=== spi_slave_if_flat ===
Fig. 1: spi_slave_if_flat, track usage over the die
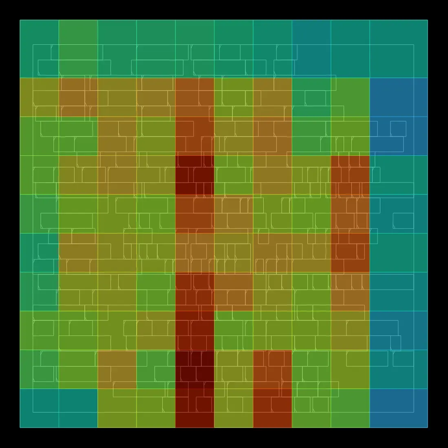

==> src/rtl/spi_pkg.sv <==
// Shared types and constants for the SPI slave front-end: FSM state encoding,
// command-byte layout and a small elaboration-time helper.
package spi_pkg;

  typedef enum logic [2:0] {
    IDLE    = 3'd0,
    CMD     = 3'd1,
    RD_REQ  = 3'd2,
    RD_LOAD = 3'd3,
    RD_DATA = 3'd4,
    WR_DATA = 3'd5,
    DONE    = 3'd6
  } spi_state_e;

  localparam int CMD_RW_BIT = 7;
  localparam int CMD_W      = 8;

  function automatic int max_int(input int a, input int b);
    return (a > b) ? a : b;
  endfunction

endpackage

==> src/rtl/spi_slave_if_if.sv <==
// Register-block request bus driven by the SPI slave: one-cycle strobe with
// address/data, plus read data returned one clock after a read strobe.
interface spi_slave_if_if #(
  parameter int ADDR_W = 4,
  parameter int DATA_W = 8
);
  logic              rw;
  logic              valid;
  logic [ADDR_W-1:0] addr_to_reg;
  logic [DATA_W-1:0] data_to_reg;
  logic [DATA_W-1:0] data_in_reg;

  modport master (output rw, valid, addr_to_reg, data_to_reg, input data_in_reg);
  modport slave  (input rw, valid, addr_to_reg, data_to_reg, output data_in_reg);
endinterface

==> src/rtl/spi_sync_edge.sv <==
// Multi-flop pin synchronizer with one-clock rise/fall pulses derived from the
// synchronized level; RESET_VAL sets the idle level seen straight out of reset.
module spi_sync_edge #(
  parameter int   STAGES    = 2,
  parameter logic RESET_VAL = 1'b0
) (
  input  logic clk,
  input  logic rst_n,
  input  logic din,
  output logic level_s,
  output logic rise_s,
  output logic fall_s
);

  logic [STAGES-1:0] sync_r;
  logic              prev_r;

  // Synchronizer chain plus one extra flop for edge detection
  always_ff @(posedge clk or negedge rst_n) begin
    if (!rst_n) begin
      sync_r <= {STAGES{RESET_VAL}};
      prev_r <= RESET_VAL;
    end else begin
      sync_r <= {sync_r[STAGES-2:0], din};
      prev_r <= sync_r[STAGES-1];
    end
  end

  assign level_s = sync_r[STAGES-1];
  assign rise_s  = level_s & ~prev_r;
  assign fall_s  = ~level_s & prev_r;

endmodule

==> src/rtl/spi_slave_if.sv <==
// SPI mode-0 slave front-end issuing register-bus read/write strobes.
// Optional feature: define SPI_BURST_EN for multi-byte bursts with address post-increment.
module spi_slave_if
  import spi_pkg::*;
#(
  parameter int SYNC_STAGES = 2,
  parameter int ADDR_W      = 4,
  parameter int DATA_W      = 8
) (
  input  logic           clk,
  input  logic           rst_n,
  input  logic           spi_sclk,
  input  logic           spi_cs_n,
  input  logic           spi_mosi,
  output logic           spi_miso,
  output logic           spi_miso_oe,
  spi_slave_if_if.master bus
);

  localparam int SR_W  = max_int(CMD_W, DATA_W);
  localparam int CNT_W = $clog2(SR_W) + 1;
  localparam logic [CNT_W-1:0]  CMD_LAST  = CNT_W'(CMD_W - 1);
  localparam logic [CNT_W-1:0]  DATA_LAST = CNT_W'(DATA_W - 1);
  localparam logic [CNT_W-1:0]  CNT_ZERO  = {CNT_W{1'b0}};
  localparam logic [CNT_W-1:0]  CNT_ONE   = {{(CNT_W-1){1'b0}}, 1'b1};
  localparam logic [ADDR_W-1:0] ADDR_ONE  = {{(ADDR_W-1){1'b0}}, 1'b1};
  localparam logic [DATA_W-1:0] DATA_ZERO = {DATA_W{1'b0}};

  logic sclk_lvl_unused_s, sclk_rise_s, sclk_fall_s;
  logic cs_lvl_s, cs_rise_s, cs_fall_unused_s;
  logic mosi_lvl_s, mosi_rise_unused_s, mosi_fall_unused_s;

  spi_sync_edge #(.STAGES(SYNC_STAGES), .RESET_VAL(1'b0)) u_sync_sclk (
    .clk(clk), .rst_n(rst_n), .din(spi_sclk),
    .level_s(sclk_lvl_unused_s), .rise_s(sclk_rise_s), .fall_s(sclk_fall_s));

  spi_sync_edge #(.STAGES(SYNC_STAGES), .RESET_VAL(1'b1)) u_sync_cs (
    .clk(clk), .rst_n(rst_n), .din(spi_cs_n),
    .level_s(cs_lvl_s), .rise_s(cs_rise_s), .fall_s(cs_fall_unused_s));

  spi_sync_edge #(.STAGES(SYNC_STAGES), .RESET_VAL(1'b0)) u_sync_mosi (
    .clk(clk), .rst_n(rst_n), .din(spi_mosi),
    .level_s(mosi_lvl_s), .rise_s(mosi_rise_unused_s), .fall_s(mosi_fall_unused_s));

  spi_state_e        state_r, state_nxt_s;
  logic [CNT_W-1:0]  cnt_r, cnt_nxt_s, cnt_inc_s;
  logic [SR_W-2:0]   rx_sr_r, rx_nxt_s, rx_shift_s;
  logic [DATA_W-1:0] tx_sr_r, tx_nxt_s, rx_byte_s;
  logic              rise_seen_r, rise_seen_nxt_s;
  logic [ADDR_W-1:0] ptr_r, ptr_nxt_s, ptr_inc_s, cmd_addr_s;
  logic [ADDR_W-1:0] addr_r, addr_nxt_s;
  logic [DATA_W-1:0] data_r, data_nxt_s;
  logic              rw_r, rw_nxt_s, valid_r, valid_nxt_s, oe_r, oe_nxt_s;

  // Frame decoder: next state and next value of every register
  always_comb begin
    state_nxt_s     = state_r;
    cnt_nxt_s       = cnt_r;
    rx_nxt_s        = rx_sr_r;
    tx_nxt_s        = tx_sr_r;
    rise_seen_nxt_s = rise_seen_r;
    ptr_nxt_s       = ptr_r;
    addr_nxt_s      = addr_r;
    data_nxt_s      = data_r;
    rw_nxt_s        = rw_r;
    valid_nxt_s     = 1'b0;
    oe_nxt_s        = oe_r;
    rx_shift_s      = {rx_sr_r[SR_W-3:0], mosi_lvl_s};
    rx_byte_s       = {rx_sr_r[DATA_W-2:0], mosi_lvl_s};
    cmd_addr_s      = {rx_sr_r[ADDR_W-2:0], mosi_lvl_s};
    cnt_inc_s       = cnt_r + CNT_ONE;
    ptr_inc_s       = ptr_r + ADDR_ONE;
    if (cs_rise_s) begin
      state_nxt_s = IDLE;
      cnt_nxt_s   = CNT_ZERO;
      tx_nxt_s    = DATA_ZERO;
      oe_nxt_s    = 1'b0;
    end else begin
      case (state_r)
        IDLE: begin
          cnt_nxt_s = CNT_ZERO;
          if (!cs_lvl_s) state_nxt_s = CMD;
          else           state_nxt_s = IDLE;
        end
        CMD: begin
          if (sclk_rise_s) begin
            rx_nxt_s  = rx_shift_s;
            cnt_nxt_s = cnt_inc_s;
            if (cnt_r == CMD_LAST) begin
              cnt_nxt_s = CNT_ZERO;
              ptr_nxt_s = cmd_addr_s;
              if (rx_sr_r[CMD_RW_BIT-1]) begin
                state_nxt_s = WR_DATA;
              end else begin
                state_nxt_s = RD_REQ;
                valid_nxt_s = 1'b1;
                rw_nxt_s    = 1'b0;
                addr_nxt_s  = cmd_addr_s;
              end
            end else begin
              state_nxt_s = CMD;
            end
          end else begin
            state_nxt_s = CMD;
          end
        end
        RD_REQ:  state_nxt_s = RD_LOAD;
        RD_LOAD: begin
          tx_nxt_s        = bus.data_in_reg;
          oe_nxt_s        = 1'b1;
          cnt_nxt_s       = CNT_ZERO;
          rise_seen_nxt_s = 1'b0;
          state_nxt_s     = RD_DATA;
        end
        RD_DATA: begin
          // a fall only counts once a rise has been seen here, so the fall
          // trailing the previous byte's last rise never shifts tx_sr
          if (sclk_rise_s) begin
            rise_seen_nxt_s = 1'b1;
            cnt_nxt_s       = cnt_inc_s;
            if (cnt_r == DATA_LAST) begin
`ifdef SPI_BURST_EN
              ptr_nxt_s   = ptr_inc_s;
              addr_nxt_s  = ptr_inc_s;
              valid_nxt_s = 1'b1;
              rw_nxt_s    = 1'b0;
              state_nxt_s = RD_REQ;
`else
              tx_nxt_s    = DATA_ZERO;
              oe_nxt_s    = 1'b0;
              state_nxt_s = DONE;
`endif
            end else begin
              state_nxt_s = RD_DATA;
            end
          end else if (sclk_fall_s && rise_seen_r) begin
            tx_nxt_s = {tx_sr_r[DATA_W-2:0], 1'b0};
          end else begin
            state_nxt_s = RD_DATA;
          end
        end
        WR_DATA: begin
          if (sclk_rise_s) begin
            rx_nxt_s  = rx_shift_s;
            cnt_nxt_s = cnt_inc_s;
            if (cnt_r == DATA_LAST) begin
              valid_nxt_s = 1'b1;
              rw_nxt_s    = 1'b1;
              addr_nxt_s  = ptr_r;
              data_nxt_s  = rx_byte_s;
              cnt_nxt_s   = CNT_ZERO;
`ifdef SPI_BURST_EN
              ptr_nxt_s   = ptr_inc_s;
              state_nxt_s = WR_DATA;
`else
              state_nxt_s = DONE;
`endif
            end else begin
              state_nxt_s = WR_DATA;
            end
          end else begin
            state_nxt_s = WR_DATA;
          end
        end
        DONE: begin
          tx_nxt_s = DATA_ZERO;
          oe_nxt_s = 1'b0;
          if (cs_lvl_s) state_nxt_s = IDLE;
          else          state_nxt_s = DONE;
        end
        default: begin
          state_nxt_s = IDLE;
          tx_nxt_s    = DATA_ZERO;
          oe_nxt_s    = 1'b0;
        end
      endcase
    end
  end

  // State, shifters and registered bus/pad outputs
  always_ff @(posedge clk or negedge rst_n) begin
    if (!rst_n) begin
      state_r     <= IDLE;
      cnt_r       <= CNT_ZERO;
      rx_sr_r     <= {(SR_W-1){1'b0}};
      tx_sr_r     <= DATA_ZERO;
      rise_seen_r <= 1'b0;
      ptr_r       <= {ADDR_W{1'b0}};
      addr_r      <= {ADDR_W{1'b0}};
      data_r      <= DATA_ZERO;
      rw_r        <= 1'b0;
      valid_r     <= 1'b0;
      oe_r        <= 1'b0;
    end else begin
      state_r     <= state_nxt_s;
      cnt_r       <= cnt_nxt_s;
      rx_sr_r     <= rx_nxt_s;
      tx_sr_r     <= tx_nxt_s;
      rise_seen_r <= rise_seen_nxt_s;
      ptr_r       <= ptr_nxt_s;
      addr_r      <= addr_nxt_s;
      data_r      <= data_nxt_s;
      rw_r        <= rw_nxt_s;
      valid_r     <= valid_nxt_s;
      oe_r        <= oe_nxt_s;
    end
  end

  assign spi_miso        = tx_sr_r[DATA_W-1];
  assign spi_miso_oe     = oe_r;
  assign bus.rw          = rw_r;
  assign bus.valid       = valid_r;
  assign bus.addr_to_reg = addr_r;
  assign bus.data_to_reg = data_r;

endmodule

==> src/flat_wrapper.sv <==
// flat-port wrapper written by rule: the top's interface ports become plain ports
module spi_slave_if_flat import spi_pkg::*;
#(
  parameter int SYNC_STAGES = 2,
  parameter int ADDR_W      = 4,
  parameter int DATA_W      = 8
)
  (clk, rst_n, spi_sclk, spi_cs_n, spi_mosi, spi_miso, spi_miso_oe, bus_rw, bus_valid, bus_addr_to_reg, bus_data_to_reg, bus_data_in_reg);
  spi_slave_if_if #(.ADDR_W(ADDR_W), .DATA_W(DATA_W)) bus_i ();
  input  logic clk;
  input  logic rst_n;
  input  logic spi_sclk;
  input  logic spi_cs_n;
  input  logic spi_mosi;
  output logic spi_miso;
  output logic spi_miso_oe;
  output wire logic [$bits(bus_i.rw)-1:0] bus_rw;
  output wire logic [$bits(bus_i.valid)-1:0] bus_valid;
  output wire logic [$bits(bus_i.addr_to_reg)-1:0] bus_addr_to_reg;
  output wire logic [$bits(bus_i.data_to_reg)-1:0] bus_data_to_reg;
  input wire logic [$bits(bus_i.data_in_reg)-1:0] bus_data_in_reg;
  assign bus_rw = bus_i.rw;
  assign bus_valid = bus_i.valid;
  assign bus_addr_to_reg = bus_i.addr_to_reg;
  assign bus_data_to_reg = bus_i.data_to_reg;
  assign bus_i.data_in_reg = bus_data_in_reg;
  spi_slave_if #(.SYNC_STAGES(SYNC_STAGES), .ADDR_W(ADDR_W), .DATA_W(DATA_W)) u_core (.clk(clk), .rst_n(rst_n), .spi_sclk(spi_sclk), .spi_cs_n(spi_cs_n), .spi_mosi(spi_mosi), .spi_miso(spi_miso), .spi_miso_oe(spi_miso_oe), .bus(bus_i));
endmodule
==> config.mk <==
export PLATFORM = sky130hd
export DESIGN_NAME = spi_slave_if_flat
export DESIGN_NICKNAME = d
export VERILOG_FILES = /design/src/rtl/spi_pkg.sv /design/src/rtl/spi_slave_if_if.sv /design/src/rtl/spi_sync_edge.sv /design/src/rtl/spi_slave_if.sv /design/src/flat_wrapper.sv
export SDC_FILE = /design/constraint.sdc
export NUM_CORES = 1
export LEC_CHECK = 0
export CAP_MARGIN = 20
export CORE_MARGIN = 2
export CORE_UTILIZATION = 49
export CTS_CLUSTER_DIAMETER = 200
export CTS_CLUSTER_SIZE = 30
export DETAILED_ROUTE_END_ITERATION = 8
export GPL_TIMING_DRIVEN = 0
export HOLD_SLACK_MARGIN = 0.1
export PLACE_DENSITY_LB_ADDON = 0.25
export SYNTH_ARGS = -nofsm -noshare
export SYNTH_HDL_FRONTEND = slang
export SYNTH_HIERARCHICAL = 1
export SYNTH_SLANG_ARGS = --single-unit
==> constraint.sdc <==
create_clock -name clk -period 1.8 [get_ports clk]
set_clock_uncertainty 0.1 [all_clocks]
set_input_delay 0.18 -clock clk [delete_from_list [all_inputs] [get_ports clk]]
set_output_delay 0.18 -clock clk [all_outputs]
set_load 0.01 [all_outputs]
=== integer_writeback ===
$ cat config.mk
export PLATFORM = sky130hd
export DESIGN_NAME = integer_writeback
export DESIGN_NICKNAME = d
export VERILOG_FILES = /design/src/rtl/integer_writeback_pkg.sv /design/src/rtl/integer_writeback_sync_fifo.sv /design/src/rtl/integer_writeback.sv
export SDC_FILE = /design/constraint.sdc
export NUM_CORES = 1
export LEC_CHECK = 0
export ABC_CLOCK_PERIOD_IN_PS = 21600
export CORE_MARGIN = 2
export CORE_UTILIZATION = 40
export DETAILED_ROUTE_END_ITERATION = 6
export GPL_ROUTABILITY_DRIVEN = 0
export MAX_ROUTING_LAYER = met4
export PLACE_DENSITY = 0.72
export SLEW_MARGIN = 20
export SYNTH_ARGS = -nofsm -noshare
export SYNTH_HDL_FRONTEND = slang
export SYNTH_SLANG_ARGS = --single-unit
$ cat constraint.sdc
create_clock -name clk -period 21.6 [get_ports clk]
set_clock_uncertainty 0.2 [all_clocks]
set_input_delay 4.32 -clock clk [delete_from_list [all_inputs] [get_ports clk]]
set_output_delay 4.32 -clock clk [all_outputs]
set_load 0.02 [all_outputs]
$ cat src/rtl/integer_writeback_pkg.sv
// Shared types for the integer writeback buffer: ROB index, register data,
// address, and the buffered result entry. Also holds the saturating
// increment used by the stall counter.
package integer_writeback_pkg;

  localparam int ROB_ID_W = 6;
  localparam int XLEN     = 32;

  typedef logic [ROB_ID_W-1:0] rob_id_t;
  typedef logic [XLEN-1:0]     reg_data_t;
  typedef logic [XLEN-1:0]     addr_t;

  // One execute result as it travels to ROB writeback / broadcast.
  typedef struct packed {
    rob_id_t   rob_id;
    logic      dst_valid;
    reg_data_t dst;
    logic      npc_wb_valid;
    logic      npc_mispred;
    addr_t     npc;
  } int_wb_entry_t;

  localparam int INT_WB_ENTRY_W = $bits(int_wb_entry_t);

  // Add one, but stick at the all-ones value instead of wrapping to zero.
  function automatic logic [31:0] sat_inc(input logic [31:0] value);
    return (value == 32'hFFFF_FFFF) ? value : value + 32'd1;
  endfunction

endpackage

$ cat src/rtl/integer_writeback_sync_fifo.sv
// Generic synchronous FIFO with flush. Head data comes straight from the
// storage array addressed by the registered read pointer, so there is no
// flow-through from push to pop and no path from pop_ready to push_ready.
//
// Handshake: a push happens on an edge where push_valid && push_ready; a pop
// happens on an edge where pop_valid && pop_ready. push_ready and pop_valid
// depend only on registered state. Flush and reset both empty the FIFO and
// override any push or pop on the same edge; reset has the higher priority.
module sync_fifo #(
  parameter int WIDTH = 8,
  parameter int DEPTH = 2,
  localparam int PTR_W = (DEPTH > 1) ? $clog2(DEPTH) : 1,
  localparam int CNT_W = $clog2(DEPTH + 1)
) (
  input  logic             clk,
  input  logic             rst,
  input  logic             flush,
  input  logic             push_valid,
  output logic             push_ready,
  input  logic [WIDTH-1:0] push_data,
  output logic             pop_valid,
  input  logic             pop_ready,
  output logic [WIDTH-1:0] pop_data,
  output logic [CNT_W-1:0] count
);

  logic [WIDTH-1:0] mem [DEPTH];
  logic [PTR_W-1:0] wr_ptr;
  logic [PTR_W-1:0] rd_ptr;
  logic             do_push;
  logic             do_pop;

  assign push_ready = (count < CNT_W'(DEPTH));
  assign pop_valid  = (count != '0);
  assign pop_data   = mem[rd_ptr];
  assign do_push    = push_valid && push_ready;
  assign do_pop     = pop_valid && pop_ready;

  // Pointer and occupancy update; pointers wrap naturally since DEPTH is a power of two.
  always_ff @(posedge clk) begin
    if (rst || flush) begin
      wr_ptr <= '0;
      rd_ptr <= '0;
      count  <= '0;
    end else begin
      if (do_push) wr_ptr <= wr_ptr + PTR_W'(1);
      if (do_pop)  rd_ptr <= rd_ptr + PTR_W'(1);
      case ({do_push, do_pop})
        2'b10:   count <= count + CNT_W'(1);
        2'b01:   count <= count - CNT_W'(1);
        default: count <= count;
      endcase
    end
  end

  // Entry storage is intentionally left unreset; only accepted pushes write it.
  always_ff @(posedge clk) begin
    if (do_push && !flush && !rst) mem[wr_ptr] <= push_data;
  end

endmodule

$ cat src/rtl/integer_writeback.sv
// Integer writeback buffer: decouples execute results from the ROB
// writeback / broadcast bus through a small FIFO, and counts the cycles in
// which the head result is offered but not taken.
module integer_writeback
  import integer_writeback_pkg::*;
#(
  parameter int DEPTH = 2
) (
  input  logic        clk,
  input  logic        rst,
  input  logic        flush,
  input  logic        ex_valid,
  output logic        ex_ready,
  input  rob_id_t     ex_rob_id,
  input  logic        ex_dst_valid,
  input  reg_data_t   ex_dst,
  input  logic        ex_npc_wb_valid,
  input  logic        ex_npc_mispred,
  input  addr_t       ex_npc,
  output logic        wb_valid,
  input  logic        wb_ready,
  output rob_id_t     wb_rob_id,
  output logic        wb_dst_valid,
  output reg_data_t   wb_dst,
  output logic        wb_npc_wb_valid,
  output logic        wb_npc_mispred,
  output addr_t       wb_npc,
  output logic [31:0] stall_cycles
);

  localparam int CNT_W = $clog2(DEPTH + 1);

  int_wb_entry_t    in_entry;
  int_wb_entry_t    head_entry;
  logic [CNT_W-1:0] fifo_count;

  assign in_entry = '{
    rob_id:       ex_rob_id,
    dst_valid:    ex_dst_valid,
    dst:          ex_dst,
    npc_wb_valid: ex_npc_wb_valid,
    npc_mispred:  ex_npc_mispred,
    npc:          ex_npc
  };

  sync_fifo #(
    .WIDTH (INT_WB_ENTRY_W),
    .DEPTH (DEPTH)
  ) u_fifo (
    .clk        (clk),
    .rst        (rst),
    .flush      (flush),
    .push_valid (ex_valid),
    .push_ready (ex_ready),
    .push_data  (in_entry),
    .pop_valid  (wb_valid),
    .pop_ready  (wb_ready),
    .pop_data   (head_entry),
    .count      (fifo_count)
  );

  assign wb_rob_id       = head_entry.rob_id;
  assign wb_dst_valid    = head_entry.dst_valid;
  assign wb_dst          = head_entry.dst;
  assign wb_npc_wb_valid = head_entry.npc_wb_valid;
  assign wb_npc_mispred  = head_entry.npc_mispred;
  assign wb_npc          = head_entry.npc;

  // Saturating count of back-pressured cycles; survives flush, cleared only by reset.
  always_ff @(posedge clk) begin
    if (rst) begin
      stall_cycles <= '0;
    end else if (wb_valid && !wb_ready) begin
      stall_cycles <= sat_inc(stall_cycles);
    end
  end

endmodule
Fig. 2: spi_slave_if_flat, wiring by layer
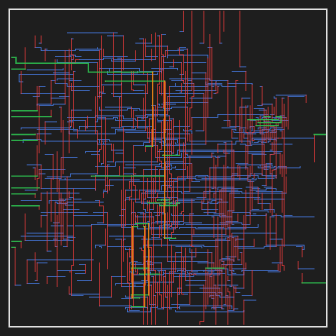
blue -> M1  # wire length 2150 um
green -> M3  # wire length 197 um
red -> M2  # wire length 2330 um
orange -> M4  # wire length 104 um
Routed WL: 4780 um
GRT Util Overall: 19.7%

## Picture notes: Fig. 1
Most Crowded Layer GR: met2
WL per Instance: 16.8 um

==> changes_impl.md, spi_slave_if_flat <==
## Implementation

* Status: finished, violations left
* Failing checks: setup timing
* R2R depth at 6
* Yosys warning tally at 6
* Vias per Instance at 5.79
* Synth-to-Final Area Change at 29.0%
* Post-detailed-route count of antenna-violating nets at 0
* Fin worst setup slack at -0.0142 ns
* Setup Viol. Count Final at 7
* Rows at 24
* Switch share at 25.1%
* Inverters at 7
* Gp weighted congestion at 0.928
* Sink Count at 50
* Part of the power in the clock network at around a third
* Layout Cells excl Fill at 285
* Total CTS buffers at 5
Fig. 3: integer_writeback, clock wires, drivers and flops
Bar = 50 um.
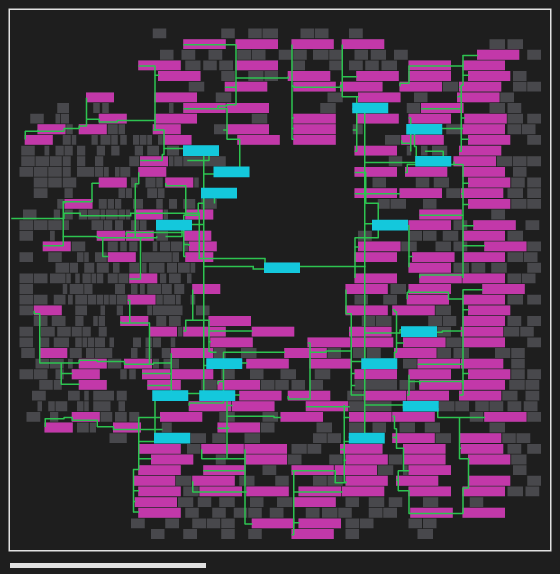
green -> clock wires  # length 1780 um
magenta -> flip-flops  # count 183
cyan -> clock-net drivers  # count 17
flops lie = widely spread
routed clock nets = 18
part of the power in the clock network: 41.3%
Power Clock: 0.309 mW

==> changes_impl.md, integer_writeback <==
## Implementation

* Post-DP HPWL at 10200 um
* Max_slew headroom at approximately 32%
* Most Crowded Layer GR: met2
* Total CTS buffers at 17
* Seq/total area at roughly 52%
* WL per Instance at 17.4 um
* Yosys stat cell total at 454
* Flop+latch power at 0.390 mW
* Vias at 4608
* Layout non-clock buf frac at 18.9%
* Fin nets at 724
* CTS tree: done
* Worst path required time at 17.08 ns
* Layout Cells excl Fill at 883
* Initial antenna violation count at 1
* Registers, synthesis at 183
* Inverters at 6
* H-tree Lvls at 4
* Core Util at FP at around two fifths
* Sink Count at 183
* I/O Buffers at approximately 180
* Critical Path Sink Type: output port
* Routed WL at 15400 um
* Adder Area Share at 0.349%
* Yosys warning tally at 0
* Top sig layer: met4
* Root Driver: clkbuf_16
* Cell class with the largest area share: flip-flops and latches
* Gate Count Post-Synth at between 400 and 500
* TritonRoute pass-1 iters at 4
* Dominant register cell: edfxtp_1
* Status: completed

=== melody_recorder ===
Fig. 4: melody_recorder, clock wires, drivers and flops
Bar = 20 um.
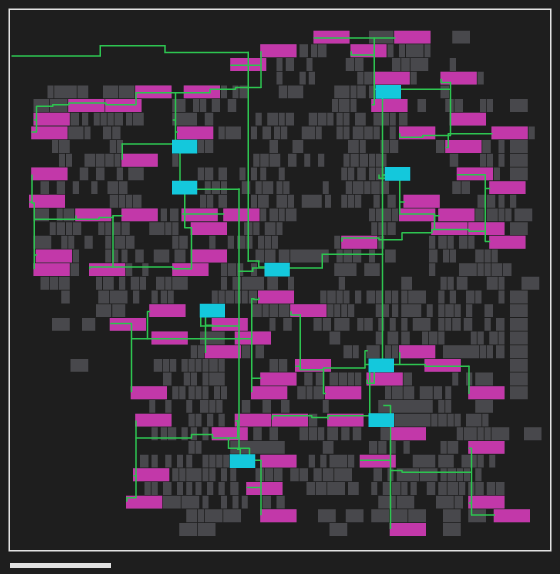

$ cat src/rtl/melody_recorder.sv
// rtl/melody_recorder.sv - records a live key stream as (key, ms) pairs into the melody RAM
// Word 0 holds the note count, word 1 is zero, pair n lives at words 2n+2 (key) and 2n+3 (time).

module melody_recorder #(
    parameter int CLOCK_FREQUENCY = 50000000,
    parameter int ADDRESS_BITS    = 7,
    parameter int MAX_MS          = 65535
) (
    input  logic                    clock,
    input  logic                    reset,
    input  logic                    enable,
    input  logic                    record,
    input  logic                    stop,
    input  logic [6:0]              key,
    output logic [ADDRESS_BITS-1:0] wrAddress,
    output logic [15:0]             wrData,
    output logic                    wrEnable,
    output logic                    busy,
    output logic                    done,
    output logic                    full,
    output logic [ADDRESS_BITS-1:0] noteCount
);

    localparam int TICKS     = CLOCK_FREQUENCY / 1000;
    localparam int TICK_BITS = (TICKS > 1) ? $clog2(TICKS) : 1;

    localparam logic [TICK_BITS-1:0]    TICK_LAST = TICK_BITS'(TICKS - 1);
    localparam logic [15:0]             MAX_MS_W  = 16'(MAX_MS);
    localparam logic [ADDRESS_BITS-1:0] MAX_NOTES = ADDRESS_BITS'((1 << (ADDRESS_BITS - 1)) - 1);

    typedef enum logic [2:0] {
        IDLE,
        ARM,
        REC,
        CLOSE_K,
        CLOSE_T,
        HDR0,
        HDR1,
        DONE
    } recorderState;

    recorderState state, stateNext;

    logic [6:0]              curKey, curKeyNext;
    logic [TICK_BITS-1:0]    tickCount, tickNext;
    logic [15:0]             msCount, msNext;
    logic [ADDRESS_BITS-1:0] noteNext;
    logic                    fullNext;
    logic [6:0]              pendKey, pendKeyNext;
    logic [15:0]             pendTime, pendTimeNext;
    logic                    stopSeen, stopSeenNext;

    logic                    writeReq;
    logic                    counterRun;
    logic                    counterClear;

    logic                    atMax;
    logic                    keyChange;
    logic                    lastNote;
    logic [ADDRESS_BITS-1:0] keyAddr;
    logic [ADDRESS_BITS-1:0] timeAddr;
    logic [15:0]             headerData;

    assign atMax      = (msCount == MAX_MS_W);
    assign keyChange  = (key != curKey);
    assign lastNote   = ((noteCount + ADDRESS_BITS'(1)) == MAX_NOTES);
    assign keyAddr    = {noteCount[ADDRESS_BITS-2:0], 1'b0} + ADDRESS_BITS'(2);
    assign timeAddr   = keyAddr + ADDRESS_BITS'(1);
    assign headerData = {{(16 - ADDRESS_BITS){1'b0}}, noteCount};

    // A frozen block must not strobe the RAM; the pending write replays on resume.
    assign wrEnable = writeReq && enable;
    assign busy     = (state == ARM) || (state == REC) || (state == CLOSE_K) ||
                      (state == CLOSE_T) || (state == HDR0) || (state == HDR1);
    assign done     = (state == DONE);

    always_comb begin
        stateNext    = state;
        curKeyNext   = curKey;
        tickNext     = tickCount;
        msNext       = msCount;
        noteNext     = noteCount;
        fullNext     = full;
        pendKeyNext  = pendKey;
        pendTimeNext = pendTime;
        stopSeenNext = stopSeen;
        writeReq     = 1'b0;
        wrAddress    = '0;
        wrData       = '0;
        counterRun   = 1'b0;
        counterClear = 1'b0;

        case (state)
            IDLE, DONE: begin
                if (!record) begin
                    stateNext = ARM;
                    noteNext  = '0;
                    fullNext  = 1'b0;
                end
            end
            ARM: begin
                if (stop) begin
                    stateNext = HDR0;
                end else if (key != 7'd0) begin
                    curKeyNext   = key;
                    counterClear = 1'b1;
                    stateNext    = REC;
                end
            end
            REC: begin
                counterRun = 1'b1;
                if (stop || atMax || keyChange) begin
                    counterClear = 1'b1;
                    // A MAX_MS split continues the same note in the next segment.
                    if (stop || !atMax) begin
                        curKeyNext = key;
                    end
                    if (msCount != 16'd0) begin
                        pendKeyNext  = curKey;
                        pendTimeNext = msCount;
                        stopSeenNext = stop;
                        stateNext    = CLOSE_K;
                    end else if (stop) begin
                        stateNext = HDR0;
                    end
                end
            end
            CLOSE_K, CLOSE_T: begin
                counterRun = 1'b1;
                writeReq   = 1'b1;
                if (stop) begin
                    stopSeenNext = 1'b1;
                end
                // The segment that started at the close is still sub-ms here.
                if (keyChange) begin
                    curKeyNext   = key;
                    counterClear = 1'b1;
                end
                if (state == CLOSE_K) begin
                    wrAddress = keyAddr;
                    wrData    = {9'd0, pendKey};
                    stateNext = CLOSE_T;
                end else begin
                    wrAddress = timeAddr;
                    wrData    = pendTime;
                    noteNext  = noteCount + ADDRESS_BITS'(1);
                    if (lastNote) begin
                        fullNext = 1'b1;
                    end
                    stateNext = (stopSeen || stop || lastNote) ? HDR0 : REC;
                end
            end
            HDR0: begin
                writeReq  = 1'b1;
                wrAddress = '0;
                wrData    = headerData;
                stateNext = HDR1;
            end
            HDR1: begin
                writeReq  = 1'b1;
                wrAddress = ADDRESS_BITS'(1);
                wrData    = '0;
                stateNext = DONE;
            end
            default: begin
                stateNext = IDLE;
            end
        endcase

        if (counterClear) begin
            tickNext = '0;
            msNext   = '0;
        end else if (counterRun) begin
            if (tickCount == TICK_LAST) begin
                tickNext = '0;
                if (!atMax) begin
                    msNext = msCount + 16'd1;
                end
            end else begin
                tickNext = tickCount + TICK_BITS'(1);
            end
        end
    end

    always_ff @(posedge clock) begin
        if (!reset) begin
            state     <= IDLE;
            curKey    <= '0;
            tickCount <= '0;
            msCount   <= '0;
            noteCount <= '0;
            full      <= 1'b0;
            pendKey   <= '0;
            pendTime  <= '0;
            stopSeen  <= 1'b0;
        end else if (enable) begin
            state     <= stateNext;
            curKey    <= curKeyNext;
            tickCount <= tickNext;
            msCount   <= msNext;
            noteCount <= noteNext;
            full      <= fullNext;
            pendKey   <= pendKeyNext;
            pendTime  <= pendTimeNext;
            stopSeen  <= stopSeenNext;
        end
    end

endmodule
$ cat config.mk
export PLATFORM = sky130hd
export DESIGN_NAME = melody_recorder
export DESIGN_NICKNAME = d
export VERILOG_FILES = /design/src/rtl/melody_recorder.sv
export SDC_FILE = /design/constraint.sdc
export NUM_CORES = 1
export LEC_CHECK = 0
export ABC_AREA = 1
export CAP_MARGIN = 20
export CORE_MARGIN = 1.5
export CORE_UTILIZATION = 40
export DETAILED_ROUTE_END_ITERATION = 12
export HOLD_SLACK_MARGIN = 0.08
export PLACE_DENSITY = 0.64
export SLEW_MARGIN = 0
export SYNTH_ARGS = -nofsm -noshare
export SYNTH_HDL_FRONTEND = slang
export SYNTH_SLANG_ARGS = --single-unit
$ cat constraint.sdc
create_clock -name clock -period 5.31 [get_ports clock]
set_clock_uncertainty 0.05 [all_clocks]
set_input_delay 1.062 -clock clock [delete_from_list [all_inputs] [get_ports clock]]
set_output_delay 1.062 -clock clock [all_outputs]
set_load 0.1 [all_outputs]
=== m_watch_alarm_flat ===
==> config.mk <==
export PLATFORM = sky130hd
export DESIGN_NAME = m_watch_alarm_flat
export DESIGN_NICKNAME = d
export VERILOG_FILES = /design/src/rtl/m_watch_alarm_if.sv /design/src/rtl/m_watch_alarm.sv /design/src/flat_wrapper.sv
export SDC_FILE = /design/constraint.sdc
export NUM_CORES = 1
export LEC_CHECK = 0
export CORE_UTILIZATION = 61
export DETAILED_ROUTE_END_ITERATION = 10
export PLACE_DENSITY = 0.83
export RECOVER_POWER = 25
export SYNTH_ARGS = -nofsm -noshare
export SYNTH_HDL_FRONTEND = slang
export SYNTH_SLANG_ARGS = --single-unit
==> constraint.sdc <==
create_clock -name clk -period 3.5 [get_ports clk]
set_input_delay 0.35 -clock clk [delete_from_list [all_inputs] [get_ports clk]]
set_output_delay 0.35 -clock clk [all_outputs]
set_load 0.02 [all_outputs]
==> src/rtl/m_watch_alarm_if.sv <==
// Key inputs and display/LED outputs of the 24-hour watch with alarm.
interface m_watch_alarm_if;
  // key_first_1/key_first_2/key_long_1 are one-cycle pulses and key_long_2 is a level.
  // There is no backpressure: the watch acts on a pulse in the cycle that samples it.
  logic       key_first_1;
  logic       key_first_2;
  logic       key_long_1;
  logic       key_long_2;
  logic       led_point;
  logic       led_setting;
  logic       led_alarm;
  logic       alarm_out;
  logic [1:0] Hex_bit;
  logic [3:0] Hex_0;
  logic [3:0] Hex_1;
  logic [3:0] Hex_2;
  logic [3:0] Hex_3;
  logic [1:0] state_dbg;

  modport master (
    output key_first_1, key_first_2, key_long_1, key_long_2,
    input  led_point, led_setting, led_alarm, alarm_out,
    input  Hex_bit, Hex_0, Hex_1, Hex_2, Hex_3, state_dbg
  );

  modport slave (
    input  key_first_1, key_first_2, key_long_1, key_long_2,
    output led_point, led_setting, led_alarm, alarm_out,
    output Hex_bit, Hex_0, Hex_1, Hex_2, Hex_3, state_dbg
  );
endinterface

==> src/rtl/m_watch_alarm.sv <==
// 24-hour BCD watch with edit copy, alarm setting, timed ring and silence.
// All outputs are registered; display and LEDs lag the internal state by one cycle.
module m_watch_alarm #(
  parameter int IN_CLK_HZ = 50_000_000,
  parameter int POINT_CS  = 25,
  parameter int ALARM_SEC = 30
) (
  input  logic           clk,
  input  logic           rst_n,
  m_watch_alarm_if.slave io
);
  localparam int TICK_DIV = IN_CLK_HZ / 100;
  localparam int PW       = (TICK_DIV > 1) ? $clog2(TICK_DIV) : 1;

  typedef enum logic [1:0] {
    S_TIME      = 2'd0,
    S_SEC       = 2'd1,
    S_SET_TIME  = 2'd2,
    S_SET_ALARM = 2'd3
  } state_t;

  state_t        state_q, state_d;
  logic [PW-1:0] presc_q, presc_d;
  logic [7:0]    cs_q, cs_d, ss_q, ss_d, mm_q, mm_d, hh_q, hh_d;
  logic [7:0]    e_mm_q, e_mm_d, e_hh_q, e_hh_d;
  logic [7:0]    a_mm_q, a_mm_d, a_hh_q, a_hh_d;
  logic [7:0]    ring_q, ring_d;
  logic          alarm_en_q, alarm_en_d;
  logic          alarm_out_q, alarm_out_d;
  logic [1:0]    hex_bit_q, hex_bit_d;
  logic [1:0]    hex_bit_o_q, hex_bit_o_d;
  logic          led_point_q, led_point_d;
  logic          led_setting_q, led_setting_d;
  logic          led_alarm_q, led_alarm_d;
  logic [15:0]   disp_q, disp_d;

  logic          tick, tick_eff, silence, commit_time;
  logic          sec_carry, min_carry;
  logic [6:0]    cs_bin;

  // Next value of a two-digit BCD counter whose final value is 'last'.
  function automatic logic [7:0] bcd_next(input logic [7:0] v, input logic [7:0] last);
    logic [7:0] r;
    if (v == last)            r = 8'h00;
    else if (v[3:0] == 4'd9)  r = {v[7:4] + 4'd1, 4'd0};
    else                      r = {v[7:4], v[3:0] + 4'd1};
    return r;
  endfunction

  always_comb begin
    tick        = (presc_q == PW'(TICK_DIV - 1));
    silence     = alarm_out_q & (io.key_first_1 | io.key_first_2 | io.key_long_1);
    commit_time = !silence && (state_q == S_SET_TIME) && io.key_long_1;
    // A time commit restarts the second, so a coincident tick is dropped.
    tick_eff    = tick && !commit_time;
    sec_carry   = 1'b0;
    min_carry   = 1'b0;

    presc_d = tick ? '0 : presc_q + 1'b1;
    cs_d    = cs_q;
    ss_d    = ss_q;
    mm_d    = mm_q;
    hh_d    = hh_q;
    if (tick_eff) begin
      cs_d = bcd_next(cs_q, 8'h99);
      if (cs_q == 8'h99) begin
        sec_carry = 1'b1;
        ss_d      = bcd_next(ss_q, 8'h59);
        if (ss_q == 8'h59) begin
          min_carry = 1'b1;
          mm_d      = bcd_next(mm_q, 8'h59);
          if (mm_q == 8'h59) hh_d = bcd_next(hh_q, 8'h23);
        end
      end
    end
    if (commit_time) begin
      presc_d = '0;
      cs_d    = 8'h00;
      ss_d    = 8'h00;
      mm_d    = e_mm_q;
      hh_d    = e_hh_q;
    end

    state_d    = state_q;
    hex_bit_d  = hex_bit_q;
    e_mm_d     = e_mm_q;
    e_hh_d     = e_hh_q;
    a_mm_d     = a_mm_q;
    a_hh_d     = a_hh_q;
    alarm_en_d = alarm_en_q;
    if (!silence) begin
      case (state_q)
        S_TIME: begin
          if (io.key_first_1) begin
            state_d   = S_SET_TIME;
            e_mm_d    = mm_q;
            e_hh_d    = hh_q;
            hex_bit_d = 2'd0;
          end else if (io.key_long_1) begin
            state_d   = S_SET_ALARM;
            e_mm_d    = a_mm_q;
            e_hh_d    = a_hh_q;
            hex_bit_d = 2'd0;
          end else if (io.key_long_2) begin
            state_d = S_SEC;
          end else if (io.key_first_2) begin
            alarm_en_d = ~alarm_en_q;
          end
        end
        S_SEC: begin
          if (!io.key_long_2) state_d = S_TIME;
        end
        default: begin
          if (io.key_long_1) begin
            state_d = S_TIME;
            if (state_q == S_SET_ALARM) begin
              a_mm_d = e_mm_q;
              a_hh_d = e_hh_q;
            end
          end else if (io.key_first_1) begin
            hex_bit_d = hex_bit_q + 2'd1;
          end else if (io.key_first_2) begin
            case (hex_bit_q)
              2'd0: e_mm_d[3:0] = (e_mm_q[3:0] >= 4'd9) ? 4'd0 : e_mm_q[3:0] + 4'd1;
              2'd1: e_mm_d[7:4] = (e_mm_q[7:4] >= 4'd5) ? 4'd0 : e_mm_q[7:4] + 4'd1;
              2'd2: begin
                if (e_hh_q[7:4] == 4'd2)
                  e_hh_d[3:0] = (e_hh_q[3:0] >= 4'd3) ? 4'd0 : e_hh_q[3:0] + 4'd1;
                else
                  e_hh_d[3:0] = (e_hh_q[3:0] >= 4'd9) ? 4'd0 : e_hh_q[3:0] + 4'd1;
              end
              default: begin
                e_hh_d[7:4] = (e_hh_q[7:4] >= 4'd2) ? 4'd0 : e_hh_q[7:4] + 4'd1;
                if (e_hh_d[7:4] == 4'd2 && e_hh_q[3:0] > 4'd3) e_hh_d[3:0] = 4'd0;
              end
            endcase
          end
        end
      endcase
    end

    ring_d      = ring_q;
    alarm_out_d = alarm_out_q;
    if (alarm_out_q && sec_carry) begin
      ring_d = ring_q - 8'd1;
      if (ring_q == 8'd1) alarm_out_d = 1'b0;
    end
    if (silence) alarm_out_d = 1'b0;
    // Compare against the alarm registers as they were before this edge.
    if (min_carry && alarm_en_q && !silence && mm_d == a_mm_q && hh_d == a_hh_q) begin
      alarm_out_d = 1'b1;
      ring_d      = 8'(ALARM_SEC);
    end
    if (!alarm_en_d) alarm_out_d = 1'b0;

    cs_bin        = 7'(cs_q[7:4]) * 7'd10 + 7'(cs_q[3:0]);
    led_point_d   = (cs_bin < 7'(POINT_CS));
    led_setting_d = (state_q == S_SET_TIME) || (state_q == S_SET_ALARM);
    led_alarm_d   = alarm_en_q;
    hex_bit_o_d   = hex_bit_q;
    case (state_q)
      S_TIME:  disp_d = {hh_q, mm_q};
      S_SEC:   disp_d = {ss_q, cs_q};
      default: disp_d = {e_hh_q, e_mm_q};
    endcase
  end

  always_ff @(posedge clk) begin
    if (!rst_n) begin
      state_q       <= S_TIME;
      presc_q       <= '0;
      cs_q          <= 8'h00;
      ss_q          <= 8'h00;
      mm_q          <= 8'h00;
      hh_q          <= 8'h00;
      e_mm_q        <= 8'h00;
      e_hh_q        <= 8'h00;
      a_mm_q        <= 8'h00;
      a_hh_q        <= 8'h00;
      ring_q        <= 8'h00;
      alarm_en_q    <= 1'b0;
      alarm_out_q   <= 1'b0;
      hex_bit_q     <= 2'd0;
      hex_bit_o_q   <= 2'd0;
      led_point_q   <= 1'b0;
      led_setting_q <= 1'b0;
      led_alarm_q   <= 1'b0;
      disp_q        <= 16'h0000;
    end else begin
      state_q       <= state_d;
      presc_q       <= presc_d;
      cs_q          <= cs_d;
      ss_q          <= ss_d;
      mm_q          <= mm_d;
      hh_q          <= hh_d;
      e_mm_q        <= e_mm_d;
      e_hh_q        <= e_hh_d;
      a_mm_q        <= a_mm_d;
      a_hh_q        <= a_hh_d;
      ring_q        <= ring_d;
      alarm_en_q    <= alarm_en_d;
      alarm_out_q   <= alarm_out_d;
      hex_bit_q     <= hex_bit_d;
      hex_bit_o_q   <= hex_bit_o_d;
      led_point_q   <= led_point_d;
      led_setting_q <= led_setting_d;
      led_alarm_q   <= led_alarm_d;
      disp_q        <= disp_d;
    end
  end

  assign io.led_point   = led_point_q;
  assign io.led_setting = led_setting_q;
  assign io.led_alarm   = led_alarm_q;
  assign io.alarm_out   = alarm_out_q;
  assign io.Hex_bit     = hex_bit_o_q;
  assign io.Hex_0       = disp_q[3:0];
  assign io.Hex_1       = disp_q[7:4];
  assign io.Hex_2       = disp_q[11:8];
  assign io.Hex_3       = disp_q[15:12];
  assign io.state_dbg   = state_q;
endmodule

==> src/flat_wrapper.sv <==
// flat-port wrapper written by rule: the top's interface ports become plain ports
module m_watch_alarm_flat 
#(
  parameter int IN_CLK_HZ = 50_000_000,
  parameter int POINT_CS  = 25,
  parameter int ALARM_SEC = 30
)
  (clk, rst_n, io_key_first_1, io_key_first_2, io_key_long_1, io_key_long_2, io_led_point, io_led_setting, io_led_alarm, io_alarm_out, io_Hex_bit, io_Hex_0, io_Hex_1, io_Hex_2, io_Hex_3, io_state_dbg);
  m_watch_alarm_if io_i ();
  input  logic clk;
  input  logic rst_n;
  input wire logic [$bits(io_i.key_first_1)-1:0] io_key_first_1;
  input wire logic [$bits(io_i.key_first_2)-1:0] io_key_first_2;
  input wire logic [$bits(io_i.key_long_1)-1:0] io_key_long_1;
  input wire logic [$bits(io_i.key_long_2)-1:0] io_key_long_2;
  output wire logic [$bits(io_i.led_point)-1:0] io_led_point;
  output wire logic [$bits(io_i.led_setting)-1:0] io_led_setting;
  output wire logic [$bits(io_i.led_alarm)-1:0] io_led_alarm;
  output wire logic [$bits(io_i.alarm_out)-1:0] io_alarm_out;
  output wire logic [$bits(io_i.Hex_bit)-1:0] io_Hex_bit;
  output wire logic [$bits(io_i.Hex_0)-1:0] io_Hex_0;
  output wire logic [$bits(io_i.Hex_1)-1:0] io_Hex_1;
  output wire logic [$bits(io_i.Hex_2)-1:0] io_Hex_2;
  output wire logic [$bits(io_i.Hex_3)-1:0] io_Hex_3;
  output wire logic [$bits(io_i.state_dbg)-1:0] io_state_dbg;
  assign io_i.key_first_1 = io_key_first_1;
  assign io_i.key_first_2 = io_key_first_2;
  assign io_i.key_long_1 = io_key_long_1;
  assign io_i.key_long_2 = io_key_long_2;
  assign io_led_point = io_i.led_point;
  assign io_led_setting = io_i.led_setting;
  assign io_led_alarm = io_i.led_alarm;
  assign io_alarm_out = io_i.alarm_out;
  assign io_Hex_bit = io_i.Hex_bit;
  assign io_Hex_0 = io_i.Hex_0;
  assign io_Hex_1 = io_i.Hex_1;
  assign io_Hex_2 = io_i.Hex_2;
  assign io_Hex_3 = io_i.Hex_3;
  assign io_state_dbg = io_i.state_dbg;
  m_watch_alarm #(.IN_CLK_HZ(IN_CLK_HZ), .POINT_CS(POINT_CS), .ALARM_SEC(ALARM_SEC)) u_core (.clk(clk), .rst_n(rst_n), .io(io_i));
endmodule
=== key_matrix_scan_flat ===
===== src/rtl/keyscan_pkg.sv =====
// Shared keypad constants and types for the key scanner and the calculator control FSM.
// Key bit index is row*NUM_COLS + col.
package keyscan_pkg;

  localparam int NUM_ROWS = 4;
  localparam int NUM_COLS = 4;
  localparam int NUM_KEYS = NUM_ROWS * NUM_COLS;

  typedef logic [NUM_KEYS-1:0] key_vec_t;
  typedef logic [NUM_ROWS-1:0] row_vec_t;
  typedef logic [NUM_COLS-1:0] col_vec_t;

  localparam int KEY_1   = 0;
  localparam int KEY_2   = 1;
  localparam int KEY_3   = 2;
  localparam int KEY_ADD = 3;
  localparam int KEY_4   = 4;
  localparam int KEY_5   = 5;
  localparam int KEY_6   = 6;
  localparam int KEY_SUB = 7;
  localparam int KEY_7   = 8;
  localparam int KEY_8   = 9;
  localparam int KEY_9   = 10;
  localparam int KEY_MUL = 11;
  localparam int KEY_0   = 12;
  localparam int KEY_CLR = 13;
  localparam int KEY_EQ  = 14;
  localparam int KEY_DIV = 15;

  // True when zero or one key is set.
  function automatic logic at_most_one(key_vec_t v);
    return (v & (v - key_vec_t'(1))) == '0;
  endfunction

endpackage


===== src/rtl/key_matrix_scan_if.sv =====
// Keypad matrix lines plus the debounced key outputs seen by the control FSM.
interface key_matrix_scan_if;
  import keyscan_pkg::*;

  row_vec_t row;
  col_vec_t col;
  key_vec_t key_out;
  key_vec_t key_pulse;

  modport master (output row, output key_out, output key_pulse, input col);
  modport slave  (input row, input key_out, input key_pulse, output col);
endinterface


===== src/rtl/keyscan_debounce.sv =====
// Whole-frame debounce: counts consecutive identical frames and commits stable ones.
// `KEYSCAN_MULTI_REJECT_EN blocks commit of frames with more than one key set.
module keyscan_debounce
  import keyscan_pkg::*;
#(
  parameter int DEBOUNCE_SCANS = 4
) (
  input  logic     clk,
  input  logic     rst_n,
  input  logic     frame_end_i,
  input  key_vec_t frame_i,
  output key_vec_t key_out_o,
  output key_vec_t key_pulse_o
);

  localparam int CNT_W = $clog2(DEBOUNCE_SCANS);
  localparam logic [CNT_W-1:0] CNT_MAX = CNT_W'(DEBOUNCE_SCANS - 1);

  logic [CNT_W-1:0] cnt_q, cnt_d;
  key_vec_t         prev_q, prev_d;
  key_vec_t         key_out_q, key_out_d;
  key_vec_t         key_pulse_q, key_pulse_d;
  logic             accept;

`ifdef KEYSCAN_MULTI_REJECT_EN
  // Multi-key frames are likely ghosts; an empty frame still clears key_out.
  assign accept = at_most_one(frame_i);
`else
  assign accept = 1'b1;
`endif

  always_comb begin
    cnt_d       = cnt_q;
    prev_d      = prev_q;
    key_out_d   = key_out_q;
    key_pulse_d = '0;
    if (frame_end_i) begin
      if (frame_i == prev_q)
        cnt_d = (cnt_q == CNT_MAX) ? cnt_q : cnt_q + CNT_W'(1);
      else
        cnt_d = '0;
      prev_d = frame_i;
      if (cnt_d == CNT_MAX && frame_i != key_out_q && accept) begin
        key_out_d   = frame_i;
        key_pulse_d = frame_i & ~key_out_q;
      end
    end
  end

  always_ff @(posedge clk or negedge rst_n) begin
    if (!rst_n) begin
      cnt_q       <= '0;
      prev_q      <= '0;
      key_out_q   <= '0;
      key_pulse_q <= '0;
    end else begin
      cnt_q       <= cnt_d;
      prev_q      <= prev_d;
      key_out_q   <= key_out_d;
      key_pulse_q <= key_pulse_d;
    end
  end

  assign key_out_o   = key_out_q;
  assign key_pulse_o = key_pulse_q;

endmodule


===== src/rtl/key_matrix_scan.sv =====
// 4x4 keypad scanner: row driver, column synchronizer and per-row sampling into a frame.
// Optional `KEYSCAN_MULTI_REJECT_EN suppresses commits of multi-key frames.
module key_matrix_scan
  import keyscan_pkg::*;
#(
  parameter int SCAN_DIV       = 50000,
  parameter int DEBOUNCE_SCANS = 4
) (
  input logic               clk,
  input logic               rst_n,
  key_matrix_scan_if.master kif
);

  localparam int SLOT_W = $clog2(SCAN_DIV);
  localparam logic [SLOT_W-1:0] SLOT_MAX = SLOT_W'(SCAN_DIV - 1);

  logic [1:0][NUM_COLS-1:0] col_sync_q;
  logic [SLOT_W-1:0]        slot_q, slot_d;
  logic [1:0]               idx_q, idx_d;
  row_vec_t                 row_q, row_d;
  key_vec_t                 raw_q, raw_d;
  logic                     slot_last;
  logic                     frame_end;

  assign slot_last = (slot_q == SLOT_MAX);
  assign frame_end = slot_last && (idx_q == 2'd3);

  // raw_d already holds the row-3 columns at frame end, so it is the complete frame.
  always_comb begin
    slot_d = slot_last ? '0 : slot_q + SLOT_W'(1);
    idx_d  = slot_last ? idx_q + 2'd1 : idx_q;
    row_d  = ~(row_vec_t'(1) << idx_d);
    raw_d  = raw_q;
    if (slot_last)
      raw_d[{idx_q, 2'b00} +: NUM_COLS] = ~col_sync_q[1];
  end

  always_ff @(posedge clk or negedge rst_n) begin
    if (!rst_n) begin
      col_sync_q <= '0;
      slot_q     <= '0;
      idx_q      <= '0;
      row_q      <= 4'b1110;
      raw_q      <= '0;
    end else begin
      col_sync_q <= {col_sync_q[0], kif.col};
      slot_q     <= slot_d;
      idx_q      <= idx_d;
      row_q      <= row_d;
      raw_q      <= raw_d;
    end
  end

  assign kif.row = row_q;

  keyscan_debounce #(
    .DEBOUNCE_SCANS(DEBOUNCE_SCANS)
  ) u_debounce (
    .clk         (clk),
    .rst_n       (rst_n),
    .frame_end_i (frame_end),
    .frame_i     (raw_d),
    .key_out_o   (kif.key_out),
    .key_pulse_o (kif.key_pulse)
  );

endmodule


===== src/flat_wrapper.sv =====
// flat-port wrapper written by rule: the top's interface ports become plain ports
module key_matrix_scan_flat import keyscan_pkg::*;
#(
  parameter int SCAN_DIV       = 50000,
  parameter int DEBOUNCE_SCANS = 4
)
  (clk, rst_n, kif_row, kif_key_out, kif_key_pulse, kif_col);
  key_matrix_scan_if kif_i ();
  input logic clk;
  input logic rst_n;
  output wire logic [$bits(kif_i.row)-1:0] kif_row;
  output wire logic [$bits(kif_i.key_out)-1:0] kif_key_out;
  output wire logic [$bits(kif_i.key_pulse)-1:0] kif_key_pulse;
  input wire logic [$bits(kif_i.col)-1:0] kif_col;
  assign kif_row = kif_i.row;
  assign kif_key_out = kif_i.key_out;
  assign kif_key_pulse = kif_i.key_pulse;
  assign kif_i.col = kif_col;
  key_matrix_scan #(.SCAN_DIV(SCAN_DIV), .DEBOUNCE_SCANS(DEBOUNCE_SCANS)) u_core (.clk(clk), .rst_n(rst_n), .kif(kif_i));
endmodule

===== config.mk =====
export PLATFORM = sky130hd
export DESIGN_NAME = key_matrix_scan_flat
export DESIGN_NICKNAME = d
export VERILOG_FILES = /design/src/rtl/keyscan_pkg.sv /design/src/rtl/key_matrix_scan_if.sv /design/src/rtl/keyscan_debounce.sv /design/src/rtl/key_matrix_scan.sv /design/src/flat_wrapper.sv
export SDC_FILE = /design/constraint.sdc
export NUM_CORES = 1
export LEC_CHECK = 0
export ABC_CLOCK_PERIOD_IN_PS = 3600
export CAP_MARGIN = 25
export CORE_ASPECT_RATIO = 1.5
export CORE_MARGIN = 4
export CORE_UTILIZATION = 45
export DETAILED_ROUTE_END_ITERATION = 8
export PLACE_DENSITY_LB_ADDON = 0.3
export SLEW_MARGIN = 20
export SYNTH_ARGS = -nofsm -noshare
export SYNTH_HDL_FRONTEND = slang
export SYNTH_SLANG_ARGS = --single-unit

===== constraint.sdc =====
create_clock -name clk -period 3.6 [get_ports clk]
set_input_delay 0.54 -clock clk [delete_from_list [all_inputs] [get_ports clk]]
set_output_delay 0.54 -clock clk [all_outputs]
set_load 0.01 [all_outputs]

=== alarm_ctrl ===
<file path="src/rtl/alarm_pkg.sv">
// Shared types and limits for the alarm controller.
// State encoding, BCD wrap limits and counter widths.
package alarm_pkg;

    typedef enum logic [1:0] {
        OFF    = 2'd0,
        ARMED  = 2'd1,
        RING   = 2'd2,
        SNOOZE = 2'd3
    } state_t;

    localparam logic [3:0] HOUR_MAX_H = 4'd2;
    localparam logic [3:0] HOUR_MAX_L = 4'd3;
    localparam logic [3:0] MIN_MAX_H  = 4'd5;
    localparam logic [3:0] MIN_MAX_L  = 4'd9;

    localparam int RING_W = 7;
    localparam int SNZ_W  = 9;
    localparam int CNT_W  = 3;

endpackage

</file>
<file path="src/rtl/alarm_ctrl_bcd_set_counter.sv">
// Two-digit BCD counter with wrap at MAX_H:MAX_L.
// Used for the user-editable alarm hour and minute.
module bcd_set_counter #(
    parameter logic [3:0] MAX_H = 4'd2,
    parameter logic [3:0] MAX_L = 4'd3
) (
    input  logic       CP,
    input  logic       nCR,
    input  logic       Inc,
    output logic [3:0] H,
    output logic [3:0] L
);

    always_ff @(posedge CP) begin
        if (!nCR) begin
            H <= 4'd0;
            L <= 4'd0;
        end else if (Inc) begin
            if (H == MAX_H && L == MAX_L) begin
                H <= 4'd0;
                L <= 4'd0;
            end else if (L == 4'd9) begin
                H <= H + 4'd1;
                L <= 4'd0;
            end else begin
                L <= L + 4'd1;
            end
        end
    end

endmodule

</file>
<file path="src/rtl/alarm_ctrl.sv">
// Alarm controller: stored alarm time, edge-triggered match,
// ring timeout and limited snooze.
module alarm_ctrl
    import alarm_pkg::*;
#(
    parameter int RING_SECS   = 60,
    parameter int SNOOZE_SECS = 300,
    parameter int MAX_SNOOZE  = 3
) (
    input  logic       CP,
    input  logic       nCR,
    input  logic       SecTick,
    input  logic [3:0] CurHH,
    input  logic [3:0] CurHL,
    input  logic [3:0] CurMH,
    input  logic [3:0] CurML,
    input  logic       AlarmOn,
    input  logic       SetMode,
    input  logic       IncHour,
    input  logic       IncMin,
    input  logic       StopKey,
    input  logic       SnoozeKey,
    output logic [3:0] AlmHH,
    output logic [3:0] AlmHL,
    output logic [3:0] AlmMH,
    output logic [3:0] AlmML,
    output logic       Ring,
    output logic       Snoozing
);

    state_t            st_q, st_d;
    logic [RING_W-1:0] ring_q, ring_d;
    logic [SNZ_W-1:0]  snz_q, snz_d;
    logic [CNT_W-1:0]  num_q, num_d;
    logic              matchq, matchprev;
    logic              match, trigger;

    bcd_set_counter #(
        .MAX_H(HOUR_MAX_H),
        .MAX_L(HOUR_MAX_L)
    ) u_hour (
        .CP (CP),
        .nCR(nCR),
        .Inc(IncHour & SetMode),
        .H  (AlmHH),
        .L  (AlmHL)
    );

    bcd_set_counter #(
        .MAX_H(MIN_MAX_H),
        .MAX_L(MIN_MAX_L)
    ) u_min (
        .CP (CP),
        .nCR(nCR),
        .Inc(IncMin & SetMode),
        .H  (AlmMH),
        .L  (AlmML)
    );

    assign match = ({CurHH, CurHL, CurMH, CurML}
                    == {AlmHH, AlmHL, AlmMH, AlmML});

    // Edge of the match, so a held minute cannot retrigger.
    assign trigger = matchq & ~matchprev & ~SetMode;

    always_ff @(posedge CP) begin
        if (!nCR) begin
            st_q      <= OFF;
            ring_q    <= '0;
            snz_q     <= '0;
            num_q     <= '0;
            matchq    <= 1'b0;
            matchprev <= 1'b0;
        end else begin
            st_q      <= st_d;
            ring_q    <= ring_d;
            snz_q     <= snz_d;
            num_q     <= num_d;
            matchq    <= match;
            matchprev <= matchq;
        end
    end

    always_comb begin
        st_d   = st_q;
        ring_d = ring_q;
        snz_d  = snz_q;
        num_d  = num_q;
        if (!AlarmOn) begin
            st_d = OFF;
        end else begin
            unique case (st_q)
                OFF: st_d = ARMED;
                ARMED: begin
                    if (trigger) begin
                        st_d   = RING;
                        ring_d = '0;
                        num_d  = '0;
                    end
                end
                RING: begin
                    if (StopKey) begin
                        st_d = ARMED;
                    end else if (SnoozeKey) begin
                        if (num_q < CNT_W'(MAX_SNOOZE)) begin
                            st_d  = SNOOZE;
                            num_d = num_q + 1'b1;
                            snz_d = '0;
                        end else begin
                            st_d = ARMED;
                        end
                    end else if (SecTick) begin
                        if (ring_q == RING_W'(RING_SECS - 1))
                            st_d = ARMED;
                        else
                            ring_d = ring_q + 1'b1;
                    end
                end
                SNOOZE: begin
                    if (StopKey) begin
                        st_d = ARMED;
                    end else if (SecTick) begin
                        if (snz_q == SNZ_W'(SNOOZE_SECS - 1)) begin
                            st_d   = RING;
                            ring_d = '0;
                        end else begin
                            snz_d = snz_q + 1'b1;
                        end
                    end
                end
                default: st_d = OFF;
            endcase
        end
    end

    assign Ring     = (st_q == RING);
    assign Snoozing = (st_q == SNOOZE);

endmodule

</file>
<file path="config.mk">
export PLATFORM = sky130hd
export DESIGN_NAME = alarm_ctrl
export DESIGN_NICKNAME = d
export VERILOG_FILES = /design/src/rtl/alarm_pkg.sv /design/src/rtl/alarm_ctrl_bcd_set_counter.sv /design/src/rtl/alarm_ctrl.sv
export SDC_FILE = /design/constraint.sdc
export NUM_CORES = 1
export LEC_CHECK = 0
export CAP_MARGIN = 20
export CORE_MARGIN = 2
export CORE_UTILIZATION = 45
export DETAILED_ROUTE_END_ITERATION = 6
export MAX_ROUTING_LAYER = met4
export PLACE_DENSITY = 0.7
export SLEW_MARGIN = 20
export SYNTH_ARGS = -nofsm -noshare
export SYNTH_HDL_FRONTEND = slang
export SYNTH_HIERARCHICAL = 1
export SYNTH_SLANG_ARGS = --single-unit
</file>
<file path="constraint.sdc">
create_clock -name CP -period 2.37 [get_ports CP]
set_clock_uncertainty 0.2 [all_clocks]
set_input_delay 0.3555 -clock CP [delete_from_list [all_inputs] [get_ports CP]]
set_output_delay 0.3555 -clock CP [all_outputs]
set_load 0.05 [all_outputs]
</file>

==> gallery <==
Track usage over the die.
shot_01.png
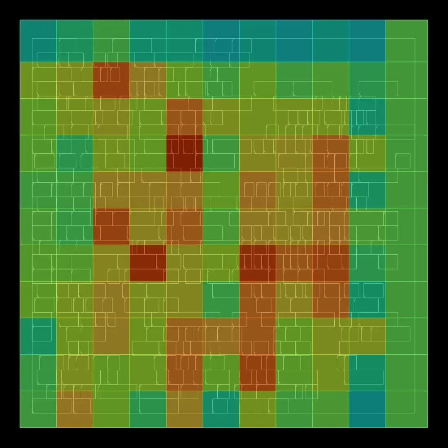
shot_02.png
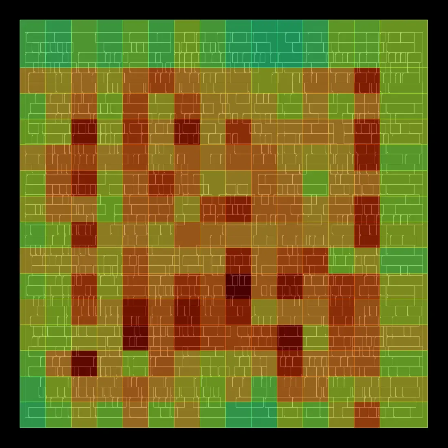
shot_03.png
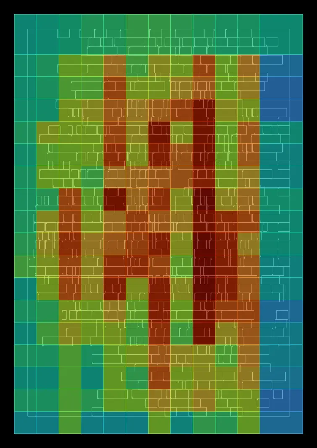
shot_04.png
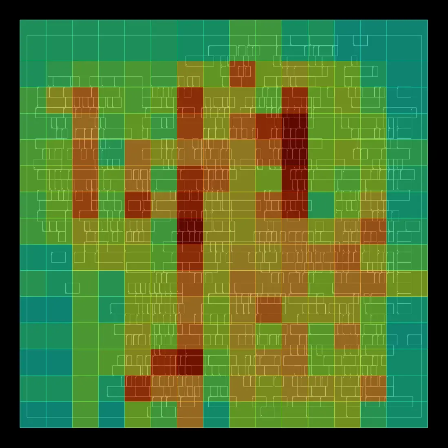
- highest track usage: shot_02.png
- most wire per cell: shot_02.png
| from | picture |
|---|---|
| key_matrix_scan_flat | shot_03.png |
| m_watch_alarm_flat | shot_02.png |
| melody_recorder | shot_04.png |
| alarm_ctrl | shot_01.png |

Fig. 5: key_matrix_scan_flat, metal 2
Cells faint in the background.
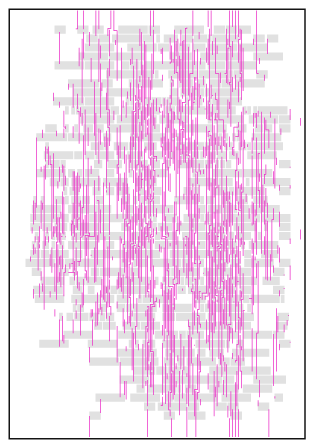
main direction = vertical
share of all routed wire = 55%
nets with wire on the layer = 499
longest straight run = 43.5 um
Routed WL: 11300 um
vias: 3430
met2 Track Usage GR: 36.3%

==> changes_impl.md, key_matrix_scan_flat <==
## Implementation

* Status: finished, violations left
* Failing checks: setup timing
* R2R depth at 14
* Dominant cell by count in the synthesized netlist: dfrtp_1
* Distinct lib cells used at ~50
* Max_slew headroom at 68.5%
* Post-detailed-route count of antenna-violating nets at 0
* Max_cap viols at 0
* AO/OA Area Share at under 10%
* Fin nets at 556
* Clkbuf count at 9
* Setup TNS at -1.65 ns
* R2R Path End: u_core.u_debounce.key_out_o[5]
* GRT Util Overall at a little over a fifth
* Part of the power in the clock network at 46.7%
* Logic family by area: simple AND/OR/NAND/NOR gates
* Internal power at 1.64 mW
* Global-route met3 utilization at around 3.3%
* Met2 WL at 6170 um
* CTS max path bufs at 2
* Setup WS pre-CTS at -0.252 ns
* Worst r2r src: u_core.slot_q[4]
* H-tree Lvls at 3
* TritonRoute pass-1 iters at 5
* Reg clk slew, reported paths at 0.07 ns
* Power density cells at 340 nW/um2
* Logic area at 2080 um2
* Total CTS buffers at 9
* Final-layout clock-cell area share at around 4.9%
* Core Util at FP at 45.8%
* Fin worst setup slack at -0.131 ns
* WHS at 0.0496 ns
* Layout Skew at 0.0120 ns
* Comb/total area at 33.5%
* Setup Viol. Count Final at 23
* Comb pwr share at 1.6%
* Post-synth design cell area at 4440 um2
* Top sig layer: met4
* CP dominant cell by count: or4_4
* Inverters at 38
* Asr flop ratio synth at 100%
* Cell class with the largest area share: flip-flops and latches
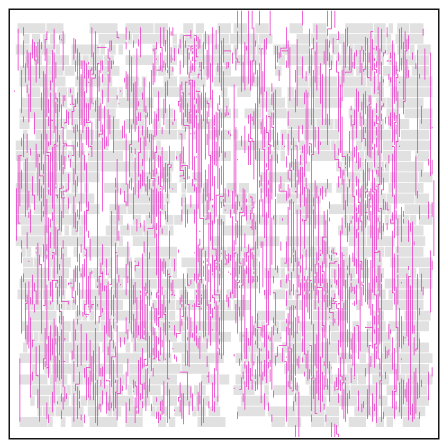
Fig. 6. Metal 2 (m_watch_alarm_flat).
Cells faint in the background.
wire length on this layer = 9090 um
main direction = vertical
share of all routed wire = 43%
longest straight run = 59.2 um
met2 Track Usage GR: 54.4%
Routed WL: 21000 um

Fig. 7: m_watch_alarm_flat, met3 routing
Bar = 20 um. Cells faint in the background.
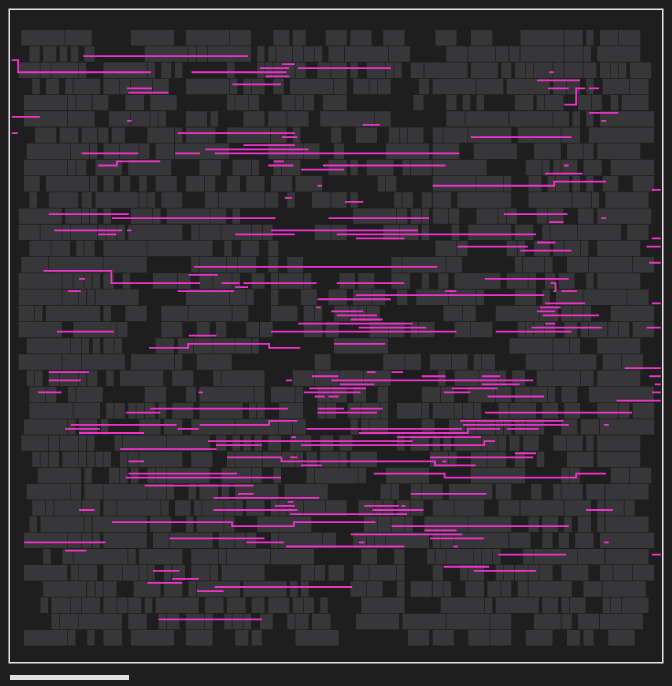
share of all routed wire = 8.8%
longest straight run = 40.7 um
global-route met3 utilization: 7.17%
vias: 6675

==> changes_impl.md, m_watch_alarm_flat <==
## Implementation

* Setup bufs post-CTS at 0
* Met3 wire length at around 1800 um
* Clkbuf count at 24
* I/O Buffers at 29
* Log Warnings at 45
* Top sig layer: met4
* R2R Path End: u_core.ring_q[6]
* Met2 WL at 9090 um
* Design Area, Final at between 8000 and 9000 um2
* Status: completed
* Post-detailed-route count of antenna-violating nets at 0
* Most frequent cells in the layout: dfxtp_1 (118), nor2_1 (114), nand2_1 (79)
* Adder Area Share at 7.83%
* TritonRoute pass-1 iters at 6
* Hold Path Origin: u_core.presc_q[0]
* Setup Viol. Count Final at 0
* CTS tree: done
* Yosys warning tally at 0
* Dominant register cell: dfxtp_1
* WL per Instance at 20.3 um
* Max incr delay on CP at between 0.4 and 0.5 ns
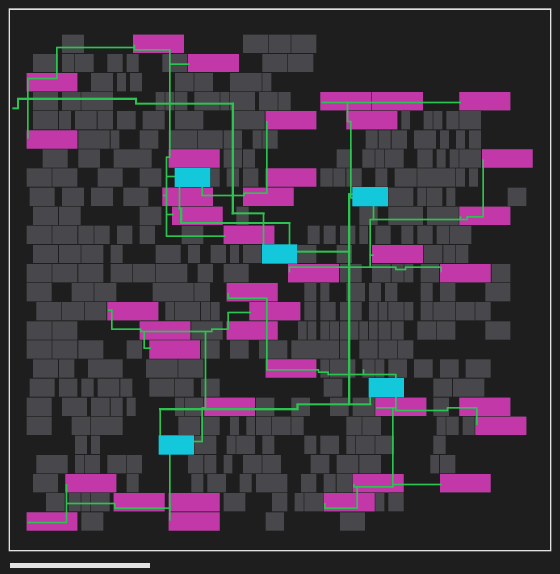
Fig. 8. Clock wires, drivers and flops (alarm_ctrl).
Bar = 20 um.
magenta -> flip-flops  # count 39
cyan -> clock-net drivers  # count 5
green -> clock wires  # length 544 um
routed clock nets = 6
flops lie = widely spread
Late-Pin Clk Latency: 0.30 ns
Power Clock: 0.463 mW
part of the power in the clock network: 35.2%

Fig. 9: alarm_ctrl, met3 routing
Bar = 20 um. Cells faint in the background.
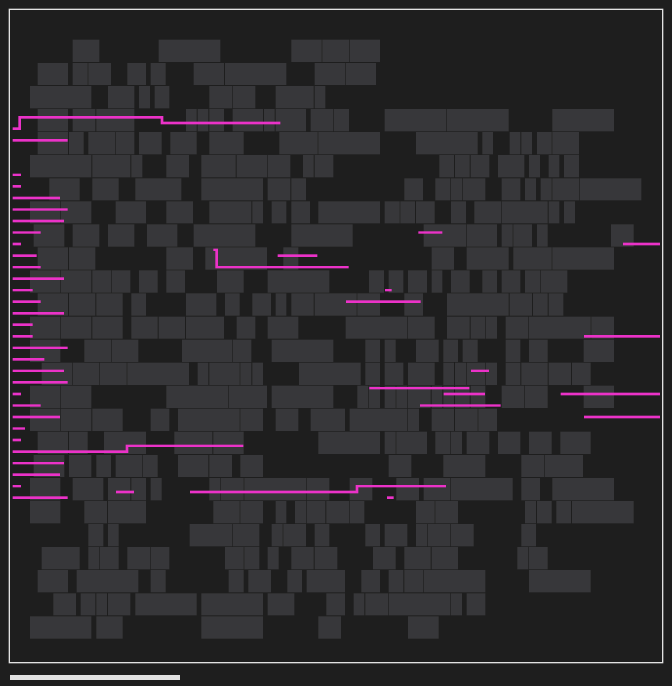
main direction = horizontal
wire length on this layer = 292 um
nets with wire on the layer = 42
global-route met3 utilization: 4.00%
vias: 2339
Routed WL: 5830 um

==> changes_impl.md, alarm_ctrl <==
## Implementation

* Fin nets at 384
* Worst hold path type: reg -> reg
* Comb/total area at around half
* Setup TNS at 0 ns
* Crit path cell chain: clkdlybuf4s50_1 -> or3b_4 -> a21boi_4 -> a21bo_2 -> or4_1 -> o31ai_1
* Flip-flops with a built-in enable at 0
* Distinct lib cells used at 61
* Seq/total area at about 25%
* Clkbuf count at 6
* Crit path arrival time at between 2 and 2.5 ns
* Max Clock Freq at 440 MHz
* Chip Area, Yosys at between 2000 and 2500 um2
* Worst r2r src: snz_q[0]
* Adder Area Share at 5.75%
* Switch share at around 25%
* Die height at 76.9 um
* Yosys warning tally at 6
* Worst path depth at 6
* Fin worst setup slack at 0.0957 ns
* Max_slew headroom at roughly two thirds
* Asr flop ratio synth at 0%
* Sink Count at 39
* Crit-path max FO at 7
* Tap cells at 70
* Antenna cells at 0
* Gp weighted congestion at around 0.81
* Post-DP HPWL at 4340 um
* Flop pwr share at 50.8%
* Power density cells at 421 nW/um2
* Share of layout cells above drive strength 1 at 14.1%
* Flop count at 39
* Log Warnings at 30
* AO/OA Area Share at 21.9%
* Internal power at approximately 1 mW
* Status: completed
* H-tree Lvls at 2
* Pin count of the biggest net entering global routing at 15
* Rows at 26
Fig. 10: melody_recorder, wiring by layer
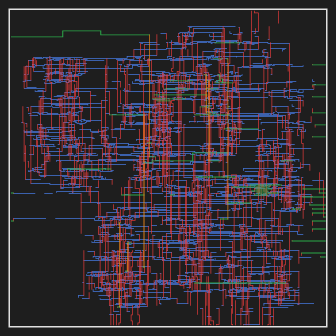
green -> M3  # wire length 432 um
orange -> M4  # wire length 226 um
red -> M2  # wire length 4910 um
blue -> M1  # wire length 5110 um
WL per Instance: 12.8 um
vias: 4259

About Fig. 4:
cyan -> clock-net drivers  # count 9
magenta -> flip-flops  # count 74
green -> clock wires  # length 960 um
routed clock nets = 10
Late-Pin Clk Latency: 0.36 ns
part of the power in the clock network: 36.5%
Power Clock: 0.510 mW

==> changes_impl.md, melody_recorder <==
## Implementation

* CTS max path bufs at 2
* CP dominant cell by count: clkdlybuf4s50_1
* I/O Buffers at 45
* Initial antenna violation count at 0
* Total chip power at 1.40 mW
* Max Clock Freq at 246 MHz
* CTS tree: done
* DRT iter0 DRCs at 222
* I/O pin count at around 46
* Setup TNS at 0 ns
* Commonest Layout Cell: nand2_1
* Adder Area Share at 1.44%
* Met1 usage at 25.1%
* Dominant cell by count in the synthesized netlist: nand2_1
* Post-CTS Resized at 0
* Max_cap viols at 0
* Log Warnings at 28
* Crit path cell chain: clkdlybuf4s50_1 -> inv_1 -> a21oi_1 -> clkdlybuf4s50_1
* Synthesized Nets at 680
* Mapped Avg Cell Area at 6.57 um2
* Flip-flops with a built-in enable at 0
* Status: completed
* Top cells, area: dfxtp_1 (34%), nand2_1 (11%), nor2_1 (9.4%)
* R2r setup slk at 2.47 ns
* Worst Setup EP: wrEnable
* Die W at around 110 um
* Dominant register cell: dfxtp_1
* Top Registers: msCount x16, pendTime x16, tickCount x16
* Worst path depth at 4
* Layout non-clock buf frac at between 9 and 10%
* Most frequent cells in the layout: nand2_1 (124), nor2_1 (109), dfxtp_1 (74)
* Registers, synthesis at 74
* Core Util at FP at 41.7%
* Root Driver: clkbuf_8
* Flop count at 74

=== btn_conditioner ===
Fig. 11: btn_conditioner, met3 routing
Bar = 20 um. Cells faint in the background.
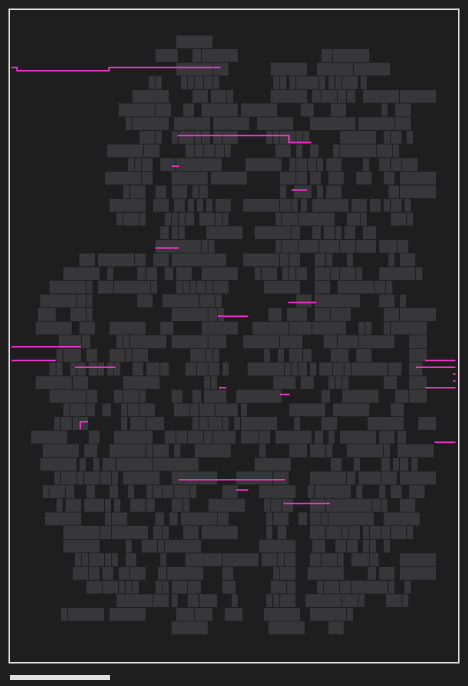

$ cat src/rtl/btn_pkg.sv
`default_nettype none
// ============================================================================
//  Module      : btn_pkg
//  Description : Shared types, default timing constants and sizing helpers
//                for the push-button conditioning slice.
//  Revision    : 1.0  initial release
// ----------------------------------------------------------------------------
//  Contents:
//    rpt_state_t        auto-repeat FSM state encoding
//    BTN_DEBOUNCE_10MS  debounce window at 100 MHz
//    BTN_REPEAT_500MS   press-to-first-repeat delay at 100 MHz
//    BTN_PERIOD_100MS   repeat period at 100 MHz
//    cnt_width()        counter width able to hold 0 .. n-1 (never below 1)
// ============================================================================
package btn_pkg;

  typedef enum logic [1:0] {
    RPT_IDLE  = 2'd0,
    RPT_DELAY = 2'd1,
    RPT_RUN   = 2'd2
  } rpt_state_t;

  localparam int BTN_DEBOUNCE_10MS = 1_000_000;
  localparam int BTN_REPEAT_500MS  = 50_000_000;
  localparam int BTN_PERIOD_100MS  = 10_000_000;

  // Width needed to count 0 .. n-1. A terminal count of 0 still needs a
  // one-bit register, so the result never drops below 1.
  function automatic int cnt_width(input int n);
    return (n <= 2) ? 1 : $clog2(n);
  endfunction

endpackage : btn_pkg
`default_nettype wire

$ cat src/rtl/btn_channel.sv
`default_nettype none
// ============================================================================
//  Module      : btn_channel
//  Description : One push-button channel: 2-flop synchronizer, debounce
//                filter, press/release edge pulses and hold-to-repeat FSM.
//  Revision    : 1.0  initial release
// ----------------------------------------------------------------------------
//  Ports:
//    clk          in   system clock
//    reset        in   synchronous, active-high reset
//    btn_raw      in   asynchronous raw button input
//    btn_level    out  debounced level
//    btn_press    out  1-cycle pulse, first cycle btn_level reads 1
//    btn_release  out  1-cycle pulse, first cycle btn_level reads 0
//    btn_rpt      out  1-cycle auto-repeat pulse while held
// ============================================================================
module btn_channel
  import btn_pkg::*;
#(
  parameter int DEBOUNCE_CYCLES = BTN_DEBOUNCE_10MS,
  parameter int REPEAT_DELAY    = BTN_REPEAT_500MS,
  parameter int REPEAT_PERIOD   = BTN_PERIOD_100MS,
  parameter bit REPEAT_EN       = 1'b1
) (
  input  logic clk,
  input  logic reset,
  input  logic btn_raw,
  output logic btn_level,
  output logic btn_press,
  output logic btn_release,
  output logic btn_rpt
);

  localparam int c_db_w  = $clog2(DEBOUNCE_CYCLES + 1);
  localparam int c_rpt_w = cnt_width((REPEAT_DELAY > REPEAT_PERIOD) ?
                                     REPEAT_DELAY : REPEAT_PERIOD);

  localparam logic [c_db_w-1:0]  c_db_last    = c_db_w'(DEBOUNCE_CYCLES - 1);
  localparam logic [c_rpt_w-1:0] c_delay_last = c_rpt_w'(REPEAT_DELAY - 1);
  localparam logic [c_rpt_w-1:0] c_per_last   = c_rpt_w'(REPEAT_PERIOD - 1);

  logic              r_sync1;
  logic              r_sync2;
  logic [c_db_w-1:0] r_db_cnt;
  logic              r_level;
  logic              r_press;
  logic              r_release;

  rpt_state_t         r_state;
  rpt_state_t         w_state_nxt;
  logic [c_rpt_w-1:0] r_rpt_cnt;
  logic [c_rpt_w-1:0] w_rpt_cnt_nxt;
  logic               w_rpt;

  // --------------------------------------------------------------------------
  // Synchronizer, debounce and edge pulses. The pulses are registered on the
  // same edge that flips the level, so each lines up with the first cycle of
  // the new level.
  // --------------------------------------------------------------------------
  always_ff @(posedge clk) begin
    if (reset) begin
      r_sync1   <= 1'b0;
      r_sync2   <= 1'b0;
      r_db_cnt  <= '0;
      r_level   <= 1'b0;
      r_press   <= 1'b0;
      r_release <= 1'b0;
    end else begin
      r_sync1   <= btn_raw;
      r_sync2   <= r_sync1;
      r_press   <= 1'b0;
      r_release <= 1'b0;
      if (r_sync2 == r_level) begin
        // Any agreeing sample restarts the window, which rejects short glitches.
        r_db_cnt <= '0;
      end else if (r_db_cnt == c_db_last) begin
        r_db_cnt  <= '0;
        r_level   <= ~r_level;
        r_press   <= ~r_level;
        r_release <= r_level;
      end else begin
        r_db_cnt <= r_db_cnt + c_db_w'(1);
      end
    end
  end

  // --------------------------------------------------------------------------
  // Auto-repeat FSM. The counter runs from the cycle after the press, so the
  // pulse decoded at the terminal count lands exactly REPEAT_DELAY (then
  // REPEAT_PERIOD) cycles after the previous event.
  // --------------------------------------------------------------------------
  always_ff @(posedge clk) begin
    if (reset) begin
      r_state   <= RPT_IDLE;
      r_rpt_cnt <= '0;
    end else begin
      r_state   <= w_state_nxt;
      r_rpt_cnt <= w_rpt_cnt_nxt;
    end
  end

  always_comb begin
    w_state_nxt   = r_state;
    w_rpt_cnt_nxt = r_rpt_cnt;
    w_rpt         = 1'b0;

    case (r_state)
      RPT_IDLE: begin
        w_rpt_cnt_nxt = '0;
        if (r_press) begin
          w_state_nxt = RPT_DELAY;
        end
      end
      RPT_DELAY: begin
        if (r_rpt_cnt == c_delay_last) begin
          w_rpt         = 1'b1;
          w_rpt_cnt_nxt = '0;
          w_state_nxt   = RPT_RUN;
        end else begin
          w_rpt_cnt_nxt = r_rpt_cnt + c_rpt_w'(1);
        end
      end
      RPT_RUN: begin
        if (r_rpt_cnt == c_per_last) begin
          w_rpt         = 1'b1;
          w_rpt_cnt_nxt = '0;
        end else begin
          w_rpt_cnt_nxt = r_rpt_cnt + c_rpt_w'(1);
        end
      end
      default: begin
        w_state_nxt   = RPT_IDLE;
        w_rpt_cnt_nxt = '0;
      end
    endcase

    // A released button (including its release-pulse cycle) or a masked
    // channel never repeats; the FSM drops straight back to idle.
    if (!r_level || !REPEAT_EN) begin
      w_state_nxt   = RPT_IDLE;
      w_rpt_cnt_nxt = '0;
      w_rpt         = 1'b0;
    end
  end

  assign btn_level   = r_level;
  assign btn_press   = r_press;
  assign btn_release = r_release;
  assign btn_rpt     = w_rpt;

endmodule : btn_channel
`default_nettype wire

$ cat src/rtl/btn_conditioner.sv
`default_nettype none
// ============================================================================
//  Module      : btn_conditioner
//  Description : N_BTN independent push-button conditioning channels plus a
//                registered event stream (press or repeat) for the counter FSM.
//  Revision    : 1.0  initial release
// ----------------------------------------------------------------------------
//  Ports:
//    clk          in   [1]      100 MHz system clock
//    reset        in   [1]      synchronous, active-high reset
//    btn_raw      in   [N_BTN]  asynchronous raw button inputs
//    btn_level    out  [N_BTN]  debounced levels
//    btn_press    out  [N_BTN]  1-cycle pulse per accepted 0->1 transition
//    btn_release  out  [N_BTN]  1-cycle pulse per accepted 1->0 transition
//    btn_rpt      out  [N_BTN]  1-cycle auto-repeat pulses while held
//    btn_evt      out  [N_BTN]  registered btn_press | btn_rpt
// ============================================================================
module btn_conditioner
  import btn_pkg::*;
#(
  parameter int               N_BTN           = 2,
  parameter int               DEBOUNCE_CYCLES = BTN_DEBOUNCE_10MS,
  parameter int               REPEAT_DELAY    = BTN_REPEAT_500MS,
  parameter int               REPEAT_PERIOD   = BTN_PERIOD_100MS,
  parameter logic [N_BTN-1:0] REPEAT_MASK     = {N_BTN{1'b1}}
) (
  input  logic             clk,
  input  logic             reset,
  input  logic [N_BTN-1:0] btn_raw,
  output logic [N_BTN-1:0] btn_level,
  output logic [N_BTN-1:0] btn_press,
  output logic [N_BTN-1:0] btn_release,
  output logic [N_BTN-1:0] btn_rpt,
  output logic [N_BTN-1:0] btn_evt
);

  logic [N_BTN-1:0] w_press;
  logic [N_BTN-1:0] w_rpt;
  logic [N_BTN-1:0] r_evt;

  for (genvar i = 0; i < N_BTN; i++) begin : g_chan
    btn_channel #(
      .DEBOUNCE_CYCLES (DEBOUNCE_CYCLES),
      .REPEAT_DELAY    (REPEAT_DELAY),
      .REPEAT_PERIOD   (REPEAT_PERIOD),
      .REPEAT_EN       (REPEAT_MASK[i])
    ) u_chan (
      .clk         (clk),
      .reset       (reset),
      .btn_raw     (btn_raw[i]),
      .btn_level   (btn_level[i]),
      .btn_press   (w_press[i]),
      .btn_release (btn_release[i]),
      .btn_rpt     (w_rpt[i])
    );
  end

  // Registered so the consumer sees a glitch-free, flop-driven event bit.
  always_ff @(posedge clk) begin
    if (reset) begin
      r_evt <= '0;
    end else begin
      r_evt <= w_press | w_rpt;
    end
  end

  assign btn_press = w_press;
  assign btn_rpt   = w_rpt;
  assign btn_evt   = r_evt;

endmodule : btn_conditioner
`default_nettype wire

$ cat config.mk
export PLATFORM = sky130hd
export DESIGN_NAME = btn_conditioner
export DESIGN_NICKNAME = d
export VERILOG_FILES = /design/src/rtl/btn_pkg.sv /design/src/rtl/btn_channel.sv /design/src/rtl/btn_conditioner.sv
export SDC_FILE = /design/constraint.sdc
export NUM_CORES = 1
export LEC_CHECK = 0
export CORE_ASPECT_RATIO = 1.5
export CORE_MARGIN = 4
export CORE_UTILIZATION = 49
export CTS_CLUSTER_DIAMETER = 120
export CTS_CLUSTER_SIZE = 28
export DETAILED_ROUTE_END_ITERATION = 10
export GPL_ROUTABILITY_DRIVEN = 0
export GPL_TIMING_DRIVEN = 0
export PLACE_DENSITY = 0.66
export SLEW_MARGIN = 10
export SYNTH_ARGS = -nofsm -noshare
export SYNTH_HDL_FRONTEND = slang
export SYNTH_SLANG_ARGS = --single-unit
$ cat constraint.sdc
create_clock -name clk -period 3.7 [get_ports clk]
set_input_delay 0.555 -clock clk [delete_from_list [all_inputs] [get_ports clk]]
set_output_delay 0.555 -clock clk [all_outputs]
set_load 0.02 [all_outputs]
=== mac_ctrl_encoder_16_vert_2 ===
File: config.mk
export PLATFORM = sky130hd
export DESIGN_NAME = mac_ctrl_encoder_16_vert_2
export DESIGN_NICKNAME = d
export VERILOG_FILES = /design/src/rtl/mac_ctrl_encoder_16_vert_2.sv
export SDC_FILE = /design/constraint.sdc
export NUM_CORES = 1
export LEC_CHECK = 0
export ABC_AREA = 0
export CAP_MARGIN = 20
export CORE_AREA = 10 10 217 219
export DETAILED_ROUTE_END_ITERATION = 10
export DIE_AREA = 0 0 227 229
export HOLD_SLACK_MARGIN = 0.06
export PLACE_DENSITY = 0.58
export SYNTH_ARGS = -nofsm -noshare
export SYNTH_HDL_FRONTEND = slang
export SYNTH_SLANG_ARGS = --single-unit
File: constraint.sdc
create_clock -name clk -period 21.7 [get_ports clk]
set_input_delay 6.51 -clock clk [delete_from_list [all_inputs] [get_ports clk]]
set_output_delay 6.51 -clock clk [all_outputs]
set_load 0.02 [all_outputs]
File: src/rtl/mac_ctrl_encoder_16_vert_2.sv
// Column-serial weight encoder for a 16-lane bit-serial MAC: for each bit column it
// emits per-group activation selects (the minority bit value) plus column markers.
module mac_ctrl_encoder_16_vert_2 #(
    parameter int DATA_WIDTH    = 8,
    parameter int VEC_LENGTH    = 16,
    parameter int MUX_SEL_WIDTH = $clog2(VEC_LENGTH) + 1
) (
    input  logic                                          clk,
    input  logic                                          reset,
    input  logic                                          w_valid,
    output logic                                          w_ready,
    input  logic [DATA_WIDTH*VEC_LENGTH-1:0]              weight,
    input  logic                                          stall,
    output logic                                          en,
    output logic [(MUX_SEL_WIDTH-1)*(VEC_LENGTH/2)-1:0]   act_sel,
    output logic [VEC_LENGTH/8-1:0]                       is_skip_zero,
    output logic [2:0]                                    column_idx,
    output logic                                          is_msb,
    output logic                                          first_col,
    output logic                                          last_col,
    output logic [MUX_SEL_WIDTH-1:0]                      hamming_sel,
    output logic                                          hamming_sign,
    output logic                                          is_shift_mul,
    output logic [2:0]                                    mul_const,
    output logic                                          busy
);

    localparam int unsigned LANES   = 8;
    localparam int unsigned SLOTS   = 4;
    localparam int unsigned NGROUPS = VEC_LENGTH / 8;
    localparam int unsigned SEL_W   = MUX_SEL_WIDTH - 1;
    localparam int unsigned NSLOTS  = NGROUPS * SLOTS;
    localparam logic [SEL_W-1:0] ZERO_SEL = SEL_W'(LANES);
    localparam logic [2:0]       LAST_COL = 3'(DATA_WIDTH - 1);

    typedef enum logic {
        IDLE,
        EMIT
    } state_t;

    state_t                                state_q;
    logic [2:0]                            col_q;
    logic [DATA_WIDTH*VEC_LENGTH-1:0]      w_q;
    logic [SEL_W*NSLOTS-1:0]               act_sel_q;
    logic [NGROUPS-1:0]                    skip_q;
    logic                                  en_q;
    logic                                  busy_q;
    logic                                  ready_q;
    logic                                  msb_q;
    logic                                  first_q;
    logic                                  last_q;

    logic [DATA_WIDTH*VEC_LENGTH-1:0]      src_vec;
    logic [2:0]                            enc_col;
    logic [VEC_LENGTH-1:0]                 lane_bit;
    logic [SEL_W*NSLOTS-1:0]               act_sel_d;
    logic [NGROUPS-1:0]                    skip_d;

    // Column 0 is encoded straight from the input bus on the handshake cycle so it
    // can be registered and presented on the very next cycle.
    assign src_vec = (state_q == IDLE) ? weight : w_q;
    assign enc_col = (state_q == IDLE) ? 3'd0 : col_q + 3'd1;

    for (genvar lane = 0; lane < VEC_LENGTH; lane++) begin : g_lane
        logic [DATA_WIDTH-1:0] lane_w;
        assign lane_w         = src_vec[lane*DATA_WIDTH +: DATA_WIDTH];
        assign lane_bit[lane] = lane_w[enc_col];
    end

    always_comb begin
        act_sel_d = {NSLOTS{ZERO_SEL}};
        skip_d    = '1;
        for (int unsigned g = 0; g < NGROUPS; g++) begin
            int unsigned ones;
            int unsigned fill;
            ones = 0;
            fill = 0;
            for (int unsigned l = 0; l < LANES; l++) begin
                if (lane_bit[g*LANES + l]) ones++;
            end
            skip_d[g] = (ones <= 4);
            // Select whichever bit value is in the minority; at most 4 lanes qualify.
            for (int unsigned l = 0; l < LANES; l++) begin
                if ((lane_bit[g*LANES + l] == skip_d[g]) && (fill < SLOTS)) begin
                    act_sel_d[(g*SLOTS + fill)*SEL_W +: SEL_W] = SEL_W'(l);
                    fill++;
                end
            end
        end
    end

    always_ff @(posedge clk) begin
        if (reset) begin
            state_q   <= IDLE;
            col_q     <= '0;
            w_q       <= '0;
            act_sel_q <= {NSLOTS{ZERO_SEL}};
            skip_q    <= '1;
            en_q      <= 1'b0;
            busy_q    <= 1'b0;
            ready_q   <= 1'b1;
            msb_q     <= 1'b0;
            first_q   <= 1'b0;
            last_q    <= 1'b0;
        end else begin
            case (state_q)
                IDLE: begin
                    if (w_valid) begin
                        state_q   <= EMIT;
                        w_q       <= weight;
                        col_q     <= '0;
                        act_sel_q <= act_sel_d;
                        skip_q    <= skip_d;
                        en_q      <= 1'b1;
                        busy_q    <= 1'b1;
                        ready_q   <= 1'b0;
                        first_q   <= 1'b1;
                        msb_q     <= (LAST_COL == 3'd0);
                        last_q    <= (LAST_COL == 3'd0);
                    end
                end
                EMIT: begin
                    if (!stall) begin
                        if (col_q == LAST_COL) begin
                            state_q   <= IDLE;
                            col_q     <= '0;
                            act_sel_q <= {NSLOTS{ZERO_SEL}};
                            skip_q    <= '1;
                            en_q      <= 1'b0;
                            busy_q    <= 1'b0;
                            ready_q   <= 1'b1;
                            msb_q     <= 1'b0;
                            first_q   <= 1'b0;
                            last_q    <= 1'b0;
                        end else begin
                            col_q     <= col_q + 3'd1;
                            act_sel_q <= act_sel_d;
                            skip_q    <= skip_d;
                            first_q   <= 1'b0;
                            msb_q     <= (col_q + 3'd1 == LAST_COL);
                            last_q    <= (col_q + 3'd1 == LAST_COL);
                        end
                    end
                end
                default: state_q <= IDLE;
            endcase
        end
    end

    assign w_ready      = ready_q;
    assign busy         = busy_q;
    assign en           = en_q;
    assign act_sel      = act_sel_q;
    assign is_skip_zero = skip_q;
    assign column_idx   = col_q;
    assign is_msb       = msb_q;
    assign first_col    = first_q;
    assign last_col     = last_q;
    assign hamming_sel  = MUX_SEL_WIDTH'(VEC_LENGTH);
    assign hamming_sign = 1'b0;
    assign is_shift_mul = 1'b0;
    assign mul_const    = 3'd0;

endmodule

=== reg_decoder_scan ===
## src/rtl/reg_decoder_scan.sv

```systemverilog
// reg_decoder_scan: registered select decoder with one-hot, thermometer, scanning and freeze modes
//   clk   : single clock, all state updates on the rising edge
//   rst_n : asynchronous active-low reset
//   e     : synchronous enable; 0 blanks outputs and returns to IDLE
//   ld    : load strobe; captures sel and mode
//   mode  : 00 DECODE, 01 THERM, 10 SCAN, 11 FREEZE
//   sel   : select / scan start index
//   d     : registered decoded output (2**SEL_W bits)
//   busy  : high while scanning
//   wrap  : one-cycle pulse when the scan index wraps to 0
module reg_decoder_scan #(
    parameter int SEL_W = 2,
    parameter int SCAN_DIV = 4,
    localparam int OUT_W = 2 ** SEL_W
) (
    input  logic             clk,
    input  logic             rst_n,
    input  logic             e,
    input  logic             ld,
    input  logic [1:0]       mode,
    input  logic [SEL_W-1:0] sel,
    output logic [OUT_W-1:0] d,
    output logic             busy,
    output logic             wrap
);
    typedef enum logic [2:0] {IDLE, DEC, THERM, SCAN, FRZ} state_t;
    localparam logic [7:0] TC = 8'(SCAN_DIV - 1);
    state_t             st, st_nx;
    logic [SEL_W-1:0]   idx, idx_nx;
    logic [7:0]         pre, pre_nx;
    logic [OUT_W-1:0]   d_nx;
    logic               wrap_nx;
    function automatic logic [OUT_W-1:0] onehot(input logic [SEL_W-1:0] i);
        return OUT_W'(1) << i;
    endfunction
    function automatic logic [OUT_W-1:0] therm(input logic [SEL_W-1:0] i);
        return {OUT_W{1'b1}} >> (OUT_W - 1 - int'(i));
    endfunction
    always_comb begin
        st_nx   = st;
        idx_nx  = idx;
        pre_nx  = pre;
        d_nx    = d;
        wrap_nx = 1'b0;
        if (!e) begin
            st_nx  = IDLE;
            idx_nx = '0;
            pre_nx = '0;
            d_nx   = '0;
        end else if (ld) begin
            // a load always restarts cleanly, discarding any pending scan step
            idx_nx = sel;
            pre_nx = '0;
            st_nx  = mode == 2'b00 ? DEC : mode == 2'b01 ? THERM : mode == 2'b10 ? SCAN : FRZ;
            d_nx   = mode == 2'b01 ? therm(sel) : mode == 2'b11 ? d : onehot(sel);
        end else if (st == SCAN) begin
            if (pre == TC) begin
                pre_nx  = '0;
                idx_nx  = idx + 1'b1;
                d_nx    = onehot(idx + 1'b1);
                wrap_nx = &idx;
            end else begin
                pre_nx = pre + 8'd1;
            end
        end
    end
    always_ff @(posedge clk or negedge rst_n) begin
        if (!rst_n) begin
            st   <= IDLE;
            idx  <= '0;
            pre  <= '0;
            d    <= '0;
            busy <= 1'b0;
            wrap <= 1'b0;
        end else begin
            st   <= st_nx;
            idx  <= idx_nx;
            pre  <= pre_nx;
            d    <= d_nx;
            busy <= st_nx == SCAN;
            wrap <= wrap_nx;
        end
    end
endmodule

```

## config.mk

```make
export PLATFORM = sky130hd
export DESIGN_NAME = reg_decoder_scan
export DESIGN_NICKNAME = d
export VERILOG_FILES = /design/src/rtl/reg_decoder_scan.sv
export SDC_FILE = /design/constraint.sdc
export NUM_CORES = 1
export LEC_CHECK = 0
export ABC_AREA = 0
export CELL_PAD_IN_SITES_DETAIL_PLACEMENT = 0
export CELL_PAD_IN_SITES_GLOBAL_PLACEMENT = 1
export CORE_MARGIN = 8
export CORE_UTILIZATION = 37
export CTS_BUF_LIST = sky130_fd_sc_hd__clkbuf_2 sky130_fd_sc_hd__clkbuf_4 sky130_fd_sc_hd__clkbuf_8
export DETAILED_ROUTE_END_ITERATION = 8
export HOLD_SLACK_MARGIN = 0.02
export PLACE_DENSITY_LB_ADDON = 0.1
export SYNTH_ARGS = -nofsm -noshare
export SYNTH_HDL_FRONTEND = slang
export SYNTH_SLANG_ARGS = --single-unit
```

## constraint.sdc

```tcl
create_clock -name clk -period 1.87 [get_ports clk]
set_clock_uncertainty 0.1 [all_clocks]
set_input_delay 0.561 -clock clk [delete_from_list [all_inputs] [get_ports clk]]
set_output_delay 0.561 -clock clk [all_outputs]
set_load 0.1 [all_outputs]
```

=== clk_src_ctl_flat ===
[config.mk]
export PLATFORM = sky130hd
export DESIGN_NAME = clk_src_ctl_flat
export DESIGN_NICKNAME = d
export VERILOG_FILES = /design/src/rtl/clk_pkg.sv /design/src/rtl/clk_src_ctl_if.sv /design/src/rtl/clk_src_sync.sv /design/src/rtl/clk_src_ctl.sv /design/src/flat_wrapper.sv
export SDC_FILE = /design/constraint.sdc
export NUM_CORES = 1
export LEC_CHECK = 0
export CAP_MARGIN = 20
export CORE_AREA = 8 8 59 61
export CTS_BUF_LIST = sky130_fd_sc_hd__clkbuf_8
export DETAILED_ROUTE_END_ITERATION = 10
export DIE_AREA = 0 0 67 69
export GPL_TIMING_DRIVEN = 0
export PLACE_DENSITY = 0.83
export SLEW_MARGIN = 25
export SYNTH_ARGS = -nofsm -noshare
export SYNTH_HDL_FRONTEND = slang
export SYNTH_SLANG_ARGS = --single-unit
[constraint.sdc]
create_clock -name clk -period 2.7 [get_ports clk]
set_input_delay 0.405 -clock clk [delete_from_list [all_inputs] [get_ports clk]]
set_output_delay 0.405 -clock clk [all_outputs]
set_load 0.01 [all_outputs]
[src/rtl/clk_pkg.sv]
// Shared definitions for the clock source controller: state encoding,
// diagnostic function codes, LDSRC operand layout and status bit positions.
package clk_pkg;

  typedef enum logic [1:0] {
    ST_STOP  = 2'd0,
    ST_RUN   = 2'd1,
    ST_STEP  = 2'd2,
    ST_BURST = 2'd3
  } clk_state_e;

  localparam logic [2:0] FN_NOP     = 3'd0;
  localparam logic [2:0] FN_START   = 3'd1;
  localparam logic [2:0] FN_STOP    = 3'd2;
  localparam logic [2:0] FN_STEP    = 3'd3;
  localparam logic [2:0] FN_LDBURST = 3'd4;
  localparam logic [2:0] FN_BURST   = 3'd5;
  localparam logic [2:0] FN_LDSRC   = 3'd6;
  localparam logic [2:0] FN_CLRERR  = 3'd7;

  // LDSRC operand layout
  localparam int SRC_BIT  = 0;
  localparam int RATE_LSB = 1;
  localparam int RATE_MSB = 2;

  // Status readback layout: {err_stopped, src_ext, rate[1:0], state[1:0]}
  localparam int STAT_ERR      = 5;
  localparam int STAT_SRC      = 4;
  localparam int STAT_RATE_MSB = 3;
  localparam int STAT_RATE_LSB = 2;
  localparam int STAT_ST_MSB   = 1;
  localparam int STAT_ST_LSB   = 0;

  // Terminal divider value for a rate code: 2^rate - 1
  function automatic logic [2:0] rate_mask(input logic [1:0] rate);
    case (rate)
      2'd0:    rate_mask = 3'd0;
      2'd1:    rate_mask = 3'd1;
      2'd2:    rate_mask = 3'd3;
      default: rate_mask = 3'd7;
    endcase
  endfunction

endpackage

[src/rtl/clk_src_ctl_if.sv]
// Diagnostic function bus: strobe, code and operand toward the controller,
// status readback toward the EBUS.
interface clk_src_ctl_if;
  logic       diag_func_l;
  logic [2:0] diag_func_code;
  logic [7:0] ebus_ds_data_h;
  logic [5:0] clk_status_h;

  modport master (output diag_func_l, diag_func_code, ebus_ds_data_h,
                  input  clk_status_h);
  modport slave  (input  diag_func_l, diag_func_code, ebus_ds_data_h,
                  output clk_status_h);
endinterface

[src/rtl/clk_src_sync.sv]
// Brings the asynchronous external timebase into the clk domain and
// produces a one-cycle pulse per rising edge.
module clk_src_sync (
  input  logic clk,
  input  logic mr_reset_l,
  input  logic external_clk_h,
  output logic rise
);
  logic meta, sync, edge_q;

  // Two-flop synchronizer followed by the edge-detect history flop
  always_ff @(posedge clk) begin
    if (!mr_reset_l) begin
      meta   <= 1'b0;
      sync   <= 1'b0;
      edge_q <= 1'b0;
    end else begin
      meta   <= external_clk_h;
      sync   <= meta;
      edge_q <= sync;
    end
  end

  assign rise = sync & ~edge_q;
endmodule

[src/rtl/clk_src_ctl.sv]
// Clock source and diagnostic burst controller: selects the timebase,
// divides it, and gates the machine tick by RUN/STOP/STEP/BURST mode.
module clk_src_ctl
  import clk_pkg::*;
#(
  parameter int BURST_W = 8,
  parameter int DIV_W   = 3
) (
  input  logic               clk,
  input  logic               mr_reset_l,
  clk_src_ctl_if.slave       bus,
  input  logic               external_clk_h,
  input  logic               clk_error_stop_h,
  input  logic               error_stop_en_h,
  output logic               clk1_clk_h,
  output logic               clk_running_h,
  output logic [BURST_W-1:0] clk_burst_cnt_h,
  output logic               clk_burst_done_h
);
  clk_state_e         state, state_n;
  logic               src_ext;
  logic [1:0]         rate;
  logic [DIV_W-1:0]   div_cnt;
  logic               err_stopped, err_n;
  logic [BURST_W-1:0] cnt_n;
  logic               done_n;
  logic               ext_rise, base_tick, div_tick, issue, err_hit, act, ld_src;
  logic [5:0]         status;

  clk_src_sync u_sync (
    .clk            (clk),
    .mr_reset_l     (mr_reset_l),
    .external_clk_h (external_clk_h),
    .rise           (ext_rise)
  );

  // Tick qualification; an error stop suppresses the tick and masks strobes
  always_comb begin
    err_hit   = error_stop_en_h && clk_error_stop_h && (state != ST_STOP);
    act       = !bus.diag_func_l && !err_hit;
    ld_src    = act && (bus.diag_func_code == FN_LDSRC);
    base_tick = src_ext ? ext_rise : 1'b1;
    div_tick  = base_tick && (div_cnt == DIV_W'(rate_mask(rate)));
    issue     = div_tick && (state != ST_STOP) && !err_hit;
  end

  // Timebase selection and rate divider
  always_ff @(posedge clk) begin
    if (!mr_reset_l) begin
      src_ext <= 1'b0;
      rate    <= 2'd0;
      div_cnt <= '0;
    end else if (ld_src) begin
      src_ext <= bus.ebus_ds_data_h[SRC_BIT];
      rate    <= bus.ebus_ds_data_h[RATE_MSB:RATE_LSB];
      div_cnt <= '0;
    end else if (base_tick) begin
      div_cnt <= div_tick ? '0 : div_cnt + DIV_W'(1);
    end
  end

  // Next-state: error stop first, then tick consequences, then the strobe
  always_comb begin
    state_n = state;
    cnt_n   = clk_burst_cnt_h;
    err_n   = err_stopped;
    done_n  = 1'b0;
    if (err_hit) begin
      state_n = ST_STOP;
      err_n   = 1'b1;
    end else begin
      if (issue && state == ST_STEP) state_n = ST_STOP;
      if (issue && state == ST_BURST) begin
        cnt_n = clk_burst_cnt_h - BURST_W'(1);
        if (clk_burst_cnt_h == BURST_W'(1)) begin
          state_n = ST_STOP;
          done_n  = 1'b1;
        end
      end
      if (act) begin
        case (bus.diag_func_code)
          FN_START: if (state == ST_STOP && !err_stopped) state_n = ST_RUN;
          FN_STOP:  state_n = ST_STOP;
          FN_STEP:  if (state == ST_STOP && !err_stopped) state_n = ST_STEP;
          FN_BURST: begin
            if (state == ST_STOP && !err_stopped) begin
              if (clk_burst_cnt_h != '0) state_n = ST_BURST;
              else                       done_n  = 1'b1;
            end
          end
          FN_LDBURST: if (state != ST_BURST) cnt_n = BURST_W'(bus.ebus_ds_data_h);
          FN_CLRERR:  err_n = 1'b0;
          FN_NOP, FN_LDSRC: ;
          default: ;
        endcase
      end
    end
  end

  // Mode state, burst counter and registered tick/done outputs
  always_ff @(posedge clk) begin
    if (!mr_reset_l) begin
      state            <= ST_STOP;
      clk_burst_cnt_h  <= '0;
      err_stopped      <= 1'b0;
      clk_burst_done_h <= 1'b0;
      clk1_clk_h       <= 1'b0;
    end else begin
      state            <= state_n;
      clk_burst_cnt_h  <= cnt_n;
      err_stopped      <= err_n;
      clk_burst_done_h <= done_n;
      clk1_clk_h       <= issue;
    end
  end

  // Status readback assembly
  always_comb begin
    status                              = '0;
    status[STAT_ERR]                    = err_stopped;
    status[STAT_SRC]                    = src_ext;
    status[STAT_RATE_MSB:STAT_RATE_LSB] = rate;
    status[STAT_ST_MSB:STAT_ST_LSB]     = state;
  end

  assign bus.clk_status_h = status;
  assign clk_running_h    = (state == ST_RUN) || (state == ST_BURST);
endmodule

[src/flat_wrapper.sv]
// flat-port wrapper written by rule: the top's interface ports become plain ports
module clk_src_ctl_flat import clk_pkg::*;
#(
  parameter int BURST_W = 8,
  parameter int DIV_W   = 3
)
  (clk, mr_reset_l, external_clk_h, clk_error_stop_h, error_stop_en_h, clk1_clk_h, clk_running_h, clk_burst_cnt_h, clk_burst_done_h, bus_diag_func_l, bus_diag_func_code, bus_ebus_ds_data_h, bus_clk_status_h);
  clk_src_ctl_if bus_i ();
  input  logic clk;
  input  logic mr_reset_l;
  input  logic external_clk_h;
  input  logic clk_error_stop_h;
  input  logic error_stop_en_h;
  output logic clk1_clk_h;
  output logic clk_running_h;
  output logic [BURST_W-1:0] clk_burst_cnt_h;
  output logic clk_burst_done_h;
  input wire logic [$bits(bus_i.diag_func_l)-1:0] bus_diag_func_l;
  input wire logic [$bits(bus_i.diag_func_code)-1:0] bus_diag_func_code;
  input wire logic [$bits(bus_i.ebus_ds_data_h)-1:0] bus_ebus_ds_data_h;
  output wire logic [$bits(bus_i.clk_status_h)-1:0] bus_clk_status_h;
  assign bus_i.diag_func_l = bus_diag_func_l;
  assign bus_i.diag_func_code = bus_diag_func_code;
  assign bus_i.ebus_ds_data_h = bus_ebus_ds_data_h;
  assign bus_clk_status_h = bus_i.clk_status_h;
  clk_src_ctl #(.BURST_W(BURST_W), .DIV_W(DIV_W)) u_core (.clk(clk), .mr_reset_l(mr_reset_l), .bus(bus_i), .external_clk_h(external_clk_h), .clk_error_stop_h(clk_error_stop_h), .error_stop_en_h(error_stop_en_h), .clk1_clk_h(clk1_clk_h), .clk_running_h(clk_running_h), .clk_burst_cnt_h(clk_burst_cnt_h), .clk_burst_done_h(clk_burst_done_h));
endmodule
Fig. 12: reg_decoder_scan, metal 2
Cells faint in the background.
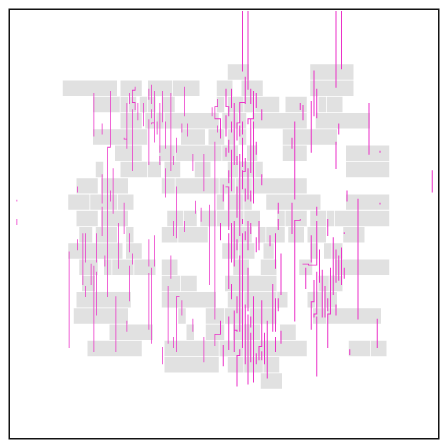
share of all routed wire = 42%
nets with wire on the layer = 132
main direction = vertical
wire length on this layer = 1040 um
met2 Track Usage GR: 15.3%
Routed WL: 2460 um
vias: 908

==> changes_impl.md, reg_decoder_scan <==
## Implementation

* Mi-comb count at 81
* Delay-heaviest family, CP: buffers and inverters
* Setup WS pre-CTS at -0.263 ns
* Dominant register cell: dfrtp_1
* Antenna cells at 0
* Seq share, synth at between 40% and 50%
* WL per Instance at between 10 and 15 um
* Area leader, netlist: dfrtp_1
* Pin count of the biggest net entering global routing at 20
* Fin nets at 164
* Max reg flops at 8
* Slowest cell on crit path: clkdlybuf4s50_1
* Met3 wire length at 116 um
* Vias per Instance at 5.07
* Setup TNS at 0 ns
* CTS tree: done
* Tap cells at 33
* Combinational power at 0.240 mW
* Status: completed
* Grt ovf at 0
* Top cells, area: dfrtp_1 (42%), ha_1 (9.9%), mux2i_1 (4.4%)
* Reg clk slew, reported paths at 0.11 ns
* Top Registers: pre x8, d x4, st x3
* CTS max path bufs at 2
* Power density cells at about 580 nW/um2
* Fin crit share at 95.5%
Fig. 13: btn_conditioner, wiring by layer
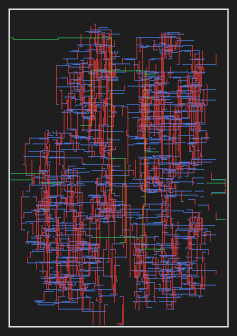
green -> M3  # wire length 181 um
blue -> M1  # wire length 4000 um
red -> M2  # wire length 4620 um
orange -> M4  # wire length 194 um
WL per Instance: 12.8 um
Routed WL: 9000 um
GRT Util Overall: 17.1%
vias: 3722

Fig. 14: btn_conditioner, metal 2
Cells faint in the background.
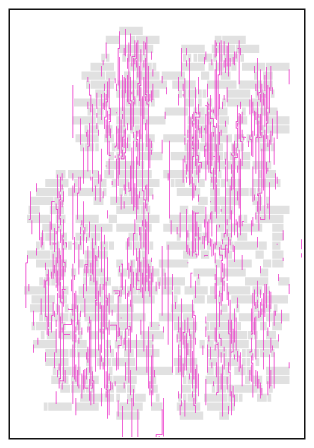
wire length on this layer = 4620 um
share of all routed wire = 51%
nets with wire on the layer = 500
main direction = vertical
met2 Track Usage GR: 29.6%

## Picture notes: Fig. 11
wire length on this layer = 181 um
longest straight run = 22.1 um
share of all routed wire = 2.0%
nets with wire on the layer = 14
main direction = horizontal
global-route met3 utilization: 4.04%

==> changes_impl.md, btn_conditioner <==
## Implementation

* Status: completed
* Worst Setup EP: btn_rpt[0]
* Max reg flops at 52
* TritonRoute pass-1 iters at 4
* Total chip power at between 2 and 2.5 mW
* Asr flop ratio synth at 0%
* Vias in the first global route at 3625
* Crit path arrival time at 2.94 ns
* Share of layout cells above drive strength 1 at 6.45%
* Cts hold-fix bufs at 0
* XOR/XNOR Area Share at 15.5%
* Max_slew headroom at 29.5%
* Yosys warning tally at 0
* Comb pwr share at 0.6%
* Setup crit start: g_chan[0].u_chan.r_rpt_cnt[0]
* Worst path depth at 8
* Seq share, synth at 44.4%
* Leak at 1.74 nW
* Met2 WL at roughly 4600 um
* Distinct lib cells used at between 40 and 50
* H-tree Lvls at 3
* Power density cells at 391 nW/um2
* Core area at 9690 um2
* Most frequent cells in the layout: nor2_1 (115), dfxtp_1 (108), xor2_1 (51)
* Gate Count Post-Synth at 560
Fig. 15: mac_ctrl_encoder_16_vert_2, metal 2
Cells faint in the background.
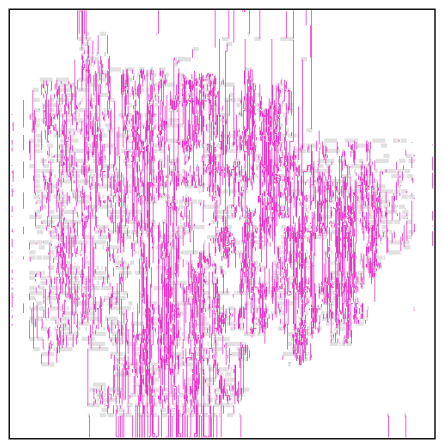
wire length on this layer = 21.2 mm
main direction = vertical
longest straight run = 85.1 um
nets with wire on the layer = 1751
vias: 13500
Routed WL: 45900 um
met2 Track Usage GR: 28.1%

==> changes_impl.md, mac_ctrl_encoder_16_vert_2 <==
## Implementation

* Status: completed
* H-tree Lvls at 4
* Global-route met3 utilization at between 4 and 5%
* Post-CTS Resized at 0
* Slowest cell on crit path: a21oi_1
* Critical Path Sink Type: flop
* Layout non-clock buf frac at 11.5%
* Core area at 42700 um2
* Drt drc at 0
* Biggest register: w_q
* Chip area at slightly above 50000 um2
* AO/OA Area Share at 23.1%
* Top sig layer: met5
* Clkbuf count at 19
* Switch share at about 55%
* CTS tree: done
* Hold Path Origin: act_sel[22]
* Vias in the first global route at approximately 13000
* Core Util at FP at 31.7%
* Mapped Avg Cell Area at ~7.6 um2
Fig. 16: clk_src_ctl_flat, track usage over the die
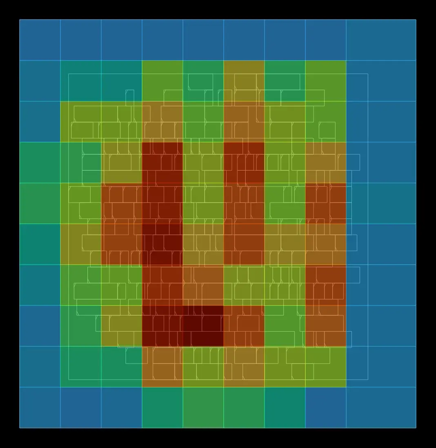
GRT Util Overall: 16.2%
global-route met3 utilization: 4.52%
Most Crowded Layer GR: met2

Fig. 17: clk_src_ctl_flat, metal 2
Cells faint in the background.
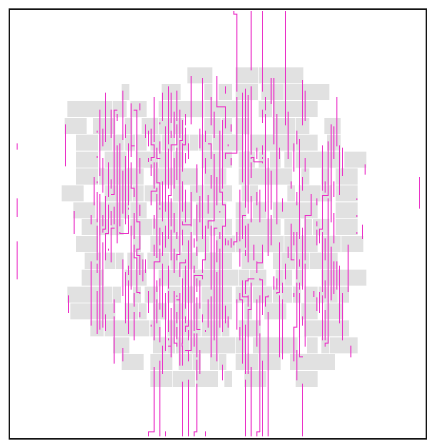
wire length on this layer = 1860 um
share of all routed wire = 49%
main direction = vertical
longest straight run = 25.8 um
nets with wire on the layer = 196
Routed WL: 3800 um
met2 Track Usage GR: 26.7%
vias: 1424

==> changes_impl.md, clk_src_ctl_flat <==
## Implementation

* Hold Path Origin: u_core.u_sync.meta
* Met2 WL at 1860 um
* Leak at 0.670 nW
* WL per Instance at 16.1 um
* Share of layout cells above drive strength 1 at between 8 and 9%
* Chip Area, Yosys at roughly 1300 um2
* Worst hold path type: reg -> reg
* I/O pin count at 34
* Total chip power at approximately 0.72 mW
* Crit path kind: in -> reg
* Worst Setup EP: u_core.clk_burst_cnt_h[6]
* Worst Hold End: u_core.u_sync.sync
* Core Util at FP at approximately half
* Status: completed
* Registers, synthesis at 22
* Placed Cells at 232
* Final hold violation count at 0
* Pin count of the biggest net entering global routing at 13

## Gallery

Clock wires, drivers and flops.
picture 1
Bar = 50 um.
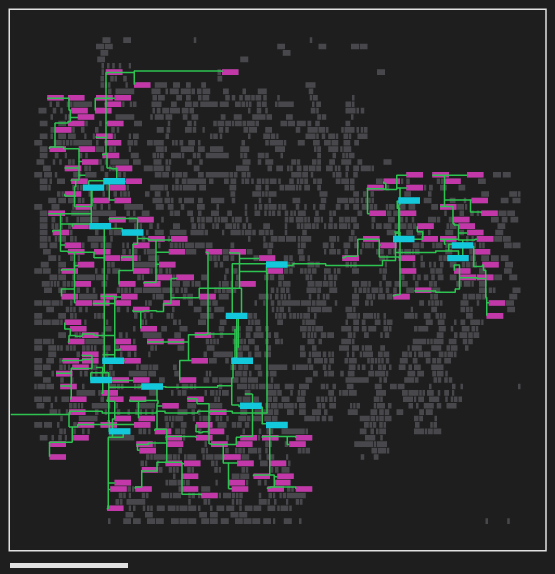
picture 2
Bar = 20 um.
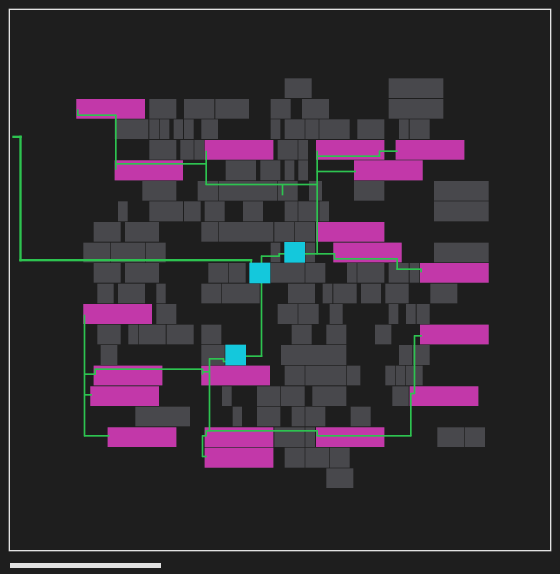
picture 3
Bar = 20 um.
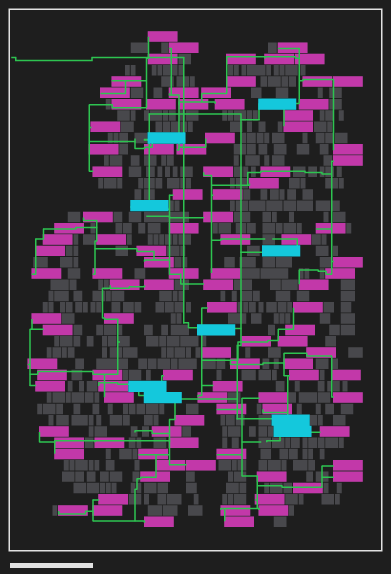
picture 4
Bar = 20 um.
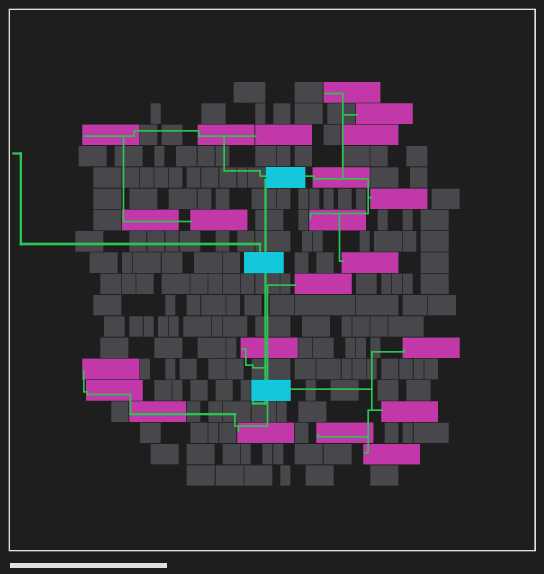
mac_ctrl_encoder_16_vert_2: picture 1
reg_decoder_scan: picture 2
clk_src_ctl_flat: picture 4
btn_conditioner: picture 3
- largest die: picture 1
- most sequential cells: picture 1



==> screenshots <==
Met3 routing.
panel A
Bar = 20 um. Cells faint in the background.
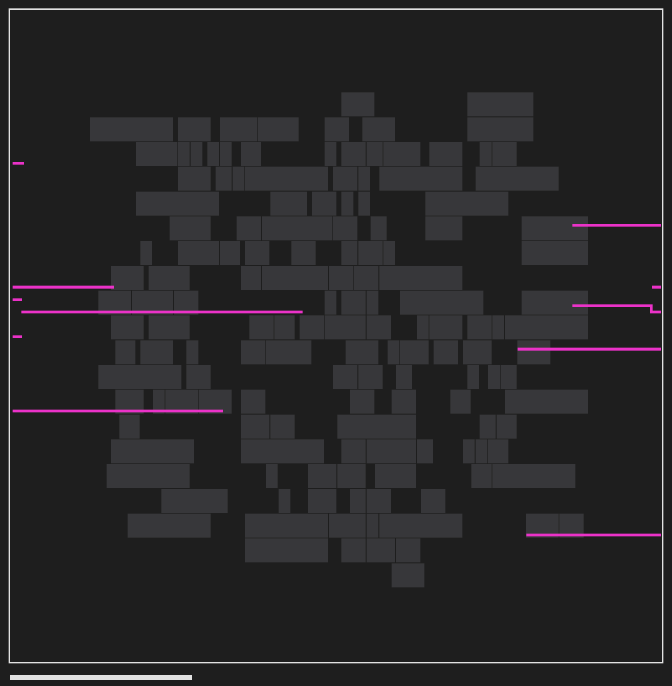
panel B
Bar = 20 um. Cells faint in the background.
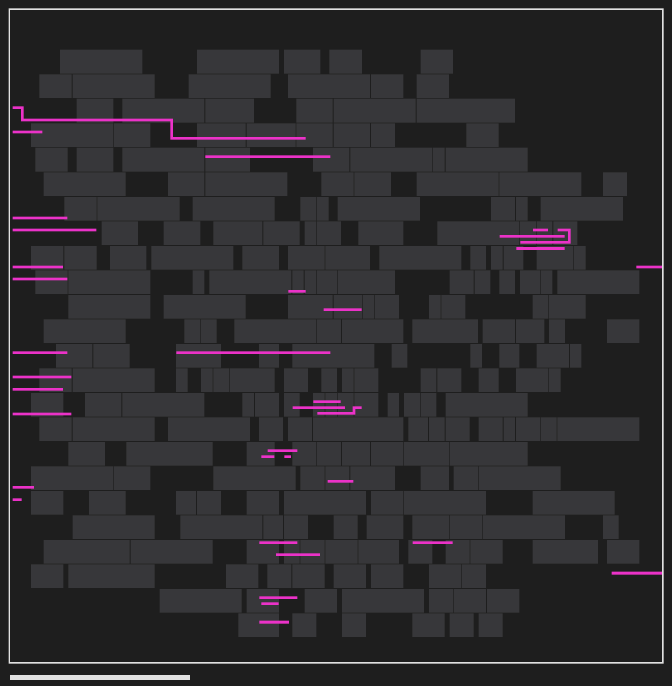
panel C
Bar = 20 um. Cells faint in the background.
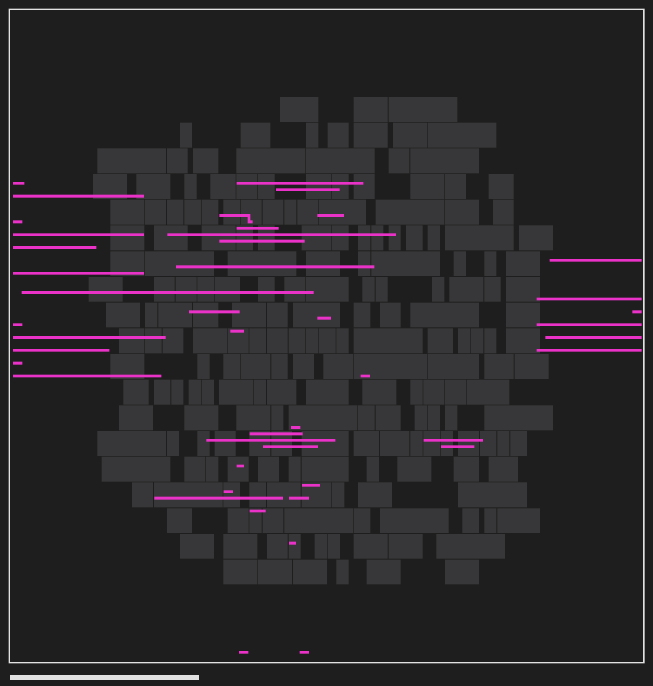
panel D
Bar = 20 um. Cells faint in the background.
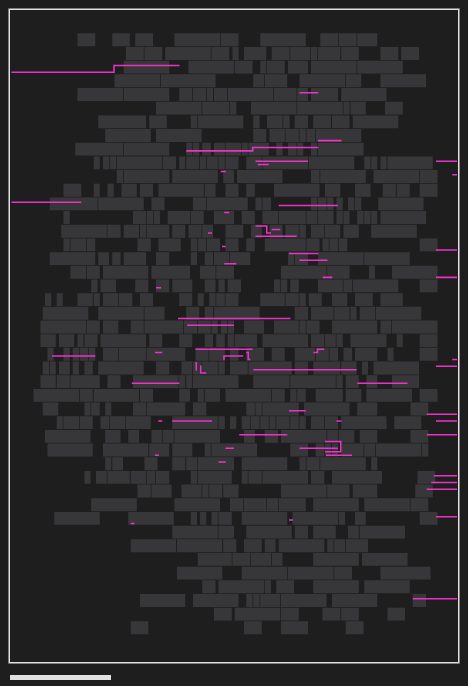
panel E
Bar = 20 um. Cells faint in the background.
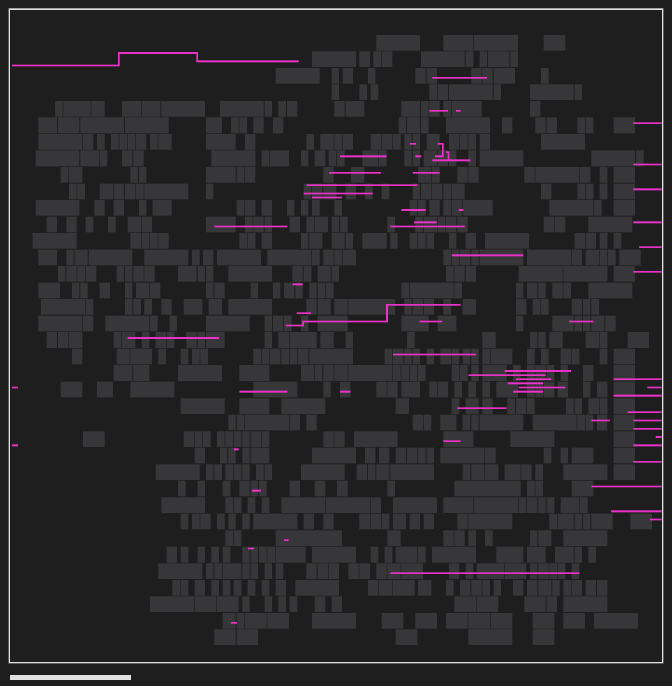
panel F
Bar = 50 um. Cells faint in the background.
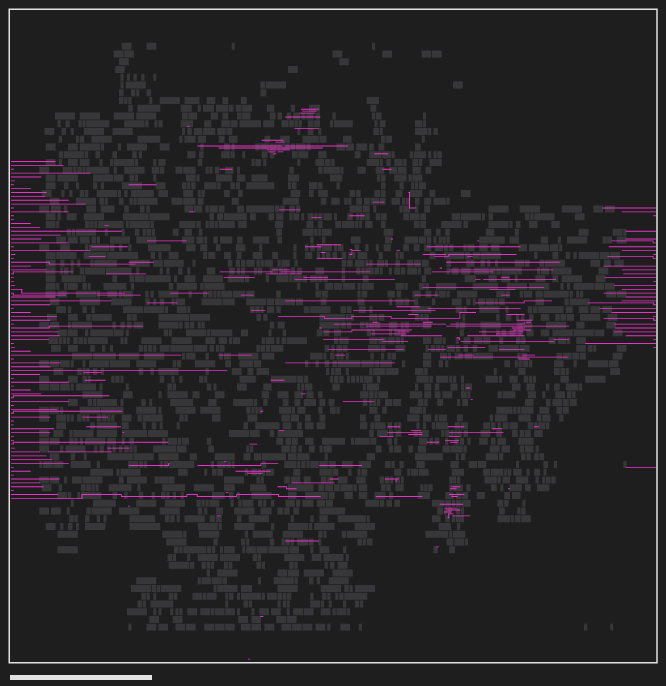
melody_recorder: panel E
mac_ctrl_encoder_16_vert_2: panel F
spi_slave_if_flat: panel B
clk_src_ctl_flat: panel C
key_matrix_scan_flat: panel D
reg_decoder_scan: panel A
Of these, largest die: panel F


==> gallery <==
Wiring by layer.
Plate I
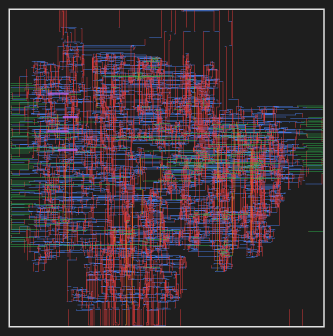
Plate II
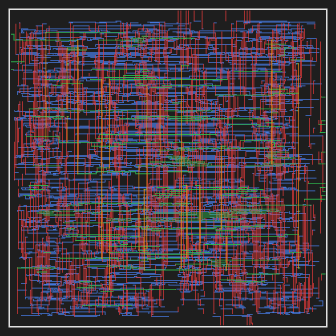
Plate III
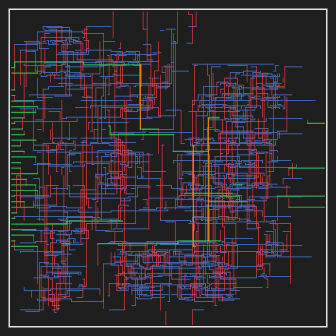
Plate IV
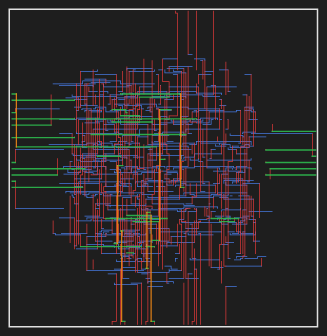
Plate V
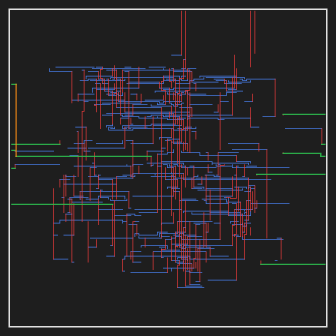
Plate VI
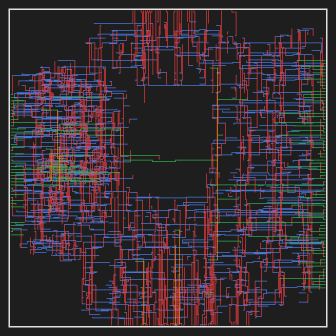
| picture | from |
|---|---|
| Plate I | mac_ctrl_encoder_16_vert_2 |
| Plate IV | clk_src_ctl_flat |
| Plate V | reg_decoder_scan |
| Plate VI | integer_writeback |
| Plate III | alarm_ctrl |
| Plate II | m_watch_alarm_flat |
The one with the most wire is Plate I.
The one with the least wire is Plate V.

Power is estimated from default activity; no workload was simulated.
